=== design 1 ===
Figure 1. Cell sizes after repair (design 1).
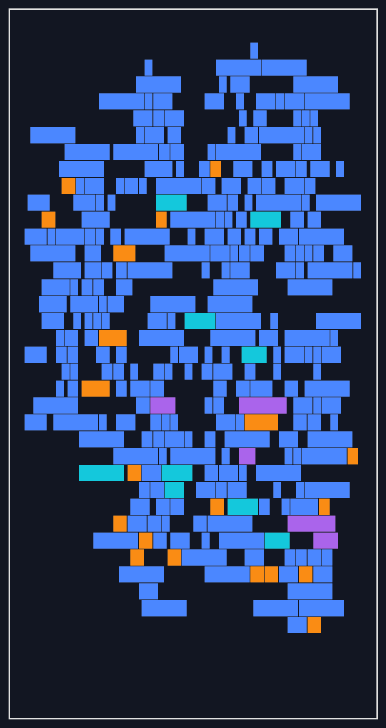

File: src/rtl/button_autorepeat_pkg.sv
// Shared types and default timing for the button autorepeat conditioner.
// Defaults assume a 50 MHz system clock.
package button_autorepeat_pkg;

   localparam int CLK_HZ               = 50_000_000;
   localparam int DEF_DEBOUNCE_CYC     = 1_000_000;
   localparam int DEF_HOLD_CYC         = 25_000_000;
   localparam int DEF_REPEAT_CYC       = 5_000_000;

   typedef enum logic [1:0] {
      S_IDLE   = 2'd0,
      S_WAIT   = 2'd1,
      S_REPEAT = 2'd2,
      S_LOCK   = 2'd3
   } state_t;

   function automatic int max_int(input int a, input int b);
      return (a > b) ? a : b;
   endfunction

endpackage

File: src/rtl/button_autorepeat_sync_debounce.sv
// Two-flop synchronizer plus stable-run counter producing a debounced pressed level.
// o_level_nxt exposes the value o_level takes at the coming edge so the FSM can react in the same cycle.
module button_autorepeat_sync_debounce
   import button_autorepeat_pkg::*;
#(
   parameter int BTN_ACTIVE_LOW = 1,
   parameter int DEBOUNCE_CYC   = DEF_DEBOUNCE_CYC
) (
   input  logic i_clk,
   input  logic i_rst,
   input  logic i_btn_raw,
   output logic o_level,
   output logic o_level_nxt
);

   localparam int            CNT_W     = $clog2(DEBOUNCE_CYC + 1);
   localparam logic [CNT_W-1:0] CNT_LAST = CNT_W'(DEBOUNCE_CYC - 1);
   localparam logic          RAW_IDLE  = (BTN_ACTIVE_LOW != 0);

   logic             r_sync1;
   logic             r_sync2;
   logic             r_level;
   logic [CNT_W-1:0] r_cnt;
   logic             w_pressed;
   logic             w_differs;
   logic             w_toggle;

   assign w_pressed   = r_sync2 ^ RAW_IDLE;
   assign w_differs   = (w_pressed != r_level);
   assign w_toggle    = w_differs && (r_cnt == CNT_LAST);
   assign o_level     = r_level;
   assign o_level_nxt = w_toggle ? ~r_level : r_level;

   always_ff @(posedge i_clk) begin
      if (i_rst) begin
         r_sync1 <= RAW_IDLE;
         r_sync2 <= RAW_IDLE;
         r_level <= 1'b0;
         r_cnt   <= '0;
      end else begin
         r_sync1 <= i_btn_raw;
         r_sync2 <= r_sync1;
         // The run counter only advances while the synced input disagrees with the accepted level.
         if (!w_differs) begin
            r_cnt <= '0;
         end else if (w_toggle) begin
            r_level <= ~r_level;
            r_cnt   <= '0;
         end else begin
            r_cnt <= r_cnt + 1'b1;
         end
      end
   end

endmodule

File: src/rtl/button_autorepeat.sv
// Push-button conditioner: debounced level, press pulse, then hold-to-repeat pulse stream.
// state    | meaning
// S_IDLE   | released, waiting for a debounced press
// S_WAIT   | pressed, first pulse issued, timing the hold delay
// S_REPEAT | auto-repeat phase, pulse every REPEAT_CYC cycles
// S_LOCK   | pressed but pulses blocked until release
module button_autorepeat
   import button_autorepeat_pkg::*;
#(
   parameter int BTN_ACTIVE_LOW = 1,
   parameter int DEBOUNCE_CYC   = DEF_DEBOUNCE_CYC,
   parameter int HOLD_CYC       = DEF_HOLD_CYC,
   parameter int REPEAT_CYC     = DEF_REPEAT_CYC,
   parameter int REPEAT_EN      = 1
) (
   input  logic i_clk,
   input  logic i_rst,
   input  logic i_btn_raw,
   input  logic i_enable,
   output logic o_btn_level,
   output logic o_btn_pulse,
   output logic o_btn_held
);

   generate
      if (DEBOUNCE_CYC < 1 || HOLD_CYC < 1 || REPEAT_CYC < 2) begin : g_bad_params
         $error("button_autorepeat: DEBOUNCE_CYC/HOLD_CYC must be >=1 and REPEAT_CYC >=2");
      end
   endgenerate

   localparam int               TMR_W     = $clog2(max_int(HOLD_CYC, REPEAT_CYC));
   localparam logic [TMR_W-1:0] HOLD_LAST = TMR_W'(HOLD_CYC - 1);
   localparam logic [TMR_W-1:0] REP_LAST  = TMR_W'(REPEAT_CYC - 1);

   state_t           r_state;
   logic [TMR_W-1:0] r_tmr;
   logic             r_pulse;
   logic             r_held;
   logic             w_level;
   logic             w_level_nxt;
   logic             w_rise;

   button_autorepeat_sync_debounce #(
      .BTN_ACTIVE_LOW (BTN_ACTIVE_LOW),
      .DEBOUNCE_CYC   (DEBOUNCE_CYC)
   ) u_sync_debounce (
      .i_clk       (i_clk),
      .i_rst       (i_rst),
      .i_btn_raw   (i_btn_raw),
      .o_level     (w_level),
      .o_level_nxt (w_level_nxt)
   );

   assign w_rise      = w_level_nxt & ~w_level;
   assign o_btn_level = w_level;
   assign o_btn_pulse = r_pulse;
   assign o_btn_held  = r_held;

   always_ff @(posedge i_clk) begin
      if (i_rst) begin
         r_state <= S_IDLE;
         r_tmr   <= '0;
         r_pulse <= 1'b0;
         r_held  <= 1'b0;
      end else begin
         r_pulse <= 1'b0;
         case (r_state)
            S_IDLE: begin
               r_held <= 1'b0;
               r_tmr  <= '0;
               if (w_rise) begin
                  if (i_enable) begin
                     r_pulse <= 1'b1;
                     r_state <= S_WAIT;
                  end else begin
                     r_state <= S_LOCK;
                  end
               end
            end
            S_WAIT: begin
               // Release is checked first so it beats a coincident timer expiry.
               if (!w_level_nxt) begin
                  r_state <= S_IDLE;
                  r_tmr   <= '0;
               end else if (!i_enable) begin
                  r_state <= S_LOCK;
                  r_tmr   <= '0;
               end else if (r_tmr == HOLD_LAST) begin
                  if (REPEAT_EN != 0) begin
                     r_pulse <= 1'b1;
                     r_tmr   <= '0;
                     r_state <= S_REPEAT;
                  end
               end else begin
                  r_tmr <= r_tmr + 1'b1;
               end
            end
            S_REPEAT: begin
               if (!w_level_nxt) begin
                  r_state <= S_IDLE;
                  r_held  <= 1'b0;
                  r_tmr   <= '0;
               end else if (!i_enable) begin
                  r_state <= S_LOCK;
                  r_held  <= 1'b0;
                  r_tmr   <= '0;
               end else begin
                  r_held <= 1'b1;
                  if (r_tmr == REP_LAST) begin
                     r_pulse <= 1'b1;
                     r_tmr   <= '0;
                  end else begin
                     r_tmr <= r_tmr + 1'b1;
                  end
               end
            end
            S_LOCK: begin
               r_held <= 1'b0;
               r_tmr  <= '0;
               if (!w_level_nxt) begin
                  r_state <= S_IDLE;
               end
            end
            default: begin
               r_state <= S_IDLE;
               r_held  <= 1'b0;
               r_tmr   <= '0;
            end
         endcase
      end
   end

endmodule
File: config.mk
export PLATFORM = sky130hd
export DESIGN_NAME = button_autorepeat
export DESIGN_NICKNAME = d
export VERILOG_FILES = /design/src/rtl/button_autorepeat_pkg.sv /design/src/rtl/button_autorepeat_sync_debounce.sv /design/src/rtl/button_autorepeat.sv
export SDC_FILE = /design/constraint.sdc
export NUM_CORES = 1
export LEC_CHECK = 0
export CAP_MARGIN = 25
export CORE_AREA = 2 2 57 112
export CTS_BUF_LIST = sky130_fd_sc_hd__clkbuf_8
export CTS_CLUSTER_DIAMETER = 60
export CTS_CLUSTER_SIZE = 8
export DETAILED_ROUTE_END_ITERATION = 10
export DIE_AREA = 0 0 59 114
export GPL_TIMING_DRIVEN = 0
export PLACE_DENSITY = 0.68
export SYNTH_ARGS = -nofsm -noshare
export SYNTH_HDL_FRONTEND = slang
export SYNTH_SLANG_ARGS = --single-unit
File: constraint.sdc
create_clock -name i_clk -period 3 [get_ports i_clk]
set_input_delay 0.6 -clock i_clk [delete_from_list [all_inputs] [get_ports i_clk]]
set_output_delay 0.6 -clock i_clk [all_outputs]
set_load 0.05 [all_outputs]
=== design 2 ===
## src/rtl/mmio_uart_tx.sv

```systemverilog
// Memory-mapped UART transmitter: byte FIFO fed by CPU stores, 8N1 serialiser (LSB first),
// and a registered status word for software polling.
module mmio_uart_tx #(
  parameter int DW         = 16,
  parameter int CLK_HZ     = 50_000_000,
  parameter int BAUD       = 115_200,
  parameter int FIFO_DEPTH = 8
) (
  input  logic          clk50m,
  input  logic          rst,
  input  logic          wr_en,
  input  logic [7:0]    wr_data,
  input  logic          clr_ovf,
  output logic [DW-1:0] status,
  output logic          tx
);

  localparam int DIV    = (CLK_HZ + BAUD / 2) / BAUD;
  localparam int CNT_W  = (DIV > 1) ? $clog2(DIV) : 1;
  localparam int PTR_W  = $clog2(FIFO_DEPTH);
  localparam int FCNT_W = PTR_W + 1;

  localparam logic [CNT_W-1:0]  BAUD_LAST = CNT_W'(DIV - 1);
  localparam logic [FCNT_W-1:0] FULL_CNT  = FCNT_W'(FIFO_DEPTH);

  typedef enum logic [1:0] {
    S_IDLE,
    S_START,
    S_DATA,
    S_STOP
  } state_t;

  state_t              state_q, state_d;
  logic [CNT_W-1:0]    baud_q, baud_d;
  logic [2:0]          bit_idx_q, bit_idx_d;
  logic [7:0]          shift_q, shift_d;
  logic [PTR_W-1:0]    wr_ptr_q, wr_ptr_d;
  logic [PTR_W-1:0]    rd_ptr_q, rd_ptr_d;
  logic [FCNT_W-1:0]   count_q, count_d;
  logic                ovf_q, ovf_d;
  logic                tx_q, tx_d;
  logic [DW-1:0]       status_q, status_d;
  logic [7:0]          mem_q [FIFO_DEPTH];

  logic full, empty, push, pop, baud_done;

  always_comb begin
    full      = (count_q == FULL_CNT);
    empty     = (count_q == '0);
    push      = wr_en && !full;
    pop       = (state_q == S_IDLE) && !empty;
    baud_done = (baud_q == BAUD_LAST);

    wr_ptr_d = push ? wr_ptr_q + PTR_W'(1) : wr_ptr_q;
    rd_ptr_d = pop  ? rd_ptr_q + PTR_W'(1) : rd_ptr_q;

    count_d = count_q;
    if (push && !pop) begin
      count_d = count_q + FCNT_W'(1);
    end else if (pop && !push) begin
      count_d = count_q - FCNT_W'(1);
    end

    // A dropped byte must win over a simultaneous clear so no overflow goes unseen.
    ovf_d = ovf_q;
    if (wr_en && full) begin
      ovf_d = 1'b1;
    end else if (clr_ovf) begin
      ovf_d = 1'b0;
    end
  end

  always_comb begin
    state_d   = state_q;
    baud_d    = baud_q;
    bit_idx_d = bit_idx_q;
    shift_d   = shift_q;

    unique case (state_q)
      S_IDLE: begin
        baud_d = '0;
        if (pop) begin
          shift_d = mem_q[rd_ptr_q];
          state_d = S_START;
        end
      end
      S_START: begin
        if (baud_done) begin
          baud_d    = '0;
          bit_idx_d = 3'd0;
          state_d   = S_DATA;
        end else begin
          baud_d = baud_q + CNT_W'(1);
        end
      end
      S_DATA: begin
        if (baud_done) begin
          baud_d    = '0;
          shift_d   = {1'b0, shift_q[7:1]};
          bit_idx_d = bit_idx_q + 3'd1;
          if (bit_idx_q == 3'd7) begin
            state_d = S_STOP;
          end
        end else begin
          baud_d = baud_q + CNT_W'(1);
        end
      end
      S_STOP: begin
        if (baud_done) begin
          baud_d  = '0;
          state_d = S_IDLE;
        end else begin
          baud_d = baud_q + CNT_W'(1);
        end
      end
      default: begin
        state_d = S_IDLE;
        baud_d  = '0;
      end
    endcase
  end

  // Line and status are registered from the current state, so both trail the FSM by one cycle.
  always_comb begin
    unique case (state_q)
      S_START: tx_d = 1'b0;
      S_DATA:  tx_d = shift_q[0];
      default: tx_d = 1'b1;
    endcase

    status_d      = '0;
    status_d[0]   = (state_q != S_IDLE);
    status_d[1]   = full;
    status_d[2]   = empty;
    status_d[3]   = ovf_q;
    status_d[7:4] = 4'(count_q);
  end

  always_ff @(posedge clk50m) begin
    if (rst) begin
      state_q   <= S_IDLE;
      baud_q    <= '0;
      bit_idx_q <= 3'd0;
      shift_q   <= 8'h00;
      wr_ptr_q  <= '0;
      rd_ptr_q  <= '0;
      count_q   <= '0;
      ovf_q     <= 1'b0;
      tx_q      <= 1'b1;
      status_q  <= DW'(4);
    end else begin
      state_q   <= state_d;
      baud_q    <= baud_d;
      bit_idx_q <= bit_idx_d;
      shift_q   <= shift_d;
      wr_ptr_q  <= wr_ptr_d;
      rd_ptr_q  <= rd_ptr_d;
      count_q   <= count_d;
      ovf_q     <= ovf_d;
      tx_q      <= tx_d;
      status_q  <= status_d;
    end
  end

  always_ff @(posedge clk50m) begin
    if (push) begin
      mem_q[wr_ptr_q] <= wr_data;
    end
  end

  assign tx     = tx_q;
  assign status = status_q;

endmodule

```

## config.mk

```make
export PLATFORM = sky130hd
export DESIGN_NAME = mmio_uart_tx
export DESIGN_NICKNAME = d
export VERILOG_FILES = /design/src/rtl/mmio_uart_tx.sv
export SDC_FILE = /design/constraint.sdc
export NUM_CORES = 1
export LEC_CHECK = 0
export CAP_MARGIN = 10
export CELL_PAD_IN_SITES_DETAIL_PLACEMENT = 1
export CELL_PAD_IN_SITES_GLOBAL_PLACEMENT = 2
export CORE_MARGIN = 1
export CORE_UTILIZATION = 38
export DETAILED_ROUTE_END_ITERATION = 8
export PLACE_DENSITY_LB_ADDON = 0.1
export SKIP_LAST_GASP = 1
export SYNTH_ARGS = -nofsm -noshare
export SYNTH_HDL_FRONTEND = slang
export SYNTH_SLANG_ARGS = --single-unit
```

## constraint.sdc

```tcl
create_clock -name clk50m -period 2.9 [get_ports clk50m]
set_input_delay 0.58 -clock clk50m [delete_from_list [all_inputs] [get_ports clk50m]]
set_output_delay 0.58 -clock clk50m [all_outputs]
set_load 0.01 [all_outputs]
```

Figure 2. Clock wires, drivers and flops (design 2).
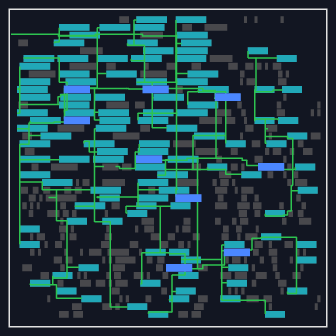
[green] clock wires | length: 1,350 um
[cyan] flip-flops | count: 109
[blue] cells driving clock nets | count: 9
flops lie: widely spread
routed clock nets: 10

==> changes_impl.md, design 2 <==
### Physical design

* Outcome: finished, final reports clean
* MI comb cells at 184
* Top cells by area, synth: edfxtp_1 (43%), dfxtp_1 (20%), mux4_2 (5.0%), ha_1 (3.9%), mux4_1 (3.5%)
* Final hold violation count at 0
* Leading area contributor after synthesis: edfxtp_1
* Routed vias at 2,512
* Nets@finish at 377
* Met2 routed WL at 4085 um
* Clock latency (worst-skew pair) at 0.36 ns
* Die X at 110.8 um
* Ys Warns at 0
* M3 GR Usage at 4.155%
* Post-CTS setup repair buffer count at 0
* Post-synth regs at 109
* DRC at 0
* Placed instance area at 4881 um^2
* Buffering overhead at 6.442%
* Grt total ovfl at 0
* Final setup fails at 0
* Seq area share at 54.23%
* Fmax at 0.3826 GHz
* R2R cell count at 10
* DP HPWL at 5731 um
[design 2: state kept, by name, summed over array words and instances, names as in the netlist, 2 cells and up, named ones only]
name,flops
status,8
mem_q,64
wr_ptr_q,3
rd_ptr_q,3
shift_q,8
count_q,4
baud_q,9
bit_idx_q,3
state_q,2
[design 2: placed cells by master (no fill, tap or decap), types with 2 or more instances in the layout]
cell	n
ha_1	14
o21ai_2	2
clkdlybuf4s50_1	20
nand3_1	6
nor3_1	5
or3_1	3
buf_4	18
nand2_1	13
mux2i_1	11
edfxtp_1	64
a21oi_1	8
clkinv_8	2
xor2_1	7
nor4_1	2
nand4_1	2
a22o_1	8
nor2b_1	4
nand2b_1	5
inv_8	2
inv_1	7
o21ai_0	6
dfxtp_1	45
conb_1	8
xnor2_1	6
nor2_1	32
a21o_1	2
mux4_1	6
mux4_2	10
clkbuf_16	9
o21ai_1	6
[design 2: where the power goes]
group	leakage (uW)	switching [uW]	internal (uW)
Clock	0.000159	609	699
Sequential	0.000949	144	1820
Combinational	0.000725	663	621
[design 2: metrics by stage]
stage,utilization [%],std cells
after detailed placement,42.56,482
final,45.39,498
after global placement,42.56,482
after floorplan,-,321
after CTS,45.39,498
after global routing,45.39,498
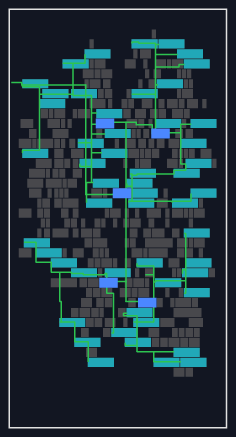
Figure 3: design 1, clock wires, drivers and flops.
[cyan] flip-flops | count: 52
[blue] cells driving clock nets | count: 5
[green] clock wires | length: 555 um
routed clock nets: 6
flops lie: widely spread

## Picture notes: Figure 1
[orange] drive 2 | cells: 20 | share: 6.6%
[blue] drive 1 or less | cells: 267 | share: 89%
[purple] drive 3 to 4 | cells: 5 | share: 1.7%
[cyan] drive 6 and up | cells: 9 | share: 3.0%

==> changes_impl.md, design 1 <==
### Physical design

* CP dominant cell by count: ha_1
* # fillers at 581
* Critical Path Stages at 9
* Min-delay worst type: register to register
* Final min period at 2.632 ns
* Hold Path Origin: u_sync_debounce.r_sync1$_SDFF_PP1_
* First-pass GRT wire length at 7817 um
* Slew Limit Fails at 0
* Placed instance area at 2665 um^2
* Worst setup path startpoint: u_sync_debounce.r_cnt[0]$_SDFF_PP0_
* Die area at 6726 um^2
* GRT Overall Usage at 14.52%
* Outcome: finished, final reports clean
* M3 GR Usage at 2.721%
* Clock buffer depth at 2
* H-Tree Depth at 2
* Inserted Clock Buffers at 5
* Peak supply drop at 208.4 uV
* Clock Skew at 0.01069 ns
* Yosys stat cell total at 288
* PwrDens at 398.3 nW/um^2
* Post-synth regs at 52
* Hold EP: u_sync_debounce.r_sync2$_SDFF_PP1_
* DR iter-0 viols at 83
## design 1: final cells by class
type | instances | area (um^2) | share of cell area [%]
Buffer | 7 | 61.31 | 2.225
Clock buffer | 5 | 68.82 | 2.498
Clock inverter | 3 | 21.27 | 0.7720
Inverter | 12 | 45.04 | 1.635
Multi-Input combinational cell | 217 | 1389 | 50.41
Sequential cell | 52 | 1041 | 37.78
Tap cell | 63 | 78.83 | 2.861
Timing Repair Buffer | 5 | 50.05 | 1.817
## design 1: registers in the layout (all words and copies together) (netlist names)
name                     flops
r_tmr                       25
u_sync_debounce.r_cnt       20
r_state                      2
o_btn_held                   1
o_btn_pulse                  1
u_sync_debounce.o_level      1
u_sync_debounce.r_sync1      1
u_sync_debounce.r_sync2      1
## design 1: report_power, final
group / internal [uW] / switching (uW) / leakage (uW)
clock: 166 / 229 / 0.0000445
combinational: 4.50 / 6.07 / 0.000386
sequential: 691 / 0.993 / 0.000419
## design 1: through the flow
stage	total power (uW)	worst slack [ns]	cells
after global routing	1144	0.1312	364
after detailed placement	719.1	0.3887	356
after CTS	1112	0.3483	364
final	1098	0.3678	364
after floorplan	714.0	0.6594	288
after global placement	718.6	0.3978	356

## Gallery

Gate-type map.
Scale bar: 20 um.
image #1
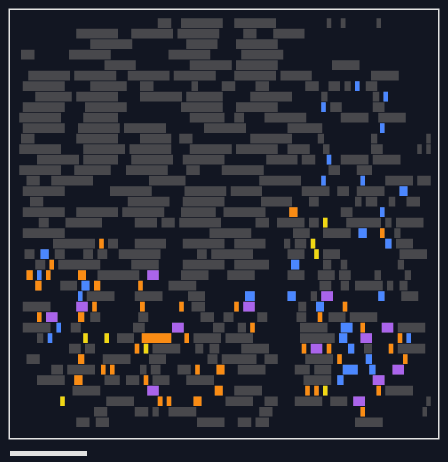
image #2
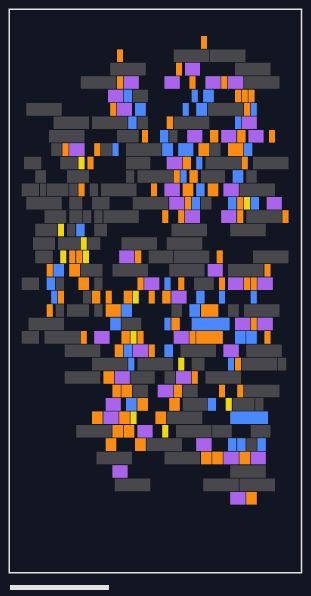
The one with the largest die is image #1.
The one with the most cells is image #1.
design 2: image #1
design 1: image #2

Key to image #2:
[orange] NOR gates | cells: 88
[yellow] inverters | cells: 12
[purple] XOR/XNOR gates | cells: 42
[blue] NAND gates | cells: 46


=== design 3 ===
Figure 4. Track usage over the die (design 3).
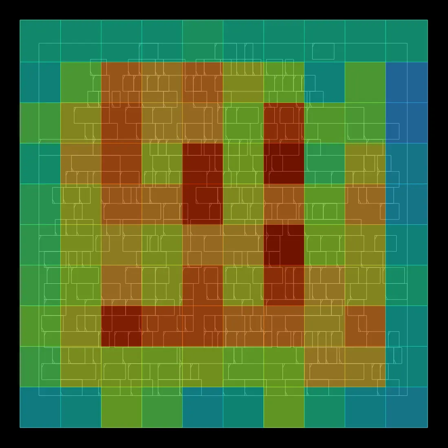

--- src/rtl/prio_event_enc.sv ---
// Pending-event collector with a registered, handshake-held offer of one event index.
// Arbitration is fixed priority (highest index) or round-robin from a rotating pointer.
module prio_event_enc #(
    parameter int unsigned N = 8,
    parameter int unsigned W = 3
) (
    input  logic         ck,
    input  logic         res,
    input  logic [N-1:0] din,
    input  logic         en,
    input  logic         clr,
    input  logic         mode,
    output logic [W-1:0] dout,
    output logic         valid,
    input  logic         ready,
    output logic [N-1:0] pending,
    output logic         overflow
);

    logic [N-1:0] pend_q, pend_d;
    logic [W-1:0] dout_q, dout_d;
    logic         valid_q, valid_d;
    logic [W-1:0] ptr_q, ptr_d;
    logic         ovf_q, ovf_d;

    logic         hs;
    logic         free;
    logic [N-1:0] served;
    logic [N-1:0] din_eff;

    // Round-robin searches downward from ptr with wrap; fixed picks the highest set bit.
    function automatic logic [W-1:0] sel_idx(input logic [N-1:0] p,
                                             input logic [W-1:0] ptr,
                                             input logic         rr);
        logic [W-1:0] idx;
        logic [W-1:0] cand;
        logic         found;
        idx   = '0;
        cand  = '0;
        found = 1'b0;
        if (rr) begin
            for (int k = 0; k < N; k++) begin
                cand = ptr - W'(k);
                if (!found && p[cand]) begin
                    idx   = cand;
                    found = 1'b1;
                end
            end
        end else begin
            for (int i = 0; i < N; i++) begin
                if (p[i]) idx = W'(i);
            end
        end
        return idx;
    endfunction

    always_comb begin
        hs      = valid_q & ready;
        free    = ~valid_q | hs;
        din_eff = en ? din : '0;
        served  = '0;
        if (hs) served[dout_q] = 1'b1;

        pend_d  = pend_q;
        ovf_d   = ovf_q;
        ptr_d   = ptr_q;
        dout_d  = dout_q;
        valid_d = valid_q;

        if (clr) begin
            pend_d  = '0;
            ovf_d   = 1'b0;
            ptr_d   = W'(N - 1);
            dout_d  = '0;
            valid_d = 1'b0;
        end else begin
            // A re-request of the bit being served survives and is not a lost event.
            pend_d = (pend_q & ~served) | din_eff;
            ovf_d  = ovf_q | (|(din_eff & pend_q & ~served));
            if (hs) ptr_d = dout_q - W'(1);
            if (free) begin
                valid_d = |pend_d;
                dout_d  = sel_idx(pend_d, ptr_d, mode);
            end
        end
    end

    always_ff @(posedge ck or negedge res) begin
        if (!res) begin
            pend_q  <= '0;
            ovf_q   <= 1'b0;
            ptr_q   <= W'(N - 1);
            dout_q  <= '0;
            valid_q <= 1'b0;
        end else begin
            pend_q  <= pend_d;
            ovf_q   <= ovf_d;
            ptr_q   <= ptr_d;
            dout_q  <= dout_d;
            valid_q <= valid_d;
        end
    end

    assign dout     = dout_q;
    assign valid    = valid_q;
    assign pending  = pend_q;
    assign overflow = ovf_q;

endmodule

--- config.mk ---
export PLATFORM = sky130hd
export DESIGN_NAME = prio_event_enc
export DESIGN_NICKNAME = d
export VERILOG_FILES = /design/src/rtl/prio_event_enc.sv
export SDC_FILE = /design/constraint.sdc
export NUM_CORES = 1
export LEC_CHECK = 0
export CAP_MARGIN = 20
export CORE_MARGIN = 3
export CORE_UTILIZATION = 50
export DETAILED_ROUTE_END_ITERATION = 16
export PLACE_DENSITY = 0.74
export SKIP_CTS_REPAIR_TIMING = 1
export SYNTH_ARGS = -nofsm -noshare
export SYNTH_HDL_FRONTEND = slang
export SYNTH_SLANG_ARGS = --single-unit
--- constraint.sdc ---
create_clock -name ck -period 4.7 [get_ports ck]
set_input_delay 0.47 -clock ck [delete_from_list [all_inputs] [get_ports ck]]
set_output_delay 0.47 -clock ck [all_outputs]
set_load 0.03 [all_outputs]
=== design 4 ===
===== src/rtl/jtdd2_main_com_pkg.sv =====
// Shared definitions for the main<->sub communication link: FSM states,
// control register bit positions and the decoded control-write payload.
package jtdd2_main_com_pkg;

    typedef enum logic [1:0] {
        ST_IDLE  = 2'd0,
        ST_REQ   = 2'd1,
        ST_GRANT = 2'd2,
        ST_REL   = 2'd3
    } com_state_t;

    localparam int unsigned CTL_HALT    = 0;
    localparam int unsigned CTL_NMI     = 1;
    localparam int unsigned CTL_IRQCLR  = 2;
    localparam int unsigned CTL_TOUTCLR = 3;
    localparam int unsigned CTL_W       = 4;
    localparam int unsigned NMI_CNT_W   = 4;

    typedef struct packed {
        logic wr;        // a control write happened this tick
        logic halt;      // value written to the stored halt request
        logic nmi;       // fire NMI pulse
        logic irq_clr;   // clear main IRQ
        logic tout_clr;  // clear timeout flag
    } ctl_ev_t;

    function automatic ctl_ev_t ctl_decode(input logic ev, input logic [CTL_W-1:0] d);
        ctl_ev_t c;
        c.wr       = ev;
        c.halt     = d[CTL_HALT];
        c.nmi      = ev & d[CTL_NMI];
        c.irq_clr  = ev & d[CTL_IRQCLR];
        c.tout_clr = ev & d[CTL_TOUTCLR];
        return c;
    endfunction

endpackage


===== src/rtl/jtdd2_com_pulse.sv =====
// Clock-enable gated pulse stretcher: a trigger starts a LEN-tick pulse;
// triggers arriving while the pulse is running are ignored.
module jtdd2_com_pulse
    import jtdd2_main_com_pkg::*;
#(
    parameter int unsigned LEN = 4
) (
    input  logic clk,
    input  logic rst,
    input  logic cen,
    input  logic trig,
    output logic pulse
);

    logic [NMI_CNT_W-1:0] cnt;

    always_ff @(posedge clk) begin
        if (rst) begin
            cnt   <= '0;
            pulse <= 1'b0;
        end else if (cen) begin
            if (cnt != '0) begin
                cnt   <= cnt - NMI_CNT_W'(1);
                pulse <= (cnt != NMI_CNT_W'(1));
            end else if (trig) begin
                cnt   <= NMI_CNT_W'(LEN);
                pulse <= 1'b1;
            end
        end
    end

endmodule


===== src/rtl/jtdd2_main_com.sv =====
// Main-CPU side of the main<->sub link: sub bus request/grant handshake,
// shared-RAM window gating, NMI to the sub and latched IRQ from the sub.
module jtdd2_main_com
    import jtdd2_main_com_pkg::*;
#(
    parameter int unsigned TOUT_W  = 12,
    parameter int unsigned NMI_LEN = 4
) (
    input  logic       clk,
    input  logic       rst,
    input  logic       main_cen,
    input  logic       ctrl_cs,
    input  logic       com_cs,
    input  logic       main_wrn,
    input  logic [7:0] main_dout,
    input  logic       irq_clr,
    input  logic       mcu_ban,
    input  logic       mcu_irqmain,
    output logic       mcu_halt,
    output logic       mcu_nmi_set,
    output logic       main_irq,
    output logic       main_wait,
    output logic       com_ok,
    output logic [7:0] status_dout
);

    com_state_t        state;
    logic [TOUT_W-1:0] tcnt;
    logic [TOUT_W-1:0] tcnt_inc;
    logic              ban_m, ban_s;
    logic              wr_prev, irqm_prev;
    logic              halt_req, tout;
    logic              wr_lvl, wr_ev, tout_hit, irq_rise, irq_clr_ev;
    ctl_ev_t           ctl;
    logic              unused_dout;

    assign unused_dout = ^main_dout[7:CTL_W];

    // One write event per bus cycle: rising edge of the select/strobe level
    assign wr_lvl = ctrl_cs & ~main_wrn;
    assign wr_ev  = main_cen & wr_lvl & ~wr_prev;
    assign ctl    = ctl_decode(wr_ev, main_dout[CTL_W-1:0]);

    // Timeout fires on the tick the request counter reaches all-ones
    assign tcnt_inc = tcnt + TOUT_W'(1);
    assign tout_hit = main_cen & (state == ST_REQ) & ban_s & halt_req & (&tcnt_inc);

    assign irq_rise   = main_cen & mcu_irqmain & ~irqm_prev;
    assign irq_clr_ev = main_cen & (irq_clr | ctl.irq_clr);

    assign main_wait   = com_cs & (state == ST_REQ);
    assign status_dout = {tout, main_irq, mcu_nmi_set, 2'b00, ban_s, com_ok, halt_req};

    always_ff @(posedge clk) begin
        if (rst) begin
            ban_m <= 1'b1;
            ban_s <= 1'b1;
        end else begin
            ban_m <= mcu_ban;
            ban_s <= ban_m;
        end
    end

    always_ff @(posedge clk) begin
        if (rst) begin
            wr_prev   <= 1'b0;
            irqm_prev <= 1'b0;
            halt_req  <= 1'b0;
            tout      <= 1'b0;
            main_irq  <= 1'b0;
        end else if (main_cen) begin
            wr_prev   <= wr_lvl;
            irqm_prev <= mcu_irqmain;
            // A fresh write reflects newer intent than a concurrent timeout
            if (ctl.wr)
                halt_req <= ctl.halt;
            else if (tout_hit)
                halt_req <= 1'b0;
            if (tout_hit)
                tout <= 1'b1;
            else if (ctl.tout_clr)
                tout <= 1'b0;
            if (irq_rise)
                main_irq <= 1'b1;
            else if (irq_clr_ev)
                main_irq <= 1'b0;
        end
    end

    // Bus request FSM; mcu_halt and com_ok are registered with the state
    always_ff @(posedge clk) begin
        if (rst) begin
            state    <= ST_IDLE;
            tcnt     <= '0;
            mcu_halt <= 1'b0;
            com_ok   <= 1'b0;
        end else if (main_cen) begin
            case (state)
                ST_IDLE: begin
                    if (halt_req) begin
                        state    <= ST_REQ;
                        tcnt     <= '0;
                        mcu_halt <= 1'b1;
                    end
                end
                ST_REQ: begin
                    if (!ban_s) begin
                        state  <= ST_GRANT;
                        com_ok <= 1'b1;
                    end else if (!halt_req) begin
                        state    <= ST_REL;
                        mcu_halt <= 1'b0;
                    end else begin
                        tcnt <= tcnt_inc;
                        if (tout_hit) begin
                            state    <= ST_REL;
                            mcu_halt <= 1'b0;
                        end
                    end
                end
                ST_GRANT: begin
                    if (!halt_req) begin
                        state    <= ST_REL;
                        mcu_halt <= 1'b0;
                        com_ok   <= 1'b0;
                    end else if (ban_s) begin
                        state  <= ST_REQ;
                        tcnt   <= '0;
                        com_ok <= 1'b0;
                    end
                end
                ST_REL: begin
                    if (ban_s)
                        state <= ST_IDLE;
                end
                default: begin
                    state    <= ST_IDLE;
                    mcu_halt <= 1'b0;
                    com_ok   <= 1'b0;
                end
            endcase
        end
    end

    jtdd2_com_pulse #(
        .LEN (NMI_LEN)
    ) u_nmi (
        .clk   (clk),
        .rst   (rst),
        .cen   (main_cen),
        .trig  (ctl.nmi),
        .pulse (mcu_nmi_set)
    );

endmodule

===== config.mk =====
export PLATFORM = sky130hd
export DESIGN_NAME = jtdd2_main_com
export DESIGN_NICKNAME = d
export VERILOG_FILES = /design/src/rtl/jtdd2_main_com_pkg.sv /design/src/rtl/jtdd2_com_pulse.sv /design/src/rtl/jtdd2_main_com.sv
export SDC_FILE = /design/constraint.sdc
export NUM_CORES = 1
export LEC_CHECK = 0
export CORE_ASPECT_RATIO = 0.7
export CORE_MARGIN = 8
export CORE_UTILIZATION = 57
export DETAILED_ROUTE_END_ITERATION = 16
export MAX_ROUTING_LAYER = met4
export PLACE_DENSITY = 0.95
export SLEW_MARGIN = 40
export SYNTH_ARGS = -nofsm -noshare
export SYNTH_HDL_FRONTEND = slang
export SYNTH_SLANG_ARGS = --single-unit

===== constraint.sdc =====
create_clock -name clk -period 4.1 [get_ports clk]
set_input_delay 0.615 -clock clk [delete_from_list [all_inputs] [get_ports clk]]
set_output_delay 0.615 -clock clk [all_outputs]
set_load 0.005 [all_outputs]

=== design 5 ===
`src/rtl/alu_issue_ctrl_if.sv`:
```
// Request/ALU/response signal bundle between decode, alu_issue_ctrl and the combinational ALU.
// The slave modport is the controller's view; master is the environment's view.
interface alu_issue_if #(parameter int WIDTH = 32);
  logic             req_valid_in;
  logic             req_ready_out;
  logic [5:0]       op_in;
  logic [5:0]       funct_in;
  logic [4:0]       shamt_in;
  logic [WIDTH-1:0] rs_val_in;
  logic [WIDTH-1:0] rt_val_in;
  logic [15:0]      imm_in;
  logic [WIDTH-1:0] alu_a_out;
  logic [WIDTH-1:0] alu_b_out;
  logic [2:0]       alu_f_out;
  logic [WIDTH-1:0] alu_y_in;
  logic             alu_zero_in;
  logic             alu_cout_in;
  logic             rsp_valid_out;
  logic             rsp_ready_in;
  logic [WIDTH-1:0] result_out;
  logic             carry_out;
  logic             branch_taken_out;
  logic             illegal_out;

  modport slave (
    input  req_valid_in, op_in, funct_in, shamt_in, rs_val_in, rt_val_in, imm_in,
    input  alu_y_in, alu_zero_in, alu_cout_in, rsp_ready_in,
    output req_ready_out, alu_a_out, alu_b_out, alu_f_out,
    output rsp_valid_out, result_out, carry_out, branch_taken_out, illegal_out
  );

  modport master (
    output req_valid_in, op_in, funct_in, shamt_in, rs_val_in, rt_val_in, imm_in,
    output alu_y_in, alu_zero_in, alu_cout_in, rsp_ready_in,
    input  req_ready_out, alu_a_out, alu_b_out, alu_f_out,
    input  rsp_valid_out, result_out, carry_out, branch_taken_out, illegal_out
  );
endinterface

```
`src/rtl/alu_issue_ctrl.sv`:
```
// Issue controller for the combinational MIPS ALU: decodes opcode/funct into an f code,
// runs one ALU cycle (or shamt self-add cycles for SLL) and holds the response until taken.
module alu_issue_ctrl #(
  parameter int WIDTH = 32
) (
  input  logic      clk_in,
  input  logic      rst_n_in,
  alu_issue_if.slave bus
);

  typedef enum logic [1:0] {IDLE, EXEC, SHIFT, RESP} state_t;
  typedef enum logic [1:0] {BR_NONE, BR_EQ, BR_NE} br_t;

  localparam logic [2:0] F_AND = 3'b000;
  localparam logic [2:0] F_OR  = 3'b001;
  localparam logic [2:0] F_ADD = 3'b010;
  localparam logic [2:0] F_SUB = 3'b110;
  localparam logic [2:0] F_SLT = 3'b111;

  function automatic logic [WIDTH-1:0] sign_ext(input logic [15:0] imm);
    return {{(WIDTH-16){imm[15]}}, imm};
  endfunction

  function automatic logic [WIDTH-1:0] zero_ext(input logic [15:0] imm);
    return {{(WIDTH-16){1'b0}}, imm};
  endfunction

  state_t           state_q, state_nx;
  logic             accept;
  logic             dec_legal, dec_sll;
  logic [2:0]       dec_f;
  logic [WIDTH-1:0] dec_b;
  br_t              dec_br;

  logic [WIDTH-1:0] a_p0, b_p0, acc_p0;
  logic [2:0]       f_p0;
  br_t              br_p0;
  logic [4:0]       cnt_q;
  logic [WIDTH-1:0] result_q;
  logic             carry_q, branch_q, illegal_q;

  assign accept = (state_q == IDLE) && bus.req_valid_in;

  always_comb begin
    dec_legal = 1'b1;
    dec_sll   = 1'b0;
    dec_f     = F_ADD;
    dec_b     = bus.rt_val_in;
    dec_br    = BR_NONE;
    unique case (bus.op_in)
      6'h00: begin
        unique case (bus.funct_in)
          6'h20, 6'h21: dec_f = F_ADD;
          6'h22, 6'h23: dec_f = F_SUB;
          6'h24:        dec_f = F_AND;
          6'h25:        dec_f = F_OR;
          6'h2A:        dec_f = F_SLT;
          6'h00:        dec_sll = 1'b1;
          default:      dec_legal = 1'b0;
        endcase
      end
      6'h08, 6'h09, 6'h23, 6'h2B: dec_b = sign_ext(bus.imm_in);
      6'h0A: begin dec_f = F_SLT; dec_b = sign_ext(bus.imm_in); end
      6'h0C: begin dec_f = F_AND; dec_b = zero_ext(bus.imm_in); end
      6'h0D: begin dec_f = F_OR;  dec_b = zero_ext(bus.imm_in); end
      6'h04: begin dec_f = F_SUB; dec_br = BR_EQ; end
      6'h05: begin dec_f = F_SUB; dec_br = BR_NE; end
      default: dec_legal = 1'b0;
    endcase
  end

  always_ff @(posedge clk_in or negedge rst_n_in) begin
    if (!rst_n_in) state_q <= IDLE;
    else           state_q <= state_nx;
  end

  always_comb begin
    state_nx = state_q;
    unique case (state_q)
      IDLE: if (bus.req_valid_in) begin
        if (!dec_legal)                    state_nx = RESP;
        else if (dec_sll && bus.shamt_in == 5'd0) state_nx = RESP;
        else if (dec_sll)                  state_nx = SHIFT;
        else                               state_nx = EXEC;
      end
      EXEC:  state_nx = RESP;
      SHIFT: if (cnt_q == 5'd1) state_nx = RESP;
      RESP:  if (bus.rsp_ready_in) state_nx = IDLE;
      default: state_nx = IDLE;
    endcase
  end

  // p0: operands latched at accept; the shift accumulator follows the ALU sum
  always_ff @(posedge clk_in) begin
    if (accept) begin
      a_p0   <= bus.rs_val_in;
      b_p0   <= dec_b;
      f_p0   <= dec_f;
      br_p0  <= dec_br;
      acc_p0 <= bus.rt_val_in;
    end else if (state_q == SHIFT) begin
      acc_p0 <= bus.alu_y_in;
    end
  end

  // Response capture: all of it is visible state, so it is cleared by reset
  always_ff @(posedge clk_in or negedge rst_n_in) begin
    if (!rst_n_in) begin
      cnt_q     <= '0;
      result_q  <= '0;
      carry_q   <= 1'b0;
      branch_q  <= 1'b0;
      illegal_q <= 1'b0;
    end else begin
      unique case (state_q)
        IDLE: if (bus.req_valid_in) begin
          cnt_q     <= bus.shamt_in;
          result_q  <= dec_legal ? bus.rt_val_in : '0;
          carry_q   <= 1'b0;
          branch_q  <= 1'b0;
          illegal_q <= !dec_legal;
        end
        EXEC: begin
          result_q <= bus.alu_y_in;
          carry_q  <= bus.alu_cout_in;
          branch_q <= ((br_p0 == BR_EQ) &&  bus.alu_zero_in) ||
                      ((br_p0 == BR_NE) && !bus.alu_zero_in);
        end
        SHIFT: begin
          cnt_q <= cnt_q - 5'd1;
          if (cnt_q == 5'd1) begin
            result_q <= bus.alu_y_in;
            carry_q  <= bus.alu_cout_in;
          end
        end
        default: ;
      endcase
    end
  end

  always_comb begin
    bus.alu_a_out = '0;
    bus.alu_b_out = '0;
    bus.alu_f_out = F_AND;
    unique case (state_q)
      EXEC: begin
        bus.alu_a_out = a_p0;
        bus.alu_b_out = b_p0;
        bus.alu_f_out = f_p0;
      end
      SHIFT: begin
        bus.alu_a_out = acc_p0;
        bus.alu_b_out = acc_p0;
        bus.alu_f_out = F_ADD;
      end
      default: ;
    endcase
  end

  assign bus.req_ready_out    = (state_q == IDLE);
  assign bus.rsp_valid_out    = (state_q == RESP);
  assign bus.result_out       = result_q;
  assign bus.carry_out        = carry_q;
  assign bus.branch_taken_out = branch_q;
  assign bus.illegal_out      = illegal_q;

endmodule

```
`src/flat_wrapper.sv`:
```
// flat-port wrapper written by rule: the top's interface ports become plain ports
module alu_issue_ctrl_flat 
#(
  parameter int WIDTH = 32
)
  (clk_in, rst_n_in, bus_req_valid_in, bus_op_in, bus_funct_in, bus_shamt_in, bus_rs_val_in, bus_rt_val_in, bus_imm_in, bus_alu_y_in, bus_alu_zero_in, bus_alu_cout_in, bus_rsp_ready_in, bus_req_ready_out, bus_alu_a_out, bus_alu_b_out, bus_alu_f_out, bus_rsp_valid_out, bus_result_out, bus_carry_out, bus_branch_taken_out, bus_illegal_out);
  alu_issue_if #(.WIDTH(WIDTH)) bus_i ();
  input  logic clk_in;
  input  logic rst_n_in;
  input wire logic [$bits(bus_i.req_valid_in)-1:0] bus_req_valid_in;
  input wire logic [$bits(bus_i.op_in)-1:0] bus_op_in;
  input wire logic [$bits(bus_i.funct_in)-1:0] bus_funct_in;
  input wire logic [$bits(bus_i.shamt_in)-1:0] bus_shamt_in;
  input wire logic [$bits(bus_i.rs_val_in)-1:0] bus_rs_val_in;
  input wire logic [$bits(bus_i.rt_val_in)-1:0] bus_rt_val_in;
  input wire logic [$bits(bus_i.imm_in)-1:0] bus_imm_in;
  input wire logic [$bits(bus_i.alu_y_in)-1:0] bus_alu_y_in;
  input wire logic [$bits(bus_i.alu_zero_in)-1:0] bus_alu_zero_in;
  input wire logic [$bits(bus_i.alu_cout_in)-1:0] bus_alu_cout_in;
  input wire logic [$bits(bus_i.rsp_ready_in)-1:0] bus_rsp_ready_in;
  output wire logic [$bits(bus_i.req_ready_out)-1:0] bus_req_ready_out;
  output wire logic [$bits(bus_i.alu_a_out)-1:0] bus_alu_a_out;
  output wire logic [$bits(bus_i.alu_b_out)-1:0] bus_alu_b_out;
  output wire logic [$bits(bus_i.alu_f_out)-1:0] bus_alu_f_out;
  output wire logic [$bits(bus_i.rsp_valid_out)-1:0] bus_rsp_valid_out;
  output wire logic [$bits(bus_i.result_out)-1:0] bus_result_out;
  output wire logic [$bits(bus_i.carry_out)-1:0] bus_carry_out;
  output wire logic [$bits(bus_i.branch_taken_out)-1:0] bus_branch_taken_out;
  output wire logic [$bits(bus_i.illegal_out)-1:0] bus_illegal_out;
  assign bus_i.req_valid_in = bus_req_valid_in;
  assign bus_i.op_in = bus_op_in;
  assign bus_i.funct_in = bus_funct_in;
  assign bus_i.shamt_in = bus_shamt_in;
  assign bus_i.rs_val_in = bus_rs_val_in;
  assign bus_i.rt_val_in = bus_rt_val_in;
  assign bus_i.imm_in = bus_imm_in;
  assign bus_i.alu_y_in = bus_alu_y_in;
  assign bus_i.alu_zero_in = bus_alu_zero_in;
  assign bus_i.alu_cout_in = bus_alu_cout_in;
  assign bus_i.rsp_ready_in = bus_rsp_ready_in;
  assign bus_req_ready_out = bus_i.req_ready_out;
  assign bus_alu_a_out = bus_i.alu_a_out;
  assign bus_alu_b_out = bus_i.alu_b_out;
  assign bus_alu_f_out = bus_i.alu_f_out;
  assign bus_rsp_valid_out = bus_i.rsp_valid_out;
  assign bus_result_out = bus_i.result_out;
  assign bus_carry_out = bus_i.carry_out;
  assign bus_branch_taken_out = bus_i.branch_taken_out;
  assign bus_illegal_out = bus_i.illegal_out;
  alu_issue_ctrl #(.WIDTH(WIDTH)) u_core (.clk_in(clk_in), .rst_n_in(rst_n_in), .bus(bus_i));
endmodule
```
`config.mk`:
```
export PLATFORM = sky130hd
export DESIGN_NAME = alu_issue_ctrl_flat
export DESIGN_NICKNAME = d
export VERILOG_FILES = /design/src/rtl/alu_issue_ctrl_if.sv /design/src/rtl/alu_issue_ctrl.sv /design/src/flat_wrapper.sv
export SDC_FILE = /design/constraint.sdc
export NUM_CORES = 1
export LEC_CHECK = 0
export CELL_PAD_IN_SITES_DETAIL_PLACEMENT = 1
export CELL_PAD_IN_SITES_GLOBAL_PLACEMENT = 1
export CORE_ASPECT_RATIO = 1.2
export CORE_MARGIN = 1
export CORE_UTILIZATION = 37
export CTS_CLUSTER_SIZE = 16
export DETAILED_ROUTE_END_ITERATION = 12
export GPL_ROUTABILITY_DRIVEN = 1
export PLACE_DENSITY_LB_ADDON = 0.3
export REMOVE_ABC_BUFFERS = 1
export SLEW_MARGIN = 10
export SYNTH_ARGS = -nofsm -noshare
export SYNTH_HDL_FRONTEND = slang
export SYNTH_SLANG_ARGS = --single-unit
```
`constraint.sdc`:
```
create_clock -name clk_in -period 3.35 [get_ports clk_in]
set_input_delay 0.8375 -clock clk_in [delete_from_list [all_inputs] [get_ports clk_in]]
set_output_delay 0.8375 -clock clk_in [all_outputs]
set_load 0.02 [all_outputs]
```
=== design 6 ===
**src/rtl/noc_router_pkg.sv**
```systemverilog
// Shared definitions for the 5-port mesh router: packet field layout, port indices and
// dimension-ordered route helpers.
package noc_router_pkg;

   localparam int unsigned VC_BIT   = 63;
   localparam int unsigned XDIR_BIT = 62;
   localparam int unsigned YDIR_BIT = 61;
   localparam int unsigned XHOP_MSB = 55;
   localparam int unsigned XHOP_LSB = 52;
   localparam int unsigned YHOP_MSB = 51;
   localparam int unsigned YHOP_LSB = 48;
   localparam int unsigned SRC_MSB  = 47;
   localparam int unsigned SRC_LSB  = 32;

   localparam int unsigned NUM_PORTS = 5;
   localparam int unsigned NUM_VCS   = 2;

   localparam logic [2:0] P_EW = 3'd0;
   localparam logic [2:0] P_WE = 3'd1;
   localparam logic [2:0] P_NS = 3'd2;
   localparam logic [2:0] P_SN = 3'd3;
   localparam logic [2:0] P_PE = 3'd4;

   typedef struct packed {
      logic        vc;
      logic        xdir;
      logic        ydir;
      logic [4:0]  rsvd;
      logic [3:0]  xhop;
      logic [3:0]  yhop;
      logic [15:0] src;
      logic [31:0] payload;
   } pkt_t;

   // X first, then Y, then eject locally.
   function automatic logic [2:0] route_port(logic [63:0] raw);
      if (raw[XHOP_MSB:XHOP_LSB] != 4'd0) begin
         return raw[XDIR_BIT] ? P_EW : P_WE;
      end else if (raw[YHOP_MSB:YHOP_LSB] != 4'd0) begin
         return raw[YDIR_BIT] ? P_NS : P_SN;
      end
      return P_PE;
   endfunction

   function automatic logic [63:0] route_update(logic [63:0] raw);
      pkt_t pk;
      pk = pkt_t'(raw);
      if (pk.xhop != 4'd0) begin
         pk.xhop = pk.xhop - 4'd1;
      end else if (pk.yhop != 4'd0) begin
         pk.yhop = pk.yhop - 4'd1;
      end
      return pk;
   endfunction

endpackage

```
**src/rtl/noc_vc_buffer.sv**
```systemverilog
// Small circular FIFO holding packets of one virtual channel on one router input.
module noc_vc_buffer #(
   parameter int unsigned DATA_WIDTH = 64,
   parameter int unsigned DEPTH      = 1
) (
   input  logic                  clk_i,
   input  logic                  rst_i,
   input  logic                  push_i,
   input  logic [DATA_WIDTH-1:0] data_i,
   input  logic                  pop_i,
   output logic [DATA_WIDTH-1:0] data_o,
   output logic                  full_o,
   output logic                  empty_o
);

   localparam int unsigned AW = (DEPTH > 1) ? $clog2(DEPTH) : 1;
   localparam int unsigned CW = $clog2(DEPTH + 1);

   logic [DATA_WIDTH-1:0] mem_q [2**AW];
   logic [AW-1:0]         wr_q, rd_q;
   logic [CW-1:0]         cnt_q;
   logic                  push_ok, pop_ok;

   assign full_o  = (cnt_q == CW'(DEPTH));
   assign empty_o = (cnt_q == '0);
   assign data_o  = mem_q[rd_q];
   assign push_ok = push_i & ~full_o;
   assign pop_ok  = pop_i & ~empty_o;

   always_ff @(posedge clk_i) begin
      if (rst_i) begin
         wr_q  <= '0;
         rd_q  <= '0;
         cnt_q <= '0;
      end else begin
         if (push_ok) begin
            mem_q[wr_q] <= data_i;
            wr_q        <= (wr_q == AW'(DEPTH - 1)) ? '0 : wr_q + 1'b1;
         end
         if (pop_ok) begin
            rd_q <= (rd_q == AW'(DEPTH - 1)) ? '0 : rd_q + 1'b1;
         end
         unique case ({push_ok, pop_ok})
            2'b10:   cnt_q <= cnt_q + 1'b1;
            2'b01:   cnt_q <= cnt_q - 1'b1;
            default: cnt_q <= cnt_q;
         endcase
      end
   end

endmodule

```
**src/rtl/noc_router.sv**
```systemverilog
// 5-port XY mesh router with two alternately-served VCs per input and per-output round-robin.
// Optional ROUTER_PKT_COUNT_EN adds a wrapping count of emitted packets on pkt_count.
module noc_router
   import noc_router_pkg::*;
#(
   parameter int unsigned DATA_WIDTH      = 64,
   parameter logic [15:0] CURRENT_ADDRESS = 16'h0000,
   parameter int unsigned BUFFER_DEPTH    = 1
) (
   input  logic                  clk,
   input  logic                  reset,
   output logic                  polarity,
`ifdef ROUTER_PKT_COUNT_EN
   output logic [15:0]           pkt_count,
`endif
   input  logic                  ewsi,
   input  logic [DATA_WIDTH-1:0] ewdi,
   output logic                  ewri,
   output logic                  ewso,
   output logic [DATA_WIDTH-1:0] ewdo,
   input  logic                  ewro,
   input  logic                  wesi,
   input  logic [DATA_WIDTH-1:0] wedi,
   output logic                  weri,
   output logic                  weso,
   output logic [DATA_WIDTH-1:0] wedo,
   input  logic                  wero,
   input  logic                  nssi,
   input  logic [DATA_WIDTH-1:0] nsdi,
   output logic                  nsri,
   output logic                  nsso,
   output logic [DATA_WIDTH-1:0] nsdo,
   input  logic                  nsro,
   input  logic                  snsi,
   input  logic [DATA_WIDTH-1:0] sndi,
   output logic                  snri,
   output logic                  snso,
   output logic [DATA_WIDTH-1:0] sndo,
   input  logic                  snro,
   input  logic                  pesi,
   input  logic [DATA_WIDTH-1:0] pedi,
   output logic                  peri,
   output logic                  peso,
   output logic [DATA_WIDTH-1:0] pedo,
   input  logic                  pero
);

   logic                  polarity_q;
   logic [NUM_PORTS-1:0]  in_valid, in_ready, out_ready;
   logic [DATA_WIDTH-1:0] in_data [NUM_PORTS];

   logic [NUM_VCS-1:0]    push  [NUM_PORTS];
   logic [NUM_VCS-1:0]    pop   [NUM_PORTS];
   logic [NUM_VCS-1:0]    full  [NUM_PORTS];
   logic [NUM_VCS-1:0]    empty [NUM_PORTS];
   logic [DATA_WIDTH-1:0] head  [NUM_PORTS][NUM_VCS];

   logic [NUM_PORTS-1:0]  req_valid;
   logic [2:0]            req_dst [NUM_PORTS];
   logic [DATA_WIDTH-1:0] req_pkt [NUM_PORTS];

   logic [NUM_PORTS-1:0]  win_valid;
   logic [2:0]            win_idx [NUM_PORTS];
   logic [NUM_PORTS-1:0]  granted_in;
   logic [2:0]            ptr_q [NUM_PORTS];
   logic [2:0]            ptr_d [NUM_PORTS];

   logic [NUM_PORTS-1:0]  so_q;
   logic [DATA_WIDTH-1:0] do_q [NUM_PORTS];

   assign in_valid  = {pesi, snsi, nssi, wesi, ewsi};
   assign out_ready = {pero, snro, nsro, wero, ewro};

   assign in_data[P_EW] = ewdi;
   assign in_data[P_WE] = wedi;
   assign in_data[P_NS] = nsdi;
   assign in_data[P_SN] = sndi;
   // Locally injected packets carry this node as their source.
   assign in_data[P_PE] = {pedi[DATA_WIDTH-1:SRC_MSB+1], CURRENT_ADDRESS, pedi[SRC_LSB-1:0]};

   assign polarity = polarity_q;

   assign ewri = in_ready[P_EW];
   assign weri = in_ready[P_WE];
   assign nsri = in_ready[P_NS];
   assign snri = in_ready[P_SN];
   assign peri = in_ready[P_PE];

   assign ewso = so_q[P_EW];
   assign weso = so_q[P_WE];
   assign nsso = so_q[P_NS];
   assign snso = so_q[P_SN];
   assign peso = so_q[P_PE];

   assign ewdo = do_q[P_EW];
   assign wedo = do_q[P_WE];
   assign nsdo = do_q[P_NS];
   assign sndo = do_q[P_SN];
   assign pedo = do_q[P_PE];

   // Inputs accept into VC ~polarity while VC polarity drains, so one buffer never sees both.
   for (genvar p = 0; p < NUM_PORTS; p++) begin : g_port
      assign in_ready[p]  = ~full[p][~polarity_q];
      assign req_valid[p] = ~empty[p][polarity_q];
      assign req_pkt[p]   = head[p][polarity_q];
      assign req_dst[p]   = route_port(req_pkt[p]);

      for (genvar v = 0; v < NUM_VCS; v++) begin : g_vc
         assign push[p][v] = in_valid[p] & in_ready[p] & (in_data[p][VC_BIT] == 1'(v))
                             & (polarity_q != 1'(v));
         assign pop[p][v]  = granted_in[p] & (polarity_q == 1'(v));

         noc_vc_buffer #(
            .DATA_WIDTH (DATA_WIDTH),
            .DEPTH      (BUFFER_DEPTH)
         ) u_buf (
            .clk_i   (clk),
            .rst_i   (reset),
            .push_i  (push[p][v]),
            .data_i  (in_data[p]),
            .pop_i   (pop[p][v]),
            .data_o  (head[p][v]),
            .full_o  (full[p][v]),
            .empty_o (empty[p][v])
         );
      end
   end

   // Per-output round-robin search starting at the pointer; a grant needs downstream ready.
   always_comb begin
      int idx;
      idx = 0;
      for (int o = 0; o < NUM_PORTS; o++) begin
         win_valid[o] = 1'b0;
         win_idx[o]   = '0;
         for (int off = 0; off < NUM_PORTS; off++) begin
            idx = int'(ptr_q[o]) + off;
            if (idx >= NUM_PORTS) begin
               idx = idx - NUM_PORTS;
            end
            if (!win_valid[o] && out_ready[o] && req_valid[idx] && (req_dst[idx] == 3'(o))) begin
               win_valid[o] = 1'b1;
               win_idx[o]   = 3'(idx);
            end
         end
      end
   end

   always_comb begin
      granted_in = '0;
      for (int o = 0; o < NUM_PORTS; o++) begin
         ptr_d[o] = ptr_q[o];
         if (win_valid[o]) begin
            granted_in[win_idx[o]] = 1'b1;
            ptr_d[o] = (win_idx[o] == 3'(NUM_PORTS - 1)) ? 3'd0 : win_idx[o] + 3'd1;
         end
      end
   end

   always_ff @(posedge clk) begin
      if (reset) begin
         polarity_q <= 1'b0;
         so_q       <= '0;
         for (int o = 0; o < NUM_PORTS; o++) begin
            do_q[o]  <= '0;
            ptr_q[o] <= '0;
         end
      end else begin
         polarity_q <= ~polarity_q;
         so_q       <= win_valid;
         for (int o = 0; o < NUM_PORTS; o++) begin
            ptr_q[o] <= ptr_d[o];
            if (win_valid[o]) begin
               do_q[o] <= route_update(req_pkt[win_idx[o]]);
            end
         end
      end
   end

`ifdef ROUTER_PKT_COUNT_EN
   logic [15:0] cnt_q;

   always_ff @(posedge clk) begin
      if (reset) begin
         cnt_q <= '0;
      end else begin
         cnt_q <= cnt_q + 16'($countones(win_valid));
      end
   end

   assign pkt_count = cnt_q;
`endif

endmodule

```
**config.mk**
```make
export PLATFORM = sky130hd
export DESIGN_NAME = noc_router
export DESIGN_NICKNAME = d
export VERILOG_FILES = /design/src/rtl/noc_router_pkg.sv /design/src/rtl/noc_vc_buffer.sv /design/src/rtl/noc_router.sv
export SDC_FILE = /design/constraint.sdc
export NUM_CORES = 2
export LEC_CHECK = 0
export CORE_MARGIN = 3
export CORE_UTILIZATION = 23
export CTS_CLUSTER_DIAMETER = 120
export DETAILED_ROUTE_END_ITERATION = 7
export PLACE_DENSITY = 0.37
export SYNTH_ARGS = -nofsm -noshare
export SYNTH_HDL_FRONTEND = slang
export SYNTH_SLANG_ARGS = --single-unit
```
**constraint.sdc**
```tcl
create_clock -name clk -period 17 [get_ports clk]
set_input_delay 3.4 -clock clk [delete_from_list [all_inputs] [get_ports clk]]
set_output_delay 3.4 -clock clk [all_outputs]
set_load 0.05 [all_outputs]
```
Figure 5. Clock wires, drivers and flops (design 6).
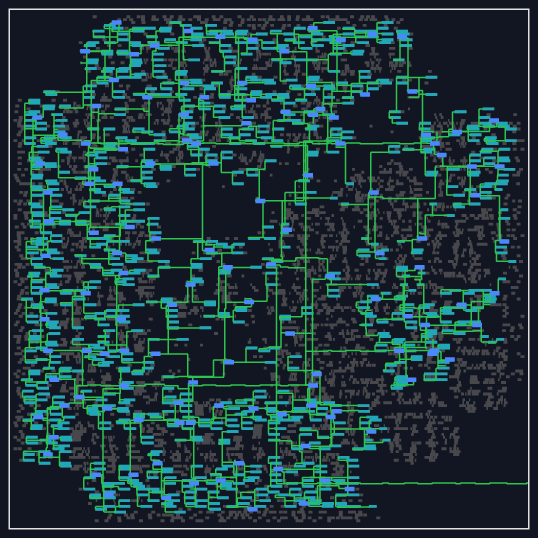
[cyan] flip-flops | count: 959
[green] clock wires | length: 16,700 um
[blue] cells driving clock nets | count: 130
flops lie: widely spread

==> changes_impl.md, design 6 <==
### Physical design

* PwrDens at 241.2 nW/um^2
* Fin crit share at 55.93%
* Clk power at 2850 uW
* Clock buffer depth at 3
* FP Core Util at 23.24%
* Final Util at 29.53%
* Gate Area at 23,870 um^2
* CTS tree: done
* Port bufs at 646
* Final Wtd Congestion at 0.8522
* Hold Path Stages at 2
* FFs w/ async S/R, synth at 0%
* Io pins at 663
* Post-synth top cells: edfxtp_1 (928), nand2_1 (549), nor2_1 (366)
* Slew Limit Fails at 0
* Top cell excl fill/tap: edfxtp_1
* Die area at 239,200 um^2
* Flop area at 28,490 um^2
* Seq pwr share at 22.4%
* Top cells by area, synth: edfxtp_1 (52%), mux2i_1 (4.5%), mux4_2 (4.3%), nand2_1 (3.8%), mux2_2 (3.7%)
* Mapped Area at 53,690 um^2
* Worst setup path startpoint: ewro
* Outcome: finished, final reports clean
* Cts hold-fix bufs at 0
design 6: layer usage:
metal	global-route usage, %	part of all wire (%)
met1	30.39	44
met2	35.30	46
met3	3.863	6.4
met4	7.696	3.5
met5	0	0.057
design 6: critical path, cell delays in order:
cell	delay [ns]
clkdlybuf4s50_1	0.93
nand2_1	0.10
o221ai_1	0.35
and2_1	0.27
o31ai_1	0.15
a32oi_1	0.55
and2_4	0.87
clkinv_1	0.54
nand2b_2	0.70
buf_4	0.45
o32ai_1	0.15
a221o_1	0.40
inv_1	0.10
ha_1	0.18
inv_1	0.07
or4b_2	0.65
a21oi_1	0.18
design 6: kinds of logic after synthesis:
logic type      Yosys count  share of synthesized area, %
simple gates           1380                         11.84
compound gates         1344                         17.20
flops                   959                         53.06
mux                     518                         12.45
buf+inv                 432                         3.121
fa+ha+maj                78                         1.818
xor+xnor                 31                        0.5057
design 6: final cells by class:
type / count / share of cell area, %
inverter: 67 / 0.3760
antenna: 19 / 0.06970
sequential: 959 / 41.77
timing repair buffer: 765 / 10.83
clock buffer: 155 / 4.984
clock inverter: 80 / 1.442
multi-input combinational: 3351 / 34.99
tap: 3026 / 5.550
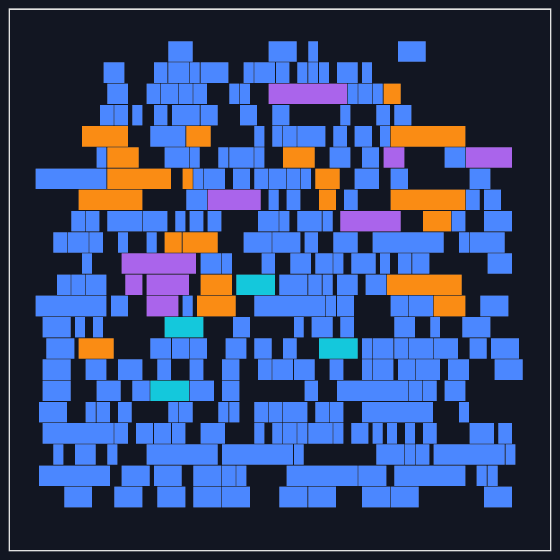
Figure 6: design 3, cell sizes after repair.
[cyan] drive 6 and up | cells: 4 | share: 1.5%
[blue] drive 1 or less | cells: 242 | share: 88%
[orange] drive 2 | cells: 20 | share: 7.3%
[purple] drive 3 to 4 | cells: 9 | share: 3.3%

About Figure 4:
Final Util: 61.53%
Routed WL per cell: 17.88 um
met2 Use GR: 36.86%
GRT Overall Usage: 24.12%
met1 usage: 34.76%

==> changes_impl.md, design 3 <==
### Physical design

* Final Instance Area at 2303 um^2
* Sequential area share after synthesis at 20.21%
* Hold Path Origin: overflow$_DFF_PN0_
* Sw Share at 48.31%
* Critical path fanouts, max at 12
* Gate Area at 1476 um^2
* Comb/total area at 64.10%
* Worst setup path startpoint: ready
* CP peak stage delay at 0.59 ns
* Adder Area Share at 1.877%
* Critical path's slowest cell: clkdlybuf4s50_1
* Synth-to-layout area growth at 15.21%
* Final hold violation count at 0
* Outcome: finished, final reports clean
* Io pins at 27
* Post-DR vias/cell at 6.409
* Simple-Gate Area Share at 30.29%
* PwrDens at 378.7 nW/um^2
* First-pass GRT wire length at 9425 um
* Die Y at 69.24 um
* Synth Flop Type: dfrtp_1
* Peak supply drop at 202.3 uV
* Worst-path clk slew at 0.07 ns
* Max capacitance violation total at 0
* Share of cells above drive strength 1 at 12.00%
* Routed vias at 2,070
## design 3: metal layers
layer | part of all wire (%) | wire length (um)
met5 | 0 | 0
met4 | 1.5 | 89
met3 | 6.0 | 347
met2 | 46 | 2634
met1 | 47 | 2703
## design 3: state kept, by name, summed over array words and instances, names as in the netlist
signal and cells:
overflow 1, ptr_q 3, pending 8, dout 3, valid 1
## design 3: cells in the mapped netlist, types with 3 or more instances
master    count  share of area (%)
nand2_1      27                5.1
nor2_1       27                5.1
a21oi_1      23                5.8
dfrtp_1      13                 16
nor3_1       13                3.3
nand3_1      10                2.5
o211ai_1      8                3.0
o21ai_0       8                2.0
a211oi_1      7                2.6
inv_1         7                1.3
nand4_1       6                1.9
clkbuf_1      5               0.94
a21o_1        4                1.5
a31oi_1       4                1.3
nand2b_1      4                1.3
or3_1         4                1.3
and2_1        3               0.94
buf_2         3               0.75
dfstp_2       3                3.9
ha_1          3                1.9
mux2_2        3                1.7
mux2i_1       3                1.5
o21a_1        3                1.1
o31a_1        3                1.3
xnor2_1       3                1.3
## design 3: critical path: cells and delay by family
family | cells | cell delay, ns
simple gates | 5 | 1.34
buf+inv | 3 | 1.01
compound gates | 4 | 0.70
fa+ha+maj | 1 | 0.49
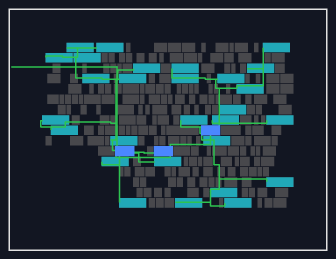
Figure 7: design 4, clock wires, drivers and flops.
[blue] cells driving clock nets | count: 3
[green] clock wires | length: 353 um
[cyan] flip-flops | count: 28
routed clock nets: 4

==> changes_impl.md, design 4 <==
### Physical design

* Ys Warns at 0
* Largest Register: tcnt
* FFs w/ async S/R, synth at 0%
* Rows at 17
* Syn Inst Count at 230
* Worst endpoint required time at 4.30 ns
* Fmax at 0.3433 GHz
* GRT Overall Usage at 16.14%
* Clock latency (worst-skew pair) at 0.28 ns
* Grt total ovfl at 0
* Final setup fails at 0
* Critical path's slowest cell: clkdlybuf4s50_1
* Largest register FFs at 12
* Final min period at 2.913 ns
* Synthesized area per cell at 7.779 um^2
* Leading area contributor after synthesis: dfxtp_1
* Final Instance Area at 1999 um^2
* CP dominant cell by count: a211oi_1
* Initial antenna violation count at 0
* Biggest consumer: sequential cells
* Outcome: finished, final reports clean
* Post-CTS setup repair buffer count at 0
* Final WS setup at 1.187 ns
* Share of cells above drive strength 1 at 5.932%
* DR iter-0 viols at 255
* Top cells by area, synth: dfxtp_1 (31%), a21oi_1 (7.6%), ha_1 (6.3%), nor2_1 (5.0%), nor3_1 (4.2%)
* Top Layer Used: met4
-- design 4: how the worst min path moves through the flow --
stage | from | end | slack (ns) | depth (start not counted)
finish | ban_m$_SDFF_PP1_ | ban_s$_SDFF_PP1_ | 0.42 | 1
global placement | ban_m$_SDFF_PP1_ | ban_s$_SDFF_PP1_ | 0.39 | 1
global route | ban_m$_SDFF_PP1_ | ban_s$_SDFF_PP1_ | 0.43 | 1
detailed placement | ban_m$_SDFF_PP1_ | ban_s$_SDFF_PP1_ | 0.40 | 1
CTS | ban_m$_SDFF_PP1_ | ban_s$_SDFF_PP1_ | 0.42 | 1
floorplan | ban_m$_SDFF_PP1_ | ban_s$_SDFF_PP1_ | 0.39 | 1
-- design 4: cell families (layout without fill, tap and decap cells) --
kind of cell	Yosys count	in the layout	share of synthesized area [%]
simple gates	95	95	28.74
compound gates	60	60	21.33
buf+inv	32	37	9.440
flops	28	28	31.33
fa+ha+maj	9	9	6.294
mux	3	3	1.678
xor+xnor	2	2	0.9792
other cells	1	2	0.2096
-- design 4: cell type report --
cell class	count	area [um^2]
fillers	250	1064
flip-flops and latches	28	560.5
clock buffers	4	55.05
well taps	38	47.55
repair buffers	24	232.7
multi-input cells	171	1070
inverters	9	33.78
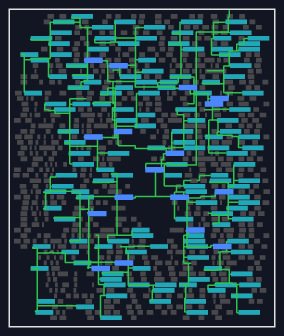
Figure 8: design 5, clock wires, drivers and flops.
[green] clock wires | length: 1,920 um
[cyan] flip-flops | count: 143
[blue] cells driving clock nets | count: 17
flops lie: widely spread

==> changes_impl.md, design 5 <==
### Physical design

* Synth-to-layout area growth at 44.50%
* Worst R2R Start: u_core.state_q[0]$_DFFE_PN0P_
* Fmax at 0.3117 GHz
* Adder Area Share at 1.185%
* MI comb cells at 366
* Combinational power share at 52.7%
* FP Core Util at 37.80%
* Critical path fanouts, max at 32
* Multiplexer share at 12.50%
* Critical Path Source Type: register
* R2r endpoint: u_core.a_p0[0]$_DFFE_PP_
* DR iter-0 viols at 280
* DP HPWL at 16,780 um
* Outcome: finished, final reports clean
* Ys Warns at 0
## design 5: per-layer routing
| layer | track usage (%) | up-vias | share of wire, % |
|---|---|---|---|
| li1 | - | 2608 | - |
| met2 | 44.24 | 200 | 54 |
| met1 | 26.25 | 2936 | 38 |
| met4 | 8.867 | 0 | 2.4 |
| met5 | 0 | - | 0 |
| met3 | 6.085 | 41 | 6.4 |
## design 5: stage by stage
stage	setup WS (ns)	util, %
after floorplan	-0.3969	-
after global placement	0.2612	51.53
after detailed placement	0.1541	51.53
after CTS	0.1013	54.60
after global routing	0.01487	54.62
final	0.1414	54.62
## design 5: logic make-up after synthesis
family                     count (synthesis)
muxes                                     81
adders and majority gates                  7
and+or+nand+nor                          123
DFF                                      143
buffers and inverters                     51
AOI/OAI and AO/OA                        155
## design 5: repair_timing
item                       CTS  global route
pin swaps                    0             0
cloned                       2             0
setup endpoints to repair   65             2
resized                     67             1

=== design 7 ===
Figure 9. Track usage over the die (design 7).
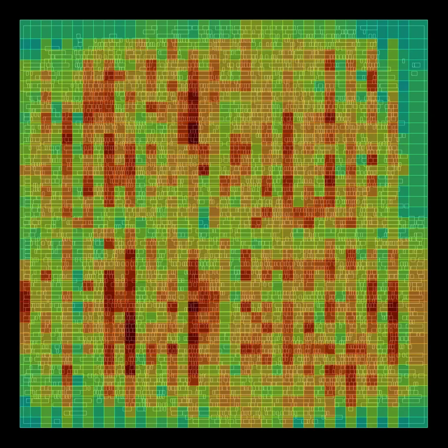

File: src/rtl/clk_divider_multi.sv
// Multi-channel programmable clock divider: per-channel divided level and strobe,
// shadowed divisor applied at period boundaries, shared sync for phase alignment.
module clk_divider_multi #(
  parameter int unsigned NUM_CH  = 4,
  parameter int unsigned W       = 32,
  parameter int unsigned DEF_DIV = 20
) (
  input  logic                I_CLK,
  input  logic                rst,
  input  logic [NUM_CH-1:0]   en,
  input  logic                sync,
  input  logic [NUM_CH-1:0]   div_wr,
  input  logic [NUM_CH*W-1:0] div_in,
  output logic [NUM_CH-1:0]   O_CLK,
  output logic [NUM_CH-1:0]   O_TICK
);

  logic [W-1:0]      cnt     [NUM_CH];
  logic [W-1:0]      div_sh  [NUM_CH];
  logic [W-1:0]      div_act [NUM_CH];
  logic [W-1:0]      n_eff   [NUM_CH];
  logic [W-1:0]      hi      [NUM_CH];
  logic [W-1:0]      div_nxt [NUM_CH];
  logic [NUM_CH-1:0] last_c;

  // Effective divisor (0/1 clamp to 2), high-phase length, boundary detect, next divisor
  always_comb begin
    for (int i = 0; i < NUM_CH; i++) begin
      n_eff[i]   = (div_act[i] < W'(2)) ? W'(2) : div_act[i];
      hi[i]      = W'(({1'b0, n_eff[i]} + (W+1)'(1)) >> 1);
      last_c[i]  = (cnt[i] >= (n_eff[i] - W'(1)));
      div_nxt[i] = div_wr[i] ? div_in[i*W +: W] : div_sh[i];
    end
  end

  always_ff @(posedge I_CLK) begin
    if (rst) begin
      for (int i = 0; i < NUM_CH; i++) begin
        cnt[i]     <= '0;
        div_sh[i]  <= W'(DEF_DIV);
        div_act[i] <= W'(DEF_DIV);
      end
      O_CLK  <= '0;
      O_TICK <= '0;
    end else begin
      for (int i = 0; i < NUM_CH; i++) begin
        if (div_wr[i]) begin
          div_sh[i] <= div_in[i*W +: W];
        end
        if (!en[i]) begin
          cnt[i]     <= '0;
          O_CLK[i]   <= 1'b0;
          O_TICK[i]  <= 1'b0;
          div_act[i] <= div_nxt[i];
        end else if (sync) begin
          cnt[i]     <= '0;
          O_CLK[i]   <= 1'b1;
          O_TICK[i]  <= 1'b0;
          div_act[i] <= div_nxt[i];
        end else begin
          // ">=" in last_c also pulls cnt back if the divisor shrank under it
          cnt[i]    <= last_c[i] ? '0 : cnt[i] + W'(1);
          O_CLK[i]  <= (cnt[i] < hi[i]);
          O_TICK[i] <= last_c[i];
          if (last_c[i]) begin
            div_act[i] <= div_nxt[i];
          end
        end
      end
    end
  end

endmodule

File: config.mk
export PLATFORM = sky130hd
export DESIGN_NAME = clk_divider_multi
export DESIGN_NICKNAME = d
export VERILOG_FILES = /design/src/rtl/clk_divider_multi.sv
export SDC_FILE = /design/constraint.sdc
export NUM_CORES = 1
export LEC_CHECK = 0
export ABC_AREA = 1
export ABC_CLOCK_PERIOD_IN_PS = 3920
export CORE_MARGIN = 2
export CORE_UTILIZATION = 45
export CTS_CLUSTER_DIAMETER = 60
export DETAILED_ROUTE_END_ITERATION = 10
export PLACE_DENSITY = 0.61
export SYNTH_ARGS = -nofsm -noshare
export SYNTH_HDL_FRONTEND = slang
export SYNTH_SLANG_ARGS = --single-unit
File: constraint.sdc
create_clock -name I_CLK -period 3.92 [get_ports I_CLK]
set_input_delay 0.784 -clock I_CLK [delete_from_list [all_inputs] [get_ports I_CLK]]
set_output_delay 0.784 -clock I_CLK [all_outputs]
set_load 0.05 [all_outputs]
=== design 8 ===
--- src/rtl/regfile_32x64.sv ---
// regfile_32x64 -- 32 x WIDTH general-purpose register file.
//
// One synchronous write port and two combinational read ports. X31 has no
// storage and always reads as zero. Per-register write strobes come from
// decoder5_32, which is driven by the write address and the raw write enable.
//
// Ports:
//   clk             system clock; state updates on the rising edge
//   reset_n         asynchronous active-low reset; clears X0..X30
//   reg_write       write enable for the current cycle
//   write_register  write address (5 bits)
//   write_data      data to write (WIDTH bits)
//   read_register1  read port 1 address
//   read_register2  read port 2 address
//   read_data1      read port 1 data (combinational)
//   read_data2      read port 2 data (combinational)
//
// Parameter BYPASS=1 forwards a same-cycle write to any read port whose
// address matches (never for X31, never during reset).

// decoder5_32 -- enable-gated 5-to-32 one-hot decoder.
//   in        address to decode
//   regWrite  enable; all outputs are 0 when low
//   out       one-hot strobe vector
module decoder5_32 (
    input  logic [4:0]  in,
    input  logic        regWrite,
    output logic [31:0] out
);
    always_comb begin
        out = '0;
        if (regWrite) begin
            out[in] = 1'b1;
        end
    end
endmodule

module regfile_32x64 #(
    parameter int WIDTH  = 64,
    parameter bit BYPASS = 1'b1
) (
    input  logic             clk,
    input  logic             reset_n,
    input  logic             reg_write,
    input  logic [4:0]       write_register,
    input  logic [WIDTH-1:0] write_data,
    input  logic [4:0]       read_register1,
    input  logic [4:0]       read_register2,
    output logic [WIDTH-1:0] read_data1,
    output logic [WIDTH-1:0] read_data2
);
    localparam logic [4:0] XZR = 5'd31;

    logic [WIDTH-1:0] regs [0:30];
    logic [30:0]      wr_en;
    logic             unused_x31_strobe;   // X31 has no storage; strobe dropped

    decoder5_32 u_dec (
        .in       (write_register),
        .regWrite (reg_write),
        .out      ({unused_x31_strobe, wr_en})
    );

    always_ff @(posedge clk or negedge reset_n) begin
        if (!reset_n) begin
            for (int unsigned i = 0; i < 31; i++) begin
                regs[i[4:0]] <= '0;
            end
        end else begin
            for (int unsigned i = 0; i < 31; i++) begin
                if (wr_en[i[4:0]]) begin
                    regs[i[4:0]] <= write_data;
                end
            end
        end
    end

    // Forwarding condition per port; reset_n gates it so reads are 0 in reset.
    logic byp1, byp2;
    assign byp1 = BYPASS && reset_n && reg_write &&
                  (write_register == read_register1) && (write_register != XZR);
    assign byp2 = BYPASS && reset_n && reg_write &&
                  (write_register == read_register2) && (write_register != XZR);

    always_comb begin
        read_data1 = '0;
        if (!reset_n) begin
            read_data1 = '0;
        end else if (byp1) begin
            read_data1 = write_data;
        end else if (read_register1 != XZR) begin
            read_data1 = regs[read_register1];
        end
    end

    always_comb begin
        read_data2 = '0;
        if (!reset_n) begin
            read_data2 = '0;
        end else if (byp2) begin
            read_data2 = write_data;
        end else if (read_register2 != XZR) begin
            read_data2 = regs[read_register2];
        end
    end
endmodule

--- config.mk ---
export PLATFORM = sky130hd
export DESIGN_NAME = regfile_32x64
export DESIGN_NICKNAME = d
export VERILOG_FILES = /design/src/rtl/regfile_32x64.sv
export SDC_FILE = /design/constraint.sdc
export NUM_CORES = 2
export LEC_CHECK = 0
export CAP_MARGIN = 15
export CORE_MARGIN = 5
export CORE_UTILIZATION = 50
export DETAILED_ROUTE_END_ITERATION = 10
export GPL_TIMING_DRIVEN = 0
export PLACE_DENSITY = 0.69
export SETUP_SLACK_MARGIN = 0.02
export SLEW_MARGIN = 20
export SYNTH_ARGS = -nofsm -noshare
export SYNTH_HDL_FRONTEND = slang
export SYNTH_SLANG_ARGS = --single-unit
--- constraint.sdc ---
create_clock -name clk -period 2.6 [get_ports clk]
set_input_delay 0.39 -clock clk [delete_from_list [all_inputs] [get_ports clk]]
set_output_delay 0.39 -clock clk [all_outputs]
set_load 0.02 [all_outputs]
Figure 10. Clock wires, drivers and flops (design 7).
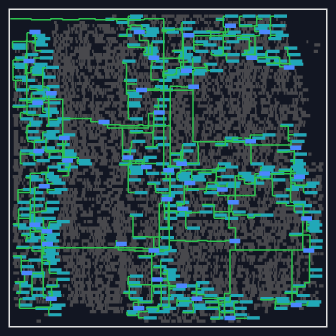
[cyan] flip-flops | count: 392
[blue] cells driving clock nets | count: 49
[green] clock wires | length: 5,870 um
routed clock nets: 50
flops lie: widely spread

Notes on Figure 9 above:
M3 GR Usage: 2.887%
met1 usage: 33.92%
Routed WL per cell: 16.39 um

==> changes_impl.md, design 7 <==
### Physical design

* Gate Area at 19,410 um^2
* Biggest consumer: sequential cells
* Final cell count without fillers at 5,702
* Multiplexer share at 0%
* Total placed cells including tap cells at 5,477
* Share of cells above drive strength 1 at 20.80%
* Final setup fails at 94
* GRT Overall Usage at 25.24%
* Nets@finish at 5,132
* Critical Path Source Type: register
* ClkCell Share at 4.024%
* Worst endpoint required time at 4.38 ns
* Critical path's slowest cell: edfxtp_1
* Combinational power share at 27.1%
* Post-synth top cells: nand2_1 (914), nor2_1 (657), inv_1 (419)
* Syn Inst Count at 4,047
* Failing checks: setup timing
* Synthesized area per cell at 7.727 um^2
* Port bufs at 146
* Leading area contributor after synthesis: edfxtp_1
* CP delay by family, top: simple AND/OR/NAND/NOR gates
* Final WS setup at -0.09026 ns
* P_int at 9343 uW
* Sequential area share after synthesis at 37.38%
* Outcome: finished with violations
* Slew HR at 32.91%
* FFs w/ async S/R, synth at 0%
==> design 7: cell usage in the layout (no fill, tap or decap), drive strengths merged, types with 7 or more instances in the layout <==
cell type      netlist  layout
nand3              206     206
a21boi              95      95
nand2              935     935
xnor2               38      38
clkinv               1      17
ha                 264     264
nor3               163     163
clkdlybuf4s50        0     145
dfxtp                8       8
edfxtp             384     384
a21oi              178     178
and3                 9       9
nand4               85      85
nor2               691     691
xor2               218     218
nor4                29      29
o21ai              130     130
clkbuf              58      74
conb                 1     128
buf                 55     456
or2                 31      31
nor3b                7       7
o21a                 9       9
inv                436     441
==> design 7: registers in the layout, indices dropped and copies added (netlist names) <==
register and count:
O_CLK 4, O_TICK 4, cnt 128, div_act 128, div_sh 128
==> design 7: routing by layer <==
layer  vias to the layer above  part of all wire, %  global-route usage [%]
li1                      14690                    -                       -
met1                     13310                   44                   33.92
met2                       742                   48                   42.46
met3                       178                  4.9                   2.887
met4                         0                  3.2                   7.942
met5                         -                    0                       0
==> design 7: timing repair <==
| action | 4_1_cts | 5_1_grt |
|---|---|---|
| setup buffers | 63 | 48 |
| pin swaps | 46 | 78 |
| gates resized | 120 | 341 |
| setup endpoints to repair | 386 | 387 |
| cloned | 11 | 19 |
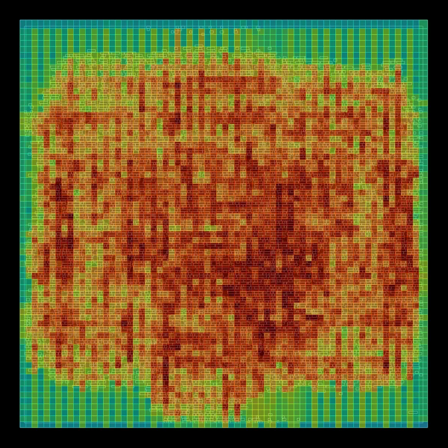
Figure 11: design 8, track usage over the die.
Top Usage Layer GRT: met2
M3 GR Usage: 12.93%
Routed WL per cell: 37.26 um
met1 usage: 47.63%

==> changes_impl.md, design 8 <==
### Physical design

* Switch Pwr at 28,890 uW
* Failing checks: setup timing
* Cts hold-fix bufs at 11
* First-pass GRT wire length at 602,100 um
* Outcome: finished with violations
* Clock Power Share at 33.2%
* Worst endpoint required time at 2.21 ns
* Tool warning count at 67
* Largest net degree at the start of global routing at 155
* Inserted Clock Buffers at 212
* Vias in the first global route at 82,440
* Critical Path End Type: primary output
* CP delay by family, top: multiplexers
* Final setup fails at 241
* FP Core Util at 50.32%
* Routed WL at 429,500 um
* Yosys aoi share at 7.516%
* Nets@finish at 8,581
* Combinational power share at 23.8%
* H-Tree Depth at 4
* Yosys stat cell total at 7,788
* Yosys xor share at 0.08198%
* Critical Path Stages at 5
* Final WS setup at -0.8273 ns
* Max capacitance violation total at 0
* Final min period at 3.427 ns
* Worst R2R Start: regs[1516]$_DFFE_PN0P_
* Ys Warns at 0
* Mapped Area at 106,800 um^2
design 8: power groups by stage:
stage | combinational (uW) | sequential [uW] | clock, uW
6_report | 23100 | 41700 | 32200
5_1_grt | 24200 | 42200 | 33500
4_1_cts | 22100 | 41300 | 32100
3_5_place_dp | 19700 | 41900 | 0
3_3_place_gp | 18400 | 41600 | 0
2_1_floorplan | 14100 | 40300 | 0
design 8: cell type report:
type	count	area [um^2]
diodes	33	82.58
inverters	3	21.27
repair buffers	504	5851
fillers	15810	81700
clock buffers	328	6489
well taps	2821	3530
plain buffers	844	6301
clock inverters	61	833.3
flip-flops and latches	1984	49650
multi-input cells	4950	57840
design 8: per-stage QoR:
stage                     total power, uW  cells  setup WS, ns  hold slack, ns
after floorplan                     54450   7788      -0.04105         0.09441
after global placement              59980  10810       -113.13          0.4989
after detailed placement            61550  10850        -3.799          0.3338
after CTS                           95500  11420       -0.8140         0.04153
after global routing                99870  11500       -0.8480         0.08596
final                               96960  11530       -0.8273          0.1002
design 8: metal layers:
layer	part of all wire, %	wire length (um)
met5	0.030	127
met4	9.4	40260
met3	12	52170
met2	42	179300
met1	37	157600

=== design 9 ===
Figure 12. M3 wires (design 9).
Cells faint in the background.
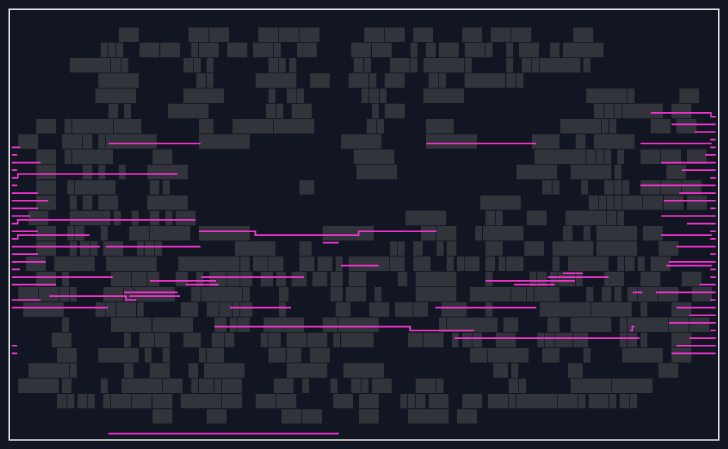

<file path="src/rtl/fetch_sequencer.sv">
// fetch_sequencer: instruction-fetch controller for the EC413 single-issue core.
//
// Owns the program counter and drives it straight onto the IMem address. The
// word IMem returns in the same cycle is latched into the instruction register
// (ir) together with the address it came from (ir_pc). Decode back-pressure
// (stall) freezes the fetch stage. An execute-stage redirect reloads the PC and
// squashes the word already sitting in ir.
//
// Update priority at every rising edge of clk:
//   rst > redirect_valid > stall > normal fetch
//
// FSM encoding (visible on fetch_state for debug):
//   RUN   = 2'b00  streaming, one instruction per cycle
//   HOLD  = 2'b01  frozen by stall; the next unstalled edge fetches normally
//   FLUSH = 2'b10  one cycle spent presenting the redirect target on imem_pc
//   2'b11 is unreachable. If it ever appears, the next edge returns to RUN and
//   every other register holds, unless a redirect arrives on that edge.
//
// Optional build macro: FETCH_JUMP_PREDECODE_EN
//   When defined, an unconditional jump (opcode imem_instr[31:26] == 6'b000001)
//   is resolved at fetch. The PC loads the jump's low address bits instead of
//   pc+1. The jump is still delivered to decode as a valid instruction, with no
//   bubble. When undefined, a jump is an ordinary word and execute must redirect.
//   The port list is the same in both builds.

module fetch_sequencer #(
  parameter int unsigned          PC_WIDTH = 16,
  parameter logic [PC_WIDTH-1:0]  RESET_PC = '0,
  parameter logic [31:0]          NOP_WORD = 32'h0000_0000
) (
  input  logic                clk,
  input  logic                rst,
  output logic [PC_WIDTH-1:0] imem_pc,
  input  logic [31:0]         imem_instr,
  input  logic                stall,
  input  logic                redirect_valid,
  input  logic [PC_WIDTH-1:0] redirect_target,
  output logic [31:0]         ir,
  output logic [PC_WIDTH-1:0] ir_pc,
  output logic                ir_valid,
  output logic [1:0]          fetch_state
);

  typedef enum logic [1:0] {
    ST_RUN     = 2'b00,
    ST_HOLD    = 2'b01,
    ST_FLUSH   = 2'b10,
    ST_ILLEGAL = 2'b11
  } fetch_state_e;

  // Opcode of the unconditional jump that the optional predecoder recognises.
  localparam logic [5:0] JUMP_OPCODE = 6'b000001;

  // Architectural state.
  logic [PC_WIDTH-1:0] pc_q,       pc_d;
  logic [31:0]         ir_q,       ir_d;
  logic [PC_WIDTH-1:0] ir_pc_q,    ir_pc_d;
  logic                ir_valid_q, ir_valid_d;
  fetch_state_e        state_q,    state_d;

  // Sequential PC. Arithmetic is modulo 2^PC_WIDTH, so the top address wraps
  // to zero silently.
  logic [PC_WIDTH-1:0] pc_plus_one;
  // Next PC used by a normal fetch. This is pc+1, or the jump target when
  // predecode is built in.
  logic [PC_WIDTH-1:0] fetch_next_pc;
  // Set when the current IMem word is a jump that fetch resolves itself.
  logic                is_jump;

  // The PC drives the IMem address directly, so IMem sees no extra latency.
  assign imem_pc     = pc_q;
  assign ir          = ir_q;
  assign ir_pc       = ir_pc_q;
  assign ir_valid    = ir_valid_q;
  assign fetch_state = state_q;

  assign pc_plus_one = pc_q + {{(PC_WIDTH-1){1'b0}}, 1'b1};

  // Pick the PC that follows a normal fetch of the current IMem word.
  always_comb begin
    is_jump       = 1'b0;
    fetch_next_pc = pc_plus_one;
`ifdef FETCH_JUMP_PREDECODE_EN
    is_jump = (imem_instr[31:26] == JUMP_OPCODE);
    if (is_jump) begin
      fetch_next_pc = imem_instr[PC_WIDTH-1:0];
    end
`else
    // In this build execute resolves jumps through redirect_valid.
    is_jump = 1'b0;
`endif
  end

  // Next-state and datapath selection. Priority is redirect > stall > fetch.
  always_comb begin
    pc_d       = pc_q;
    ir_d       = ir_q;
    ir_pc_d    = ir_pc_q;
    ir_valid_d = ir_valid_q;
    state_d    = state_q;

    if (redirect_valid) begin
      // Squash the wrong-path word and present the target on IMem for one
      // cycle. A simultaneous stall is ignored.
      pc_d       = redirect_target;
      ir_d       = NOP_WORD;
      ir_valid_d = 1'b0;
      state_d    = ST_FLUSH;
    end else begin
      case (state_q)
        ST_RUN, ST_HOLD, ST_FLUSH: begin
          if (stall) begin
            // Decode cannot take a word: freeze PC and IR.
            state_d = ST_HOLD;
          end else begin
            ir_d       = imem_instr;
            ir_pc_d    = pc_q;
            ir_valid_d = 1'b1;
            pc_d       = fetch_next_pc;
            state_d    = ST_RUN;
          end
        end
        default: begin
          // Unreachable encoding: hold everything and resynchronise to RUN.
          state_d = ST_RUN;
        end
      endcase
    end
  end

  // State register. Synchronous active-high reset initialises all of the
  // architectural state.
  always_ff @(posedge clk) begin
    if (rst) begin
      pc_q       <= RESET_PC;
      ir_q       <= NOP_WORD;
      ir_pc_q    <= '0;
      ir_valid_q <= 1'b0;
      state_q    <= ST_RUN;
    end else begin
      pc_q       <= pc_d;
      ir_q       <= ir_d;
      ir_pc_q    <= ir_pc_d;
      ir_valid_q <= ir_valid_d;
      state_q    <= state_d;
    end
  end

endmodule

</file>
<file path="config.mk">
export PLATFORM = sky130hd
export DESIGN_NAME = fetch_sequencer
export DESIGN_NICKNAME = d
export VERILOG_FILES = /design/src/rtl/fetch_sequencer.sv
export SDC_FILE = /design/constraint.sdc
export NUM_CORES = 1
export LEC_CHECK = 0
export CAP_MARGIN = 5
export CORE_ASPECT_RATIO = 0.6
export CORE_UTILIZATION = 28
export CTS_CLUSTER_SIZE = 40
export DETAILED_ROUTE_END_ITERATION = 10
export PLACE_DENSITY = 0.58
export SYNTH_ARGS = -nofsm -noshare
export SYNTH_HDL_FRONTEND = slang
export SYNTH_SLANG_ARGS = --single-unit
</file>
<file path="constraint.sdc">
create_clock -name clk -period 3 [get_ports clk]
set_input_delay 0.9 -clock clk [delete_from_list [all_inputs] [get_ports clk]]
set_output_delay 0.9 -clock clk [all_outputs]
set_load 0.05 [all_outputs]
</file>
=== design 10 ===
[src/rtl/serial_sub.sv]
// ---------------------------------------------------------------------------
// serial_sub : digit-serial unsigned subtractor.
//
// Computes sub_in1 - sub_in2 (mod 2^BUS_WIDTH) one DIGIT_WIDTH-bit digit per
// clock, least significant digit first, and reports the final borrow. One
// operation is in flight at a time. The block takes N = BUS_WIDTH/DIGIT_WIDTH
// CALC cycles and then holds the result until the consumer accepts it.
//
// Ports
//   clk, rst        : clock and synchronous active-high reset
//   sub_in_valid    : operands valid          (in)
//   sub_in_ready    : block is idle and accepts operands (out)
//   sub_in1/sub_in2 : minuend / subtrahend, unsigned     (in)
//   sub_out_valid   : result valid            (out)
//   sub_out_ready   : consumer accepts result (in)
//   sub_out         : difference, registered  (out)
//   sub_borrow_out  : 1 iff sub_in1 < sub_in2, registered (out)
// ---------------------------------------------------------------------------
module serial_sub #(
    parameter int BUS_WIDTH   = 32,
    parameter int DIGIT_WIDTH = 4
) (
    input  logic                 clk,
    input  logic                 rst,
    input  logic                 sub_in_valid,
    output logic                 sub_in_ready,
    input  logic [BUS_WIDTH-1:0] sub_in1,
    input  logic [BUS_WIDTH-1:0] sub_in2,
    output logic                 sub_out_valid,
    input  logic                 sub_out_ready,
    output logic [BUS_WIDTH-1:0] sub_out,
    output logic                 sub_borrow_out
);

    localparam int N  = BUS_WIDTH / DIGIT_WIDTH;
    localparam int CW = (N > 1) ? $clog2(N) : 1;

    typedef enum logic [1:0] {IDLE, CALC, DONE} state_t;

    state_t                 state, state_nx;
    logic [BUS_WIDTH-1:0]   a_sh, b_sh;   // operands, shifted down one digit per CALC cycle
    logic [CW-1:0]          cnt;          // index of the digit being processed
    logic                   borrow;       // borrow carried between digits
    logic [DIGIT_WIDTH:0]   diff;         // one extra bit catches the digit borrow
    logic                   last;
    int                     dig_lsb;

    assign last    = (cnt == CW'(N - 1));
    assign dig_lsb = int'(cnt) * DIGIT_WIDTH;

    always_comb begin
        diff = {1'b0, a_sh[DIGIT_WIDTH-1:0]}
             - {1'b0, b_sh[DIGIT_WIDTH-1:0]}
             - {{DIGIT_WIDTH{1'b0}}, borrow};
    end

    // ---------------- FSM: state register ----------------
    always_ff @(posedge clk) begin
        if (rst) state <= IDLE;
        else     state <= state_nx;
    end

    // ---------------- FSM: next state ----------------
    always_comb begin
        state_nx = state;
        case (state)
            IDLE:    if (sub_in_valid)  state_nx = CALC;
            CALC:    if (last)          state_nx = DONE;
            DONE:    if (sub_out_ready) state_nx = IDLE;
            default:                    state_nx = IDLE;
        endcase
    end

    // ---------------- FSM: outputs ----------------
    always_comb begin
        sub_in_ready  = (state == IDLE);
        sub_out_valid = (state == DONE);
    end

    // ---------------- datapath ----------------
    // The result register is written digit by digit in place; its contents
    // are only meaningful once DONE is reached, and it keeps the last result
    // through the return to IDLE until the next operation overwrites it.
    always_ff @(posedge clk) begin
        if (rst) begin
            a_sh           <= '0;
            b_sh           <= '0;
            cnt            <= '0;
            borrow         <= 1'b0;
            sub_out        <= '0;
            sub_borrow_out <= 1'b0;
        end else begin
            case (state)
                IDLE: begin
                    if (sub_in_valid) begin
                        a_sh   <= sub_in1;
                        b_sh   <= sub_in2;
                        borrow <= 1'b0;
                        cnt    <= '0;
                    end
                end
                CALC: begin
                    sub_out[dig_lsb +: DIGIT_WIDTH] <= diff[DIGIT_WIDTH-1:0];
                    borrow <= diff[DIGIT_WIDTH];
                    a_sh   <= a_sh >> DIGIT_WIDTH;
                    b_sh   <= b_sh >> DIGIT_WIDTH;
                    if (last) begin
                        cnt            <= '0;
                        sub_borrow_out <= diff[DIGIT_WIDTH];
                    end else begin
                        cnt <= cnt + 1'b1;
                    end
                end
                default: ;
            endcase
        end
    end

endmodule

[config.mk]
export PLATFORM = sky130hd
export DESIGN_NAME = serial_sub
export DESIGN_NICKNAME = d
export VERILOG_FILES = /design/src/rtl/serial_sub.sv
export SDC_FILE = /design/constraint.sdc
export NUM_CORES = 1
export LEC_CHECK = 0
export CAP_MARGIN = 20
export CORE_UTILIZATION = 60
export DETAILED_ROUTE_END_ITERATION = 8
export DONT_BUFFER_PORTS = 1
export PLACE_DENSITY_LB_ADDON = 0.2
export SLEW_MARGIN = 20
export SYNTH_ARGS = -nofsm -noshare
export SYNTH_HDL_FRONTEND = slang
export SYNTH_SLANG_ARGS = --single-unit
[constraint.sdc]
create_clock -name clk -period 5.49 [get_ports clk]
set_clock_uncertainty 0.05 [all_clocks]
set_input_delay 0.8235 -clock clk [delete_from_list [all_inputs] [get_ports clk]]
set_output_delay 0.8235 -clock clk [all_outputs]
set_load 0.02 [all_outputs]
Figure 13. Track usage over the die (design 10).
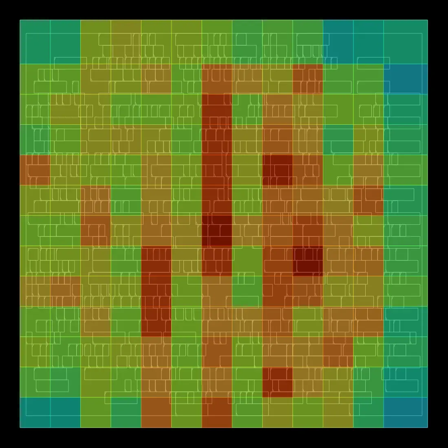
met2 Use GR: 40.87%
M3 GR Usage: 5.172%
Final Util: 65.69%

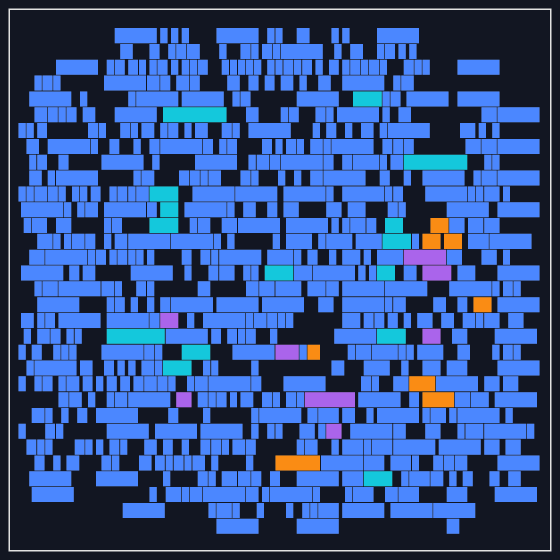
Figure 14: design 10, cell sizes after repair.
[cyan] drive 6 and up | cells: 15 | share: 2.4%
[orange] drive 2 | cells: 8 | share: 1.3%
[purple] drive 3 to 4 | cells: 8 | share: 1.3%
[blue] drive 1 or less | cells: 593 | share: 95%

==> changes_impl.md, design 10 <==
### Physical design

* Most instantiated logic cells after routing: nor2_1 (194), dfxtp_1 (101), a21oi_1 (62)
* Hold Path Stages at 2
* Fin crit share at 47.29%
* Clock Power Share at 33.3%
* DR iter-0 viols at 221
* Worst Path Class, Setup: register to primary output
* Flop area at 2067 um^2
* Top cell excl fill/tap: nor2_1
* Peak supply drop at 154.6 uV
* Synth-to-layout area growth at 4.198%
* FP Core Util at 63.04%
* Clock buffer depth at 2
* Crit path to: sub_in_ready
* Cts hold-fix bufs at 0
* Core Region at 7848 um^2
* Final Wtd Congestion at 0.7878
* # diodes at 0
* Top Usage Layer GRT: met2
* Met2 routed WL at 5082 um
* Tool warning count at 32
* ClkCell Share at 4.393%
* Outcome: finished, final reports clean
* Area share of the largest cell type after synthesis at 41.68%
* Sw Share at 28.29%
* Switch Pwr at 455.8 uW
* Critical Path End Type: primary output
-- design 10: cell families (layout without fill, tap and decap cells) --
family	count (synthesis)	count (layout)	share of synthesized area (%)
muxes	12	12	2.428
adders and majority gates	12	12	3.338
DFF	103	103	41.68
AOI/OAI and AO/OA	99	99	11.91
buffers and inverters	69	38	5.438
xor gates and xnor gates	4	4	0.7083
and+or+nand+nor	356	356	34.50
-- design 10: through the flow --
stage          hold WS (ns)  util [%]  power (uW)  cells  worst slack, ns
2_1_floorplan        0.3926         -        1052    655            3.305
3_3_place_gp         0.4078     62.45        1082    709            2.904
3_5_place_dp         0.4146     62.45        1091    709            2.858
4_1_cts              0.4318     65.34        1623    725            2.831
5_1_grt              0.4425     65.69        1702    726            2.734
6_report             0.4355     65.69        1611    726            2.894
-- design 10: flip-flops by register name (all words and copies together), names as in the netlist --
signal          cells
a_sh               32
b_sh               32
borrow              1
cnt                 3
state               2
sub_borrow_out      1
sub_out            32
-- design 10: power groups by stage --
stage	logic [uW]	registers, uW	clock network [uW]
after detailed placement	238	853	0
final	239	836	536
after global routing	275	843	583
after global placement	231	851	0
after floorplan	219	833	0
after CTS	240	836	547
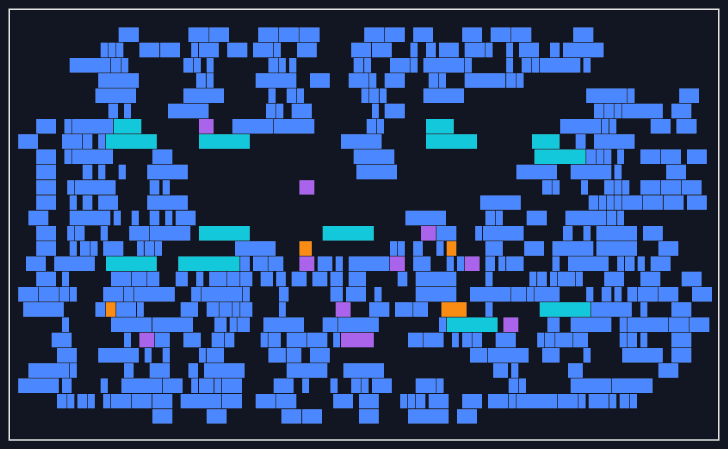
Figure 15: design 9, cell sizes after repair.
[blue] drive 1 or less | cells: 421 | share: 94%
[cyan] drive 6 and up | cells: 13 | share: 2.9%
[orange] drive 2 | cells: 4 | share: 0.89%
[purple] drive 3 to 4 | cells: 10 | share: 2.2%

## Picture notes: Figure 12
nets with wire on the layer: 70
longest straight run: 40.7 um
share of all routed wire: 9.0%

==> changes_impl.md, design 9 <==
### Physical design

* Outcome: finished, final reports clean
* Slew HR at 57.52%
* Post-CTS Resized at 0
* Root Driver: clkbuf_16
* Worst endpoint required time at 2.10 ns
* Most instantiated logic cells after routing: clkdlybuf4s50_1 (118), nand2_1 (110), dfxtp_1 (67)
* # fillers at 855
* Tool warning count at 26
* Area-dominant class: flip-flops and latches
* Flip-flops at 67
* FP Core Util at 29.58%
* PwrDens at 579.9 nW/um^2
* Yosys stat cell total at 325
* Pre-CTS WS at 0.2526 ns
* Non-clk bufs at 126
* Leading area contributor after synthesis: dfxtp_1
* Hold EP: ir[22]$_SDFFE_PP0P_
* Clock Skew at 0.007283 ns
* Final setup fails at 0
* DRT antenna net count at 0
* WP data arrival at 1.69 ns
* DRC at 0
* Core Region at 8751 um^2
* CP delay by family, top: buffers and inverters
==> design 9: per-layer routing <==
| metal | vias to the layer above | global-route usage (%) | part of all wire [%] |
|---|---|---|---|
| met2 | 108 | 23.26 | 39 |
| li1 | 1337 | - | - |
| met1 | 1233 | 25.30 | 51 |
| met4 | 0 | 4.699 | 0.78 |
| met3 | 5 | 6.531 | 9.0 |
| met5 | - | 0 | 0 |
==> design 9: flip-flops by register name (all words and copies together) (netlist names) <==
register / cells
ir: 32
imem_pc: 16
ir_pc: 16
fetch_state: 2
ir_valid: 1
==> design 9: power breakdown <==
part           total (uW)  internal [uW]  switching, uW
logic                 403            160            243
clock network        1080            708            368
registers             967            929           38.3
==> design 9: cells by family after synthesis <==
family	after synthesis	share of synthesized area, %
flops	67	51.81
xor+xnor	11	3.722
simple gates	156	25.42
compound gates	68	14.84
buf+inv	21	3.334
fa+ha+maj	1	0.4832
mux	1	0.3867
==> design 9: synth_stat cells, types with 3 or more instances <==
cell type / instances
nand2_1: 110
dfxtp_1: 67
a21oi_1: 50
clkbuf_1: 17
nor2_1: 16
a211oi_1: 9
xnor2_1: 8
nand3_1: 6
nor4_1: 5
nand4_1: 4
nor3_1: 4
xor2_1: 3

## Gallery

Clock wires, drivers and flops.
shot_01.png
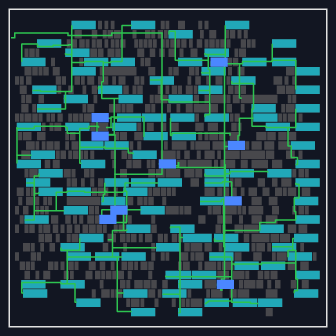
shot_02.png
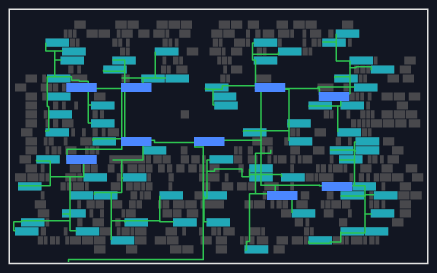
design 9: shot_02.png
design 10: shot_01.png
The one with the most sequential cells is shot_01.png.

Key to shot_02.png:
[green] clock wires | length: 876 um
[blue] cells driving clock nets | count: 9
[cyan] flip-flops | count: 67
flops lie: widely spread


=== design 11 ===
Figure 16. Cell sizes after repair (design 11).
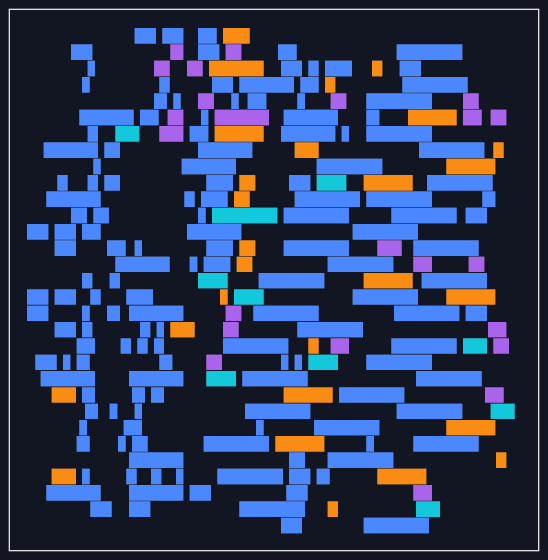

===== src/rtl/calc_result_fifo_pkg.sv =====
// Shared definitions for the calculator datapath: opcodes, default result
// width and the buffered result entry.
package calc_pkg;

  localparam int SM_WIDTH = 3;

  localparam logic [2:0] OP_ADD = 3'd0;
  localparam logic [2:0] OP_SUB = 3'd1;
  localparam logic [2:0] OP_MUL = 3'd2;
  localparam logic [2:0] OP_DIV = 3'd3;
  localparam logic [2:0] OP_REM = 3'd4;

  // Entry layout at the default width; other widths use a local equivalent.
  typedef struct packed {
    logic [2:0]          op;
    logic [SM_WIDTH-1:0] res;
    logic                sf;
    logic                zf;
    logic                dzf;
  } calc_entry_t;

endpackage


===== src/rtl/calc_result_fifo_if.sv =====
// Handshake and status bundle between the arithmetic units, the result FIFO
// and its downstream consumer.
interface calc_result_fifo_if #(
  parameter int WIDTH = calc_pkg::SM_WIDTH,
  parameter int DEPTH = 4,
  parameter int CNT_W = 8
);
  // Valid/ready: a transfer happens on a rising edge where both valid and
  // ready are high; the sender holds its payload steady until that edge.
  logic                     i_valid;
  logic                     o_ready;
  logic [2:0]               i_op;
  logic [WIDTH-1:0]         i_res;
  logic                     i_DZ;
  logic                     i_Z;
  logic                     o_valid;
  logic                     i_ready;
  logic [2:0]               o_op;
  logic [WIDTH-1:0]         o_res;
  logic                     o_SF;
  logic                     o_ZF;
  logic                     o_DZF;
  logic [$clog2(DEPTH):0]   o_count;
  logic                     o_sticky_DZ;
  logic                     i_clr_sticky;
  logic [CNT_W-1:0]         o_err_cnt;
  logic                     o_flag_mismatch;

  modport master (
    output i_valid, i_op, i_res, i_DZ, i_Z, i_ready, i_clr_sticky,
    input  o_ready, o_valid, o_op, o_res, o_SF, o_ZF, o_DZF, o_count,
           o_sticky_DZ, o_err_cnt, o_flag_mismatch
  );

  modport slave (
    input  i_valid, i_op, i_res, i_DZ, i_Z, i_ready, i_clr_sticky,
    output o_ready, o_valid, o_op, o_res, o_SF, o_ZF, o_DZF, o_count,
           o_sticky_DZ, o_err_cnt, o_flag_mismatch
  );

endinterface


===== src/rtl/calc_result_fifo_sm_canon.sv =====
// Sign-magnitude canonicaliser: folds negative zero to all-zeros and derives
// the sign and zero flags from the canonical value.
module sm_canon #(
  parameter int WIDTH = calc_pkg::SM_WIDTH
) (
  input  logic [WIDTH-1:0] res,
  output logic [WIDTH-1:0] res_c,
  output logic             sf,
  output logic             zf
);

  always_comb begin
    zf    = (res[WIDTH-2:0] == '0);
    res_c = zf ? '0 : res;
    sf    = zf ? 1'b0 : res[WIDTH-1];
  end

endmodule


===== src/rtl/calc_result_fifo.sv =====
// Registered result FIFO behind the arithmetic units, with sticky
// divide-by-zero tracking and a saturating error counter.
module calc_result_fifo
  import calc_pkg::*;
#(
  parameter int WIDTH = SM_WIDTH,
  parameter int DEPTH = 4,
  parameter int CNT_W = 8
) (
  input logic i_clk,
  input logic i_rst,
  calc_result_fifo_if.slave bus
);

  localparam int AW = $clog2(DEPTH);

  typedef struct packed {
    logic [2:0]       op;
    logic [WIDTH-1:0] res;
    logic             sf;
    logic             zf;
    logic             dzf;
  } entry_t;

  entry_t           mem [DEPTH];
  entry_t           wr_entry;
  entry_t           head;
  logic [AW:0]      wr_ptr, rd_ptr, count;
  logic             push, pop;
  logic [WIDTH-1:0] res_c;
  logic             sf_c, zf_c;
  logic             sticky_dz, mismatch;
  logic [CNT_W-1:0] err_cnt;

  sm_canon #(.WIDTH(WIDTH)) u_canon (
    .res   (bus.i_res),
    .res_c (res_c),
    .sf    (sf_c),
    .zf    (zf_c)
  );

  // Occupancy comes straight from the wrap-bit pointers, so ready/valid
  // depend on registered state only.
  assign count       = wr_ptr - rd_ptr;
  assign bus.o_ready = (count != (AW+1)'(DEPTH));
  assign bus.o_valid = (count != '0);
  assign bus.o_count = count;
  assign push        = bus.i_valid & bus.o_ready;
  assign pop         = bus.o_valid & bus.i_ready;

  always_comb begin
    wr_entry.op  = bus.i_op;
    wr_entry.res = res_c;
    wr_entry.sf  = sf_c;
    wr_entry.zf  = zf_c;
    wr_entry.dzf = bus.i_DZ;
  end

  always_ff @(posedge i_clk) begin
    if (push) mem[wr_ptr[AW-1:0]] <= wr_entry;
  end

  always_ff @(posedge i_clk or posedge i_rst) begin
    if (i_rst) begin
      wr_ptr <= '0;
      rd_ptr <= '0;
    end else begin
      if (push) wr_ptr <= wr_ptr + 1'b1;
      if (pop)  rd_ptr <= rd_ptr + 1'b1;
    end
  end

  // A DZ push in the same cycle as a clear wins, restarting the count at 1.
  always_ff @(posedge i_clk or posedge i_rst) begin
    if (i_rst) begin
      sticky_dz <= 1'b0;
      err_cnt   <= '0;
      mismatch  <= 1'b0;
    end else begin
      if (push && bus.i_DZ) begin
        sticky_dz <= 1'b1;
        if (bus.i_clr_sticky)  err_cnt <= CNT_W'(1);
        else if (err_cnt != '1) err_cnt <= err_cnt + 1'b1;
      end else if (bus.i_clr_sticky) begin
        sticky_dz <= 1'b0;
        err_cnt   <= '0;
      end
      if (push && (bus.i_Z != zf_c)) mismatch <= 1'b1;
      else if (bus.i_clr_sticky)     mismatch <= 1'b0;
    end
  end

  // Stale storage is hidden while the FIFO is empty.
  always_comb begin
    head = bus.o_valid ? mem[rd_ptr[AW-1:0]] : '0;
  end

  assign bus.o_op            = head.op;
  assign bus.o_res           = head.res;
  assign bus.o_SF            = head.sf;
  assign bus.o_ZF            = head.zf;
  assign bus.o_DZF           = head.dzf;
  assign bus.o_sticky_DZ     = sticky_dz;
  assign bus.o_err_cnt       = err_cnt;
  assign bus.o_flag_mismatch = mismatch;

endmodule


===== src/flat_wrapper.sv =====
// flat-port wrapper written by rule: the top's interface ports become plain ports
module calc_result_fifo_flat import calc_pkg::*;
#(
  parameter int WIDTH = SM_WIDTH,
  parameter int DEPTH = 4,
  parameter int CNT_W = 8
)
  (i_clk, i_rst, bus_i_valid, bus_i_op, bus_i_res, bus_i_DZ, bus_i_Z, bus_i_ready, bus_i_clr_sticky, bus_o_ready, bus_o_valid, bus_o_op, bus_o_res, bus_o_SF, bus_o_ZF, bus_o_DZF, bus_o_count, bus_o_sticky_DZ, bus_o_err_cnt, bus_o_flag_mismatch);
  calc_result_fifo_if #(.WIDTH(WIDTH), .DEPTH(DEPTH), .CNT_W(CNT_W)) bus_i ();
  input logic i_clk;
  input logic i_rst;
  input wire logic [$bits(bus_i.i_valid)-1:0] bus_i_valid;
  input wire logic [$bits(bus_i.i_op)-1:0] bus_i_op;
  input wire logic [$bits(bus_i.i_res)-1:0] bus_i_res;
  input wire logic [$bits(bus_i.i_DZ)-1:0] bus_i_DZ;
  input wire logic [$bits(bus_i.i_Z)-1:0] bus_i_Z;
  input wire logic [$bits(bus_i.i_ready)-1:0] bus_i_ready;
  input wire logic [$bits(bus_i.i_clr_sticky)-1:0] bus_i_clr_sticky;
  output wire logic [$bits(bus_i.o_ready)-1:0] bus_o_ready;
  output wire logic [$bits(bus_i.o_valid)-1:0] bus_o_valid;
  output wire logic [$bits(bus_i.o_op)-1:0] bus_o_op;
  output wire logic [$bits(bus_i.o_res)-1:0] bus_o_res;
  output wire logic [$bits(bus_i.o_SF)-1:0] bus_o_SF;
  output wire logic [$bits(bus_i.o_ZF)-1:0] bus_o_ZF;
  output wire logic [$bits(bus_i.o_DZF)-1:0] bus_o_DZF;
  output wire logic [$bits(bus_i.o_count)-1:0] bus_o_count;
  output wire logic [$bits(bus_i.o_sticky_DZ)-1:0] bus_o_sticky_DZ;
  output wire logic [$bits(bus_i.o_err_cnt)-1:0] bus_o_err_cnt;
  output wire logic [$bits(bus_i.o_flag_mismatch)-1:0] bus_o_flag_mismatch;
  assign bus_i.i_valid = bus_i_valid;
  assign bus_i.i_op = bus_i_op;
  assign bus_i.i_res = bus_i_res;
  assign bus_i.i_DZ = bus_i_DZ;
  assign bus_i.i_Z = bus_i_Z;
  assign bus_i.i_ready = bus_i_ready;
  assign bus_i.i_clr_sticky = bus_i_clr_sticky;
  assign bus_o_ready = bus_i.o_ready;
  assign bus_o_valid = bus_i.o_valid;
  assign bus_o_op = bus_i.o_op;
  assign bus_o_res = bus_i.o_res;
  assign bus_o_SF = bus_i.o_SF;
  assign bus_o_ZF = bus_i.o_ZF;
  assign bus_o_DZF = bus_i.o_DZF;
  assign bus_o_count = bus_i.o_count;
  assign bus_o_sticky_DZ = bus_i.o_sticky_DZ;
  assign bus_o_err_cnt = bus_i.o_err_cnt;
  assign bus_o_flag_mismatch = bus_i.o_flag_mismatch;
  calc_result_fifo #(.WIDTH(WIDTH), .DEPTH(DEPTH), .CNT_W(CNT_W)) u_core (.i_clk(i_clk), .i_rst(i_rst), .bus(bus_i));
endmodule

===== config.mk =====
export PLATFORM = sky130hd
export DESIGN_NAME = calc_result_fifo_flat
export DESIGN_NICKNAME = d
export VERILOG_FILES = /design/src/rtl/calc_result_fifo_pkg.sv /design/src/rtl/calc_result_fifo_if.sv /design/src/rtl/calc_result_fifo_sm_canon.sv /design/src/rtl/calc_result_fifo.sv /design/src/flat_wrapper.sv
export SDC_FILE = /design/constraint.sdc
export NUM_CORES = 1
export LEC_CHECK = 0
export ABC_CLOCK_PERIOD_IN_PS = 3000
export CAP_MARGIN = 20
export CELL_PAD_IN_SITES_DETAIL_PLACEMENT = 1
export CELL_PAD_IN_SITES_GLOBAL_PLACEMENT = 2
export CORE_AREA = 2 2 86 88
export CTS_CLUSTER_DIAMETER = 150
export DETAILED_ROUTE_END_ITERATION = 8
export DIE_AREA = 0 0 88 90
export GPL_TIMING_DRIVEN = 0
export HOLD_SLACK_MARGIN = 0.08
export PLACE_DENSITY_LB_ADDON = 0.1
export RECOVER_POWER = 100
export SYNTH_ARGS = -nofsm -noshare
export SYNTH_HDL_FRONTEND = slang
export SYNTH_HIERARCHICAL = 1
export SYNTH_SLANG_ARGS = --single-unit
export TNS_END_PERCENT = 1

===== constraint.sdc =====
create_clock -name i_clk -period 3 [get_ports i_clk]
set_input_delay 0.75 -clock i_clk [delete_from_list [all_inputs] [get_ports i_clk]]
set_output_delay 0.75 -clock i_clk [all_outputs]
set_load 0.02 [all_outputs]

=== design 12 ===
$ cat src/rtl/seg7_scan_driver_if.sv
// seg7_scan_driver_if: load/value/blank inputs and scanned segment outputs of the 7-segment driver
// master: drives load, value (4*DIGITS), dp_in (DIGITS), blank; receives seg (7), dp, an (DIGITS), frame_done
// slave : the driver side, directions reversed
interface seg7_scan_driver_if #(parameter int DIGITS = 4);
  logic                  load;
  logic [4*DIGITS-1:0]   value;
  logic [DIGITS-1:0]     dp_in;
  logic                  blank;
  logic [6:0]            seg;
  logic                  dp;
  logic [DIGITS-1:0]     an;
  logic                  frame_done;
  modport master (output load, value, dp_in, blank, input seg, dp, an, frame_done);
  modport slave (input load, value, dp_in, blank, output seg, dp, an, frame_done);
endinterface

$ cat src/rtl/seg7_scan_driver.sv
// seg7_scan_driver: time-multiplexed hex driver scanning DIGITS 7-segment digits at REFRESH_DIV clk per digit
// clk, rst : clock and synchronous active-high reset
// bus      : seg7_scan_driver_if.slave (load/value/dp_in/blank in; seg/dp/an/frame_done out, all registered)
// SEG7_LEADING_ZERO_BLANK_EN defined: digits above the most-significant nonzero digit show seg=0
module seg7_scan_driver #(
  parameter int DIGITS      = 4,
  parameter int REFRESH_DIV = 100000
) (
  input logic               clk,
  input logic               rst,
  seg7_scan_driver_if.slave bus
);
  localparam int IW = DIGITS > 1 ? $clog2(DIGITS) : 1;
  localparam int PW = REFRESH_DIV > 1 ? $clog2(REFRESH_DIV) : 1;
  logic [4*DIGITS-1:0] shadow_val_q, shadow_val_d;
  logic [DIGITS-1:0]   shadow_dp_q, shadow_dp_d;
  logic [PW-1:0]       presc_q, presc_d;
  logic [IW-1:0]       idx_q, idx_d;
  logic [6:0]          seg_q, seg_d;
  logic                dp_q, dp_d;
  logic [DIGITS-1:0]   an_q, an_d, sel;
  logic                fd_q, fd_d;
  logic                tc, last, sup;
  logic [3:0]          nib;
  function automatic logic [6:0] hex_decode(input logic [3:0] h);
    case (h)
      4'h0: return 7'b1111110;
      4'h1: return 7'b0110000;
      4'h2: return 7'b1101101;
      4'h3: return 7'b1111001;
      4'h4: return 7'b0110011;
      4'h5: return 7'b1011011;
      4'h6: return 7'b1011111;
      4'h7: return 7'b1110000;
      4'h8: return 7'b1111111;
      4'h9: return 7'b1111011;
      4'hA: return 7'b1110111;
      4'hB: return 7'b0011111;
      4'hC: return 7'b1001110;
      4'hD: return 7'b0111101;
      4'hE: return 7'b1001111;
      default: return 7'b1000111;
    endcase
  endfunction
  always_comb begin
    tc = presc_q == PW'(REFRESH_DIV - 1);
    last = idx_q == IW'(DIGITS - 1);
    presc_d = tc ? '0 : presc_q + 1'b1;
    idx_d = tc ? (last ? '0 : idx_q + 1'b1) : idx_q;
    shadow_val_d = bus.load ? bus.value : shadow_val_q;
    shadow_dp_d = bus.load ? bus.dp_in : shadow_dp_q;
    // outputs come from the pre-edge shadow so a coincident load never mixes nibbles
    sel = DIGITS'(1) << idx_q;
    nib = 4'(shadow_val_q >> {idx_q, 2'b00});
    sup = 1'b0;
`ifdef SEG7_LEADING_ZERO_BLANK_EN
    // suppressed when this digit and every digit above it are zero; digit 0 always shown
    sup = idx_q != '0;
    for (int k = 0; k < DIGITS; k++)
      if (k >= int'(idx_q) && shadow_val_q[4*k +: 4] != 4'd0) sup = 1'b0;
`endif
    an_d = bus.blank ? '0 : sel;
    seg_d = (bus.blank || sup) ? '0 : hex_decode(nib);
    dp_d = !bus.blank && |(shadow_dp_q & sel);
    fd_d = tc && last;
  end
  always_ff @(posedge clk) begin
    if (rst) begin
      shadow_val_q <= '0;
      shadow_dp_q <= '0;
      presc_q <= '0;
      idx_q <= '0;
      seg_q <= '0;
      dp_q <= 1'b0;
      an_q <= '0;
      fd_q <= 1'b0;
    end else begin
      shadow_val_q <= shadow_val_d;
      shadow_dp_q <= shadow_dp_d;
      presc_q <= presc_d;
      idx_q <= idx_d;
      seg_q <= seg_d;
      dp_q <= dp_d;
      an_q <= an_d;
      fd_q <= fd_d;
    end
  end
  assign bus.seg = seg_q;
  assign bus.dp = dp_q;
  assign bus.an = an_q;
  assign bus.frame_done = fd_q;
endmodule
$ cat src/flat_wrapper.sv
// flat-port wrapper written by rule: the top's interface ports become plain ports
module seg7_scan_driver_flat 
#(
  parameter int DIGITS      = 4,
  parameter int REFRESH_DIV = 100000
)
  (clk, rst, bus_load, bus_value, bus_dp_in, bus_blank, bus_seg, bus_dp, bus_an, bus_frame_done);
  seg7_scan_driver_if #(.DIGITS(DIGITS)) bus_i ();
  input logic clk;
  input logic rst;
  input wire logic [$bits(bus_i.load)-1:0] bus_load;
  input wire logic [$bits(bus_i.value)-1:0] bus_value;
  input wire logic [$bits(bus_i.dp_in)-1:0] bus_dp_in;
  input wire logic [$bits(bus_i.blank)-1:0] bus_blank;
  output wire logic [$bits(bus_i.seg)-1:0] bus_seg;
  output wire logic [$bits(bus_i.dp)-1:0] bus_dp;
  output wire logic [$bits(bus_i.an)-1:0] bus_an;
  output wire logic [$bits(bus_i.frame_done)-1:0] bus_frame_done;
  assign bus_i.load = bus_load;
  assign bus_i.value = bus_value;
  assign bus_i.dp_in = bus_dp_in;
  assign bus_i.blank = bus_blank;
  assign bus_seg = bus_i.seg;
  assign bus_dp = bus_i.dp;
  assign bus_an = bus_i.an;
  assign bus_frame_done = bus_i.frame_done;
  seg7_scan_driver #(.DIGITS(DIGITS), .REFRESH_DIV(REFRESH_DIV)) u_core (.clk(clk), .rst(rst), .bus(bus_i));
endmodule
$ cat config.mk
export PLATFORM = sky130hd
export DESIGN_NAME = seg7_scan_driver_flat
export DESIGN_NICKNAME = d
export VERILOG_FILES = /design/src/rtl/seg7_scan_driver_if.sv /design/src/rtl/seg7_scan_driver.sv /design/src/flat_wrapper.sv
export SDC_FILE = /design/constraint.sdc
export NUM_CORES = 1
export LEC_CHECK = 0
export CAP_MARGIN = 20
export CELL_PAD_IN_SITES_DETAIL_PLACEMENT = 1
export CELL_PAD_IN_SITES_GLOBAL_PLACEMENT = 2
export CORE_MARGIN = 5
export CORE_UTILIZATION = 42
export CTS_CLUSTER_SIZE = 25
export DETAILED_ROUTE_END_ITERATION = 8
export DONT_BUFFER_PORTS = 1
export GPL_ROUTABILITY_DRIVEN = 0
export PLACE_DENSITY = 0.83
export SLEW_MARGIN = 20
export SYNTH_ARGS = -nofsm -noshare
export SYNTH_HDL_FRONTEND = slang
export SYNTH_SLANG_ARGS = --single-unit
$ cat constraint.sdc
create_clock -name clk -period 3.9 [get_ports clk]
set_clock_uncertainty 0.05 [all_clocks]
set_input_delay 0.78 -clock clk [delete_from_list [all_inputs] [get_ports clk]]
set_output_delay 0.78 -clock clk [all_outputs]
set_load 0.02 [all_outputs]

==> screenshots <==
M3 wires.
Cells faint in the background.
Plate I
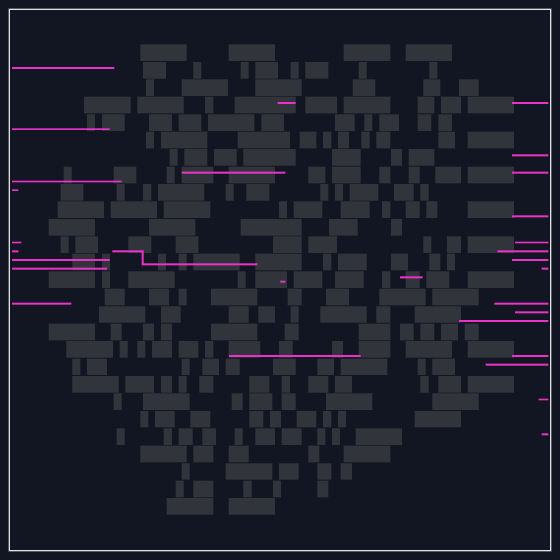
Plate II
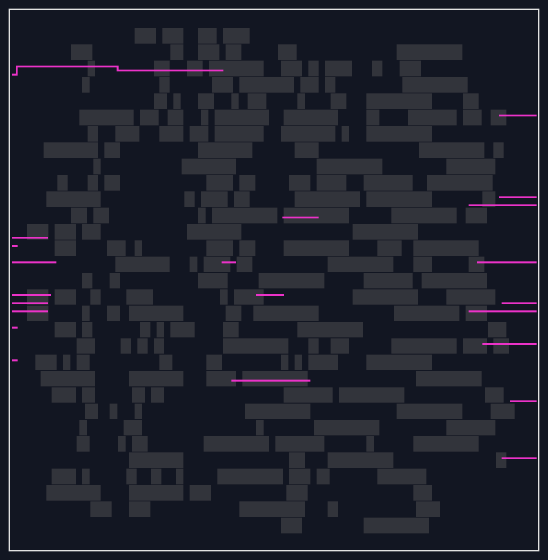
Plate I -> design 12
Plate II -> design 11

Key to Plate I:
longest straight run: 20.2 um
wire length on this layer: 239 um
main direction: horizontal
nets with wire on the layer: 26

Figure 17. Clock wires, drivers and flops (design 12).
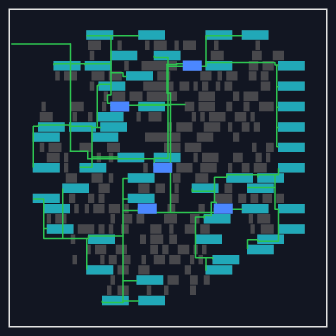
[green] clock wires | length: 620 um
[blue] cells driving clock nets | count: 5
[cyan] flip-flops | count: 52
routed clock nets: 6
flops lie: widely spread

==> changes_impl.md, design 12 <==
### Physical design

* Max capacitance violation total at 0
* Worst Path Class, Setup: register to register
* P_leak at 0.0009525 uW
* CTS tree: done
* CP Buf/Inv Count at 1
* DP HPWL at 3493 um
* Post-CTS setup repair buffer count at 0
* Critical path fanouts, max at 8
* Cts hold-fix bufs at 0
* Hold EP: u_core.presc_q[0]$_SDFF_PP0_
* Rows at 27
* Clock buffer depth at 2
* Most instantiated logic cells after routing: dfxtp_1 (52), nor2_1 (41), mux2i_1 (20)
* DRT antenna net count at 0
* Die area at 7089 um^2
* Peak supply drop at 162.0 uV
* Outcome: finished, final reports clean
* Critical path's slowest cell: mux4_1
==> design 12: kinds of logic (layout without fill, tap and decap cells) <==
| logic type | after synthesis | in the layout | share of synthesized area [%] |
|---|---|---|---|
| AND-OR/OR-AND | 22 | 22 | 6.332 |
| multiplexers | 26 | 26 | 13.85 |
| adder cells (fa/ha/maj) | 12 | 12 | 6.493 |
| XOR/XNOR | 13 | 13 | 4.924 |
| AND/OR/NAND/NOR | 88 | 88 | 19.05 |
| flip-flops | 52 | 52 | 45.02 |
| buffers and inverters | 17 | 14 | 4.328 |
==> design 12: area by class of cell <==
class / instances / area, um^2
clock buffers: 6 / 82.58
well taps: 72 / 90.09
multi-input cells: 161 / 1171
flip-flops and latches: 52 / 1041
inverters: 6 / 22.52
clock inverters: 2 / 15.01
fillers: 621 / 3017
==> design 12: where the power goes <==
part / leakage [uW] / switching [uW] / total [uW] / internal, uW
clock network: 0.0000434 / 177 / 321 / 144
registers: 0.000425 / 19.1 / 570 / 551
logic: 0.000484 / 31.5 / 62.8 / 31.3
==> design 12: routing by layer <==
metal	track usage, %	routed length (um)	vias up
li1	-	-	786
met1	17.57	2230	748
met2	20.66	2034	31
met3	4.416	238	6
met4	4.386	68	0
met5	0	0	-
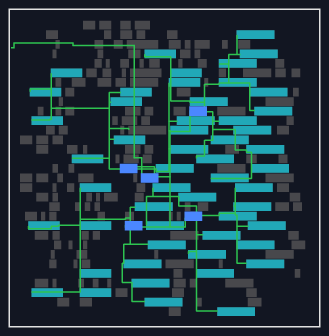
Figure 18: design 11, clock wires, drivers and flops.
[green] clock wires | length: 651 um
[blue] cells driving clock nets | count: 5
[cyan] flip-flops | count: 52
routed clock nets: 6

## Picture notes: Figure 16
[cyan] drive 6 and up | cells: 10 | share: 4.8%
[orange] drive 2 | cells: 27 | share: 13%
[blue] drive 1 or less | cells: 150 | share: 71%
[purple] drive 3 to 4 | cells: 23 | share: 11%

==> changes_impl.md, design 11 <==
### Physical design

* Cts hold-fix bufs at 0
* Biggest consumer: combinational cells
* EDFF count, synth at 36
* Outcome: finished with violations
* Die X at 88 um
* Final WS setup at -0.06542 ns
* Post-synth regs at 52
* Slew HR at 53.67%
* Final Util at 42.99%
* Top Usage Layer GRT: met2
* Final Instance Area at 3018 um^2
* CP peak stage delay at 0.47 ns
* Worst setup path startpoint: u_core/wr_ptr[0]$_DFFE_PP0P_
* Final min period at 3.065 ns
* Final setup fails at 7
* Yosys stat chip area at 2337 um^2
* Fin Hold WS at 0.4924 ns
* # diodes at 0
* Floorplan Nets at 179
* Simple-Gate Area Share at 10.71%
* Routed length on met1 at 2208 um
* P_int at 2245 uW
* Yosys xor share at 2.944%
* Critical path fanouts, max at 6
* Crit path to: bus_o_op[0]
* Fin crit share at 102.2%
* Final hold violation count at 0
* Synth-to-layout area growth at 29.12%
* Seq power at 1050 uW
* Failing checks: setup timing
## design 11: final cells by class
type | count | area, um^2
Buffer | 8 | 38.79
Fill cell | 735 | 4003
Clock buffer | 5 | 68.82
Timing Repair Buffer | 44 | 392.9
Inverter | 8 | 32.53
Tap cell | 99 | 123.9
Sequential cell | 52 | 1481
Multi-Input combinational cell | 90 | 837.1
Clock inverter | 3 | 42.54
## design 11: cells in the mapped netlist, drive strengths merged (4+ instances only)
cell / number / area share (%)
nand2: 8 / 1.3
o21ai: 5 / 1.1
dfrtp: 16 / 17
nor2b: 4 / 1.1
nand3: 7 / 1.5
ha: 7 / 3.7
nor2: 4 / 0.64
edfxtp: 36 / 46
mux2: 4 / 1.9
mux4: 9 / 8.7
clkbuf: 6 / 0.96
and2: 13 / 3.5
inv: 8 / 1.3
## design 11: worst reg2reg max path, cell delays in order, from the launching register on
cell and delay (ns):
dfrtp_1 0.38, inv_2 0.07, ha_4 0.16, fa_2 0.33, xor3_2 0.29, buf_4 0.16, buf_4 0.12, buf_4 0.14
a31o_1 0.24, buf_6 0.14, nor4_1 0.32, mux2_2 0.37


==> notes/layouts.md <==
Pictures saved along the way, in no particular order.

Gate-type map.
(a)
Scale bar: 20 um.
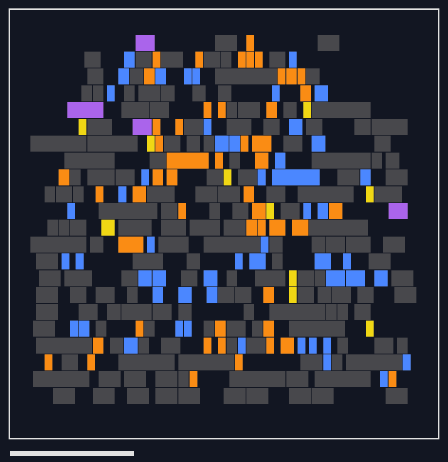
(b)
Scale bar: 20 um.
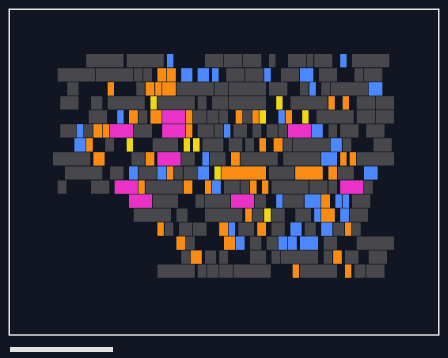
(c)
Scale bar: 20 um.
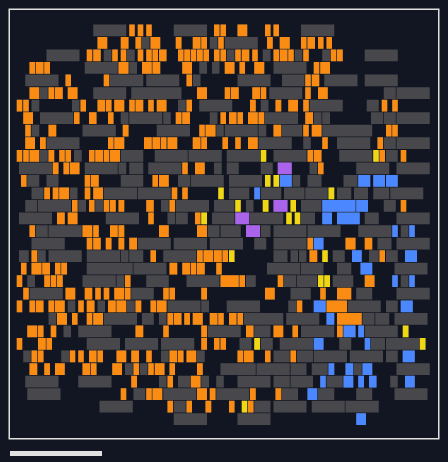
(d)
Scale bar: 50 um.
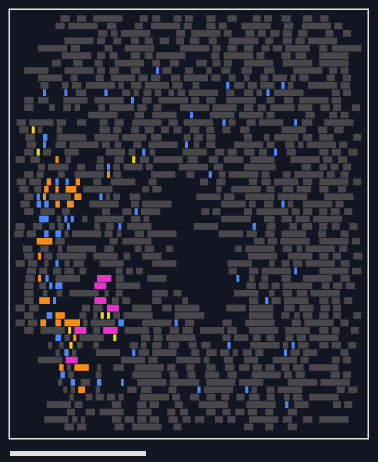
(e)
Scale bar: 50 um.
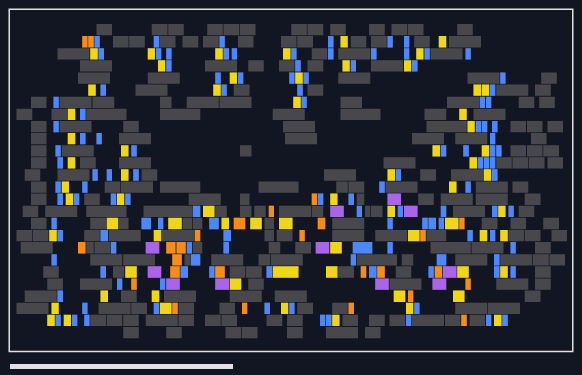
(f)
Scale bar: 20 um.
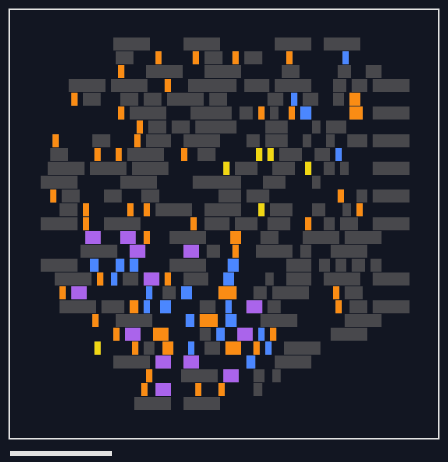
- most cells: (d)
| from | picture |
|---|---|
| design 9 | (e) |
| design 10 | (c) |
| design 3 | (a) |
| design 5 | (d) |
| design 4 | (b) |
| design 12 | (f) |


==> screenshots <==
Track usage over the die.
panel A
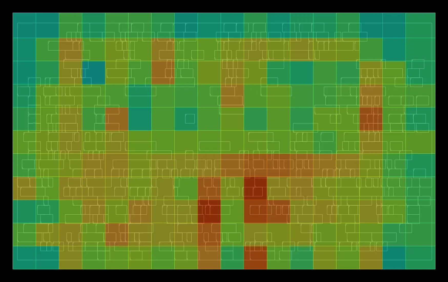
panel B
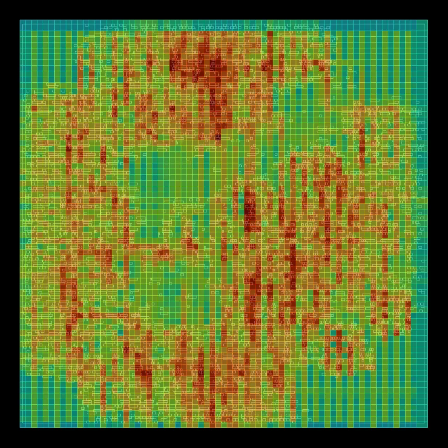
panel C
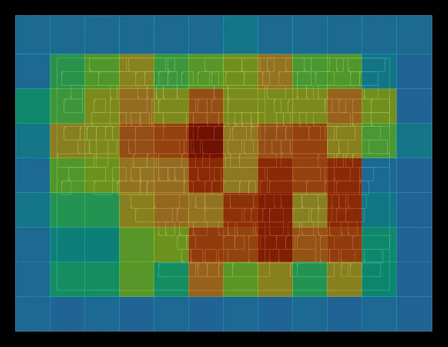
panel D
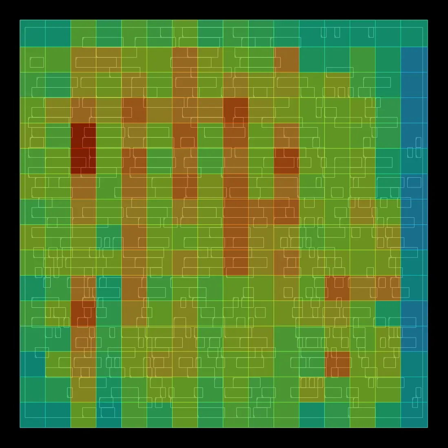
panel E
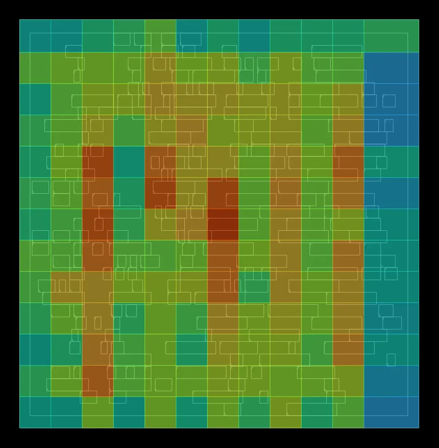
panel F
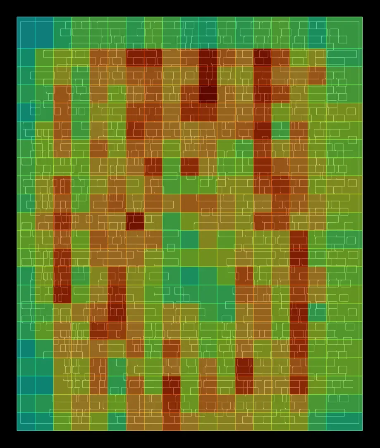
For design 9, see panel A.
For design 6, see panel B.
For design 4, see panel C.
For design 11, see panel E.
For design 5, see panel F.
For design 2, see panel D.

Power is estimated from default activity; no workload was simulated.
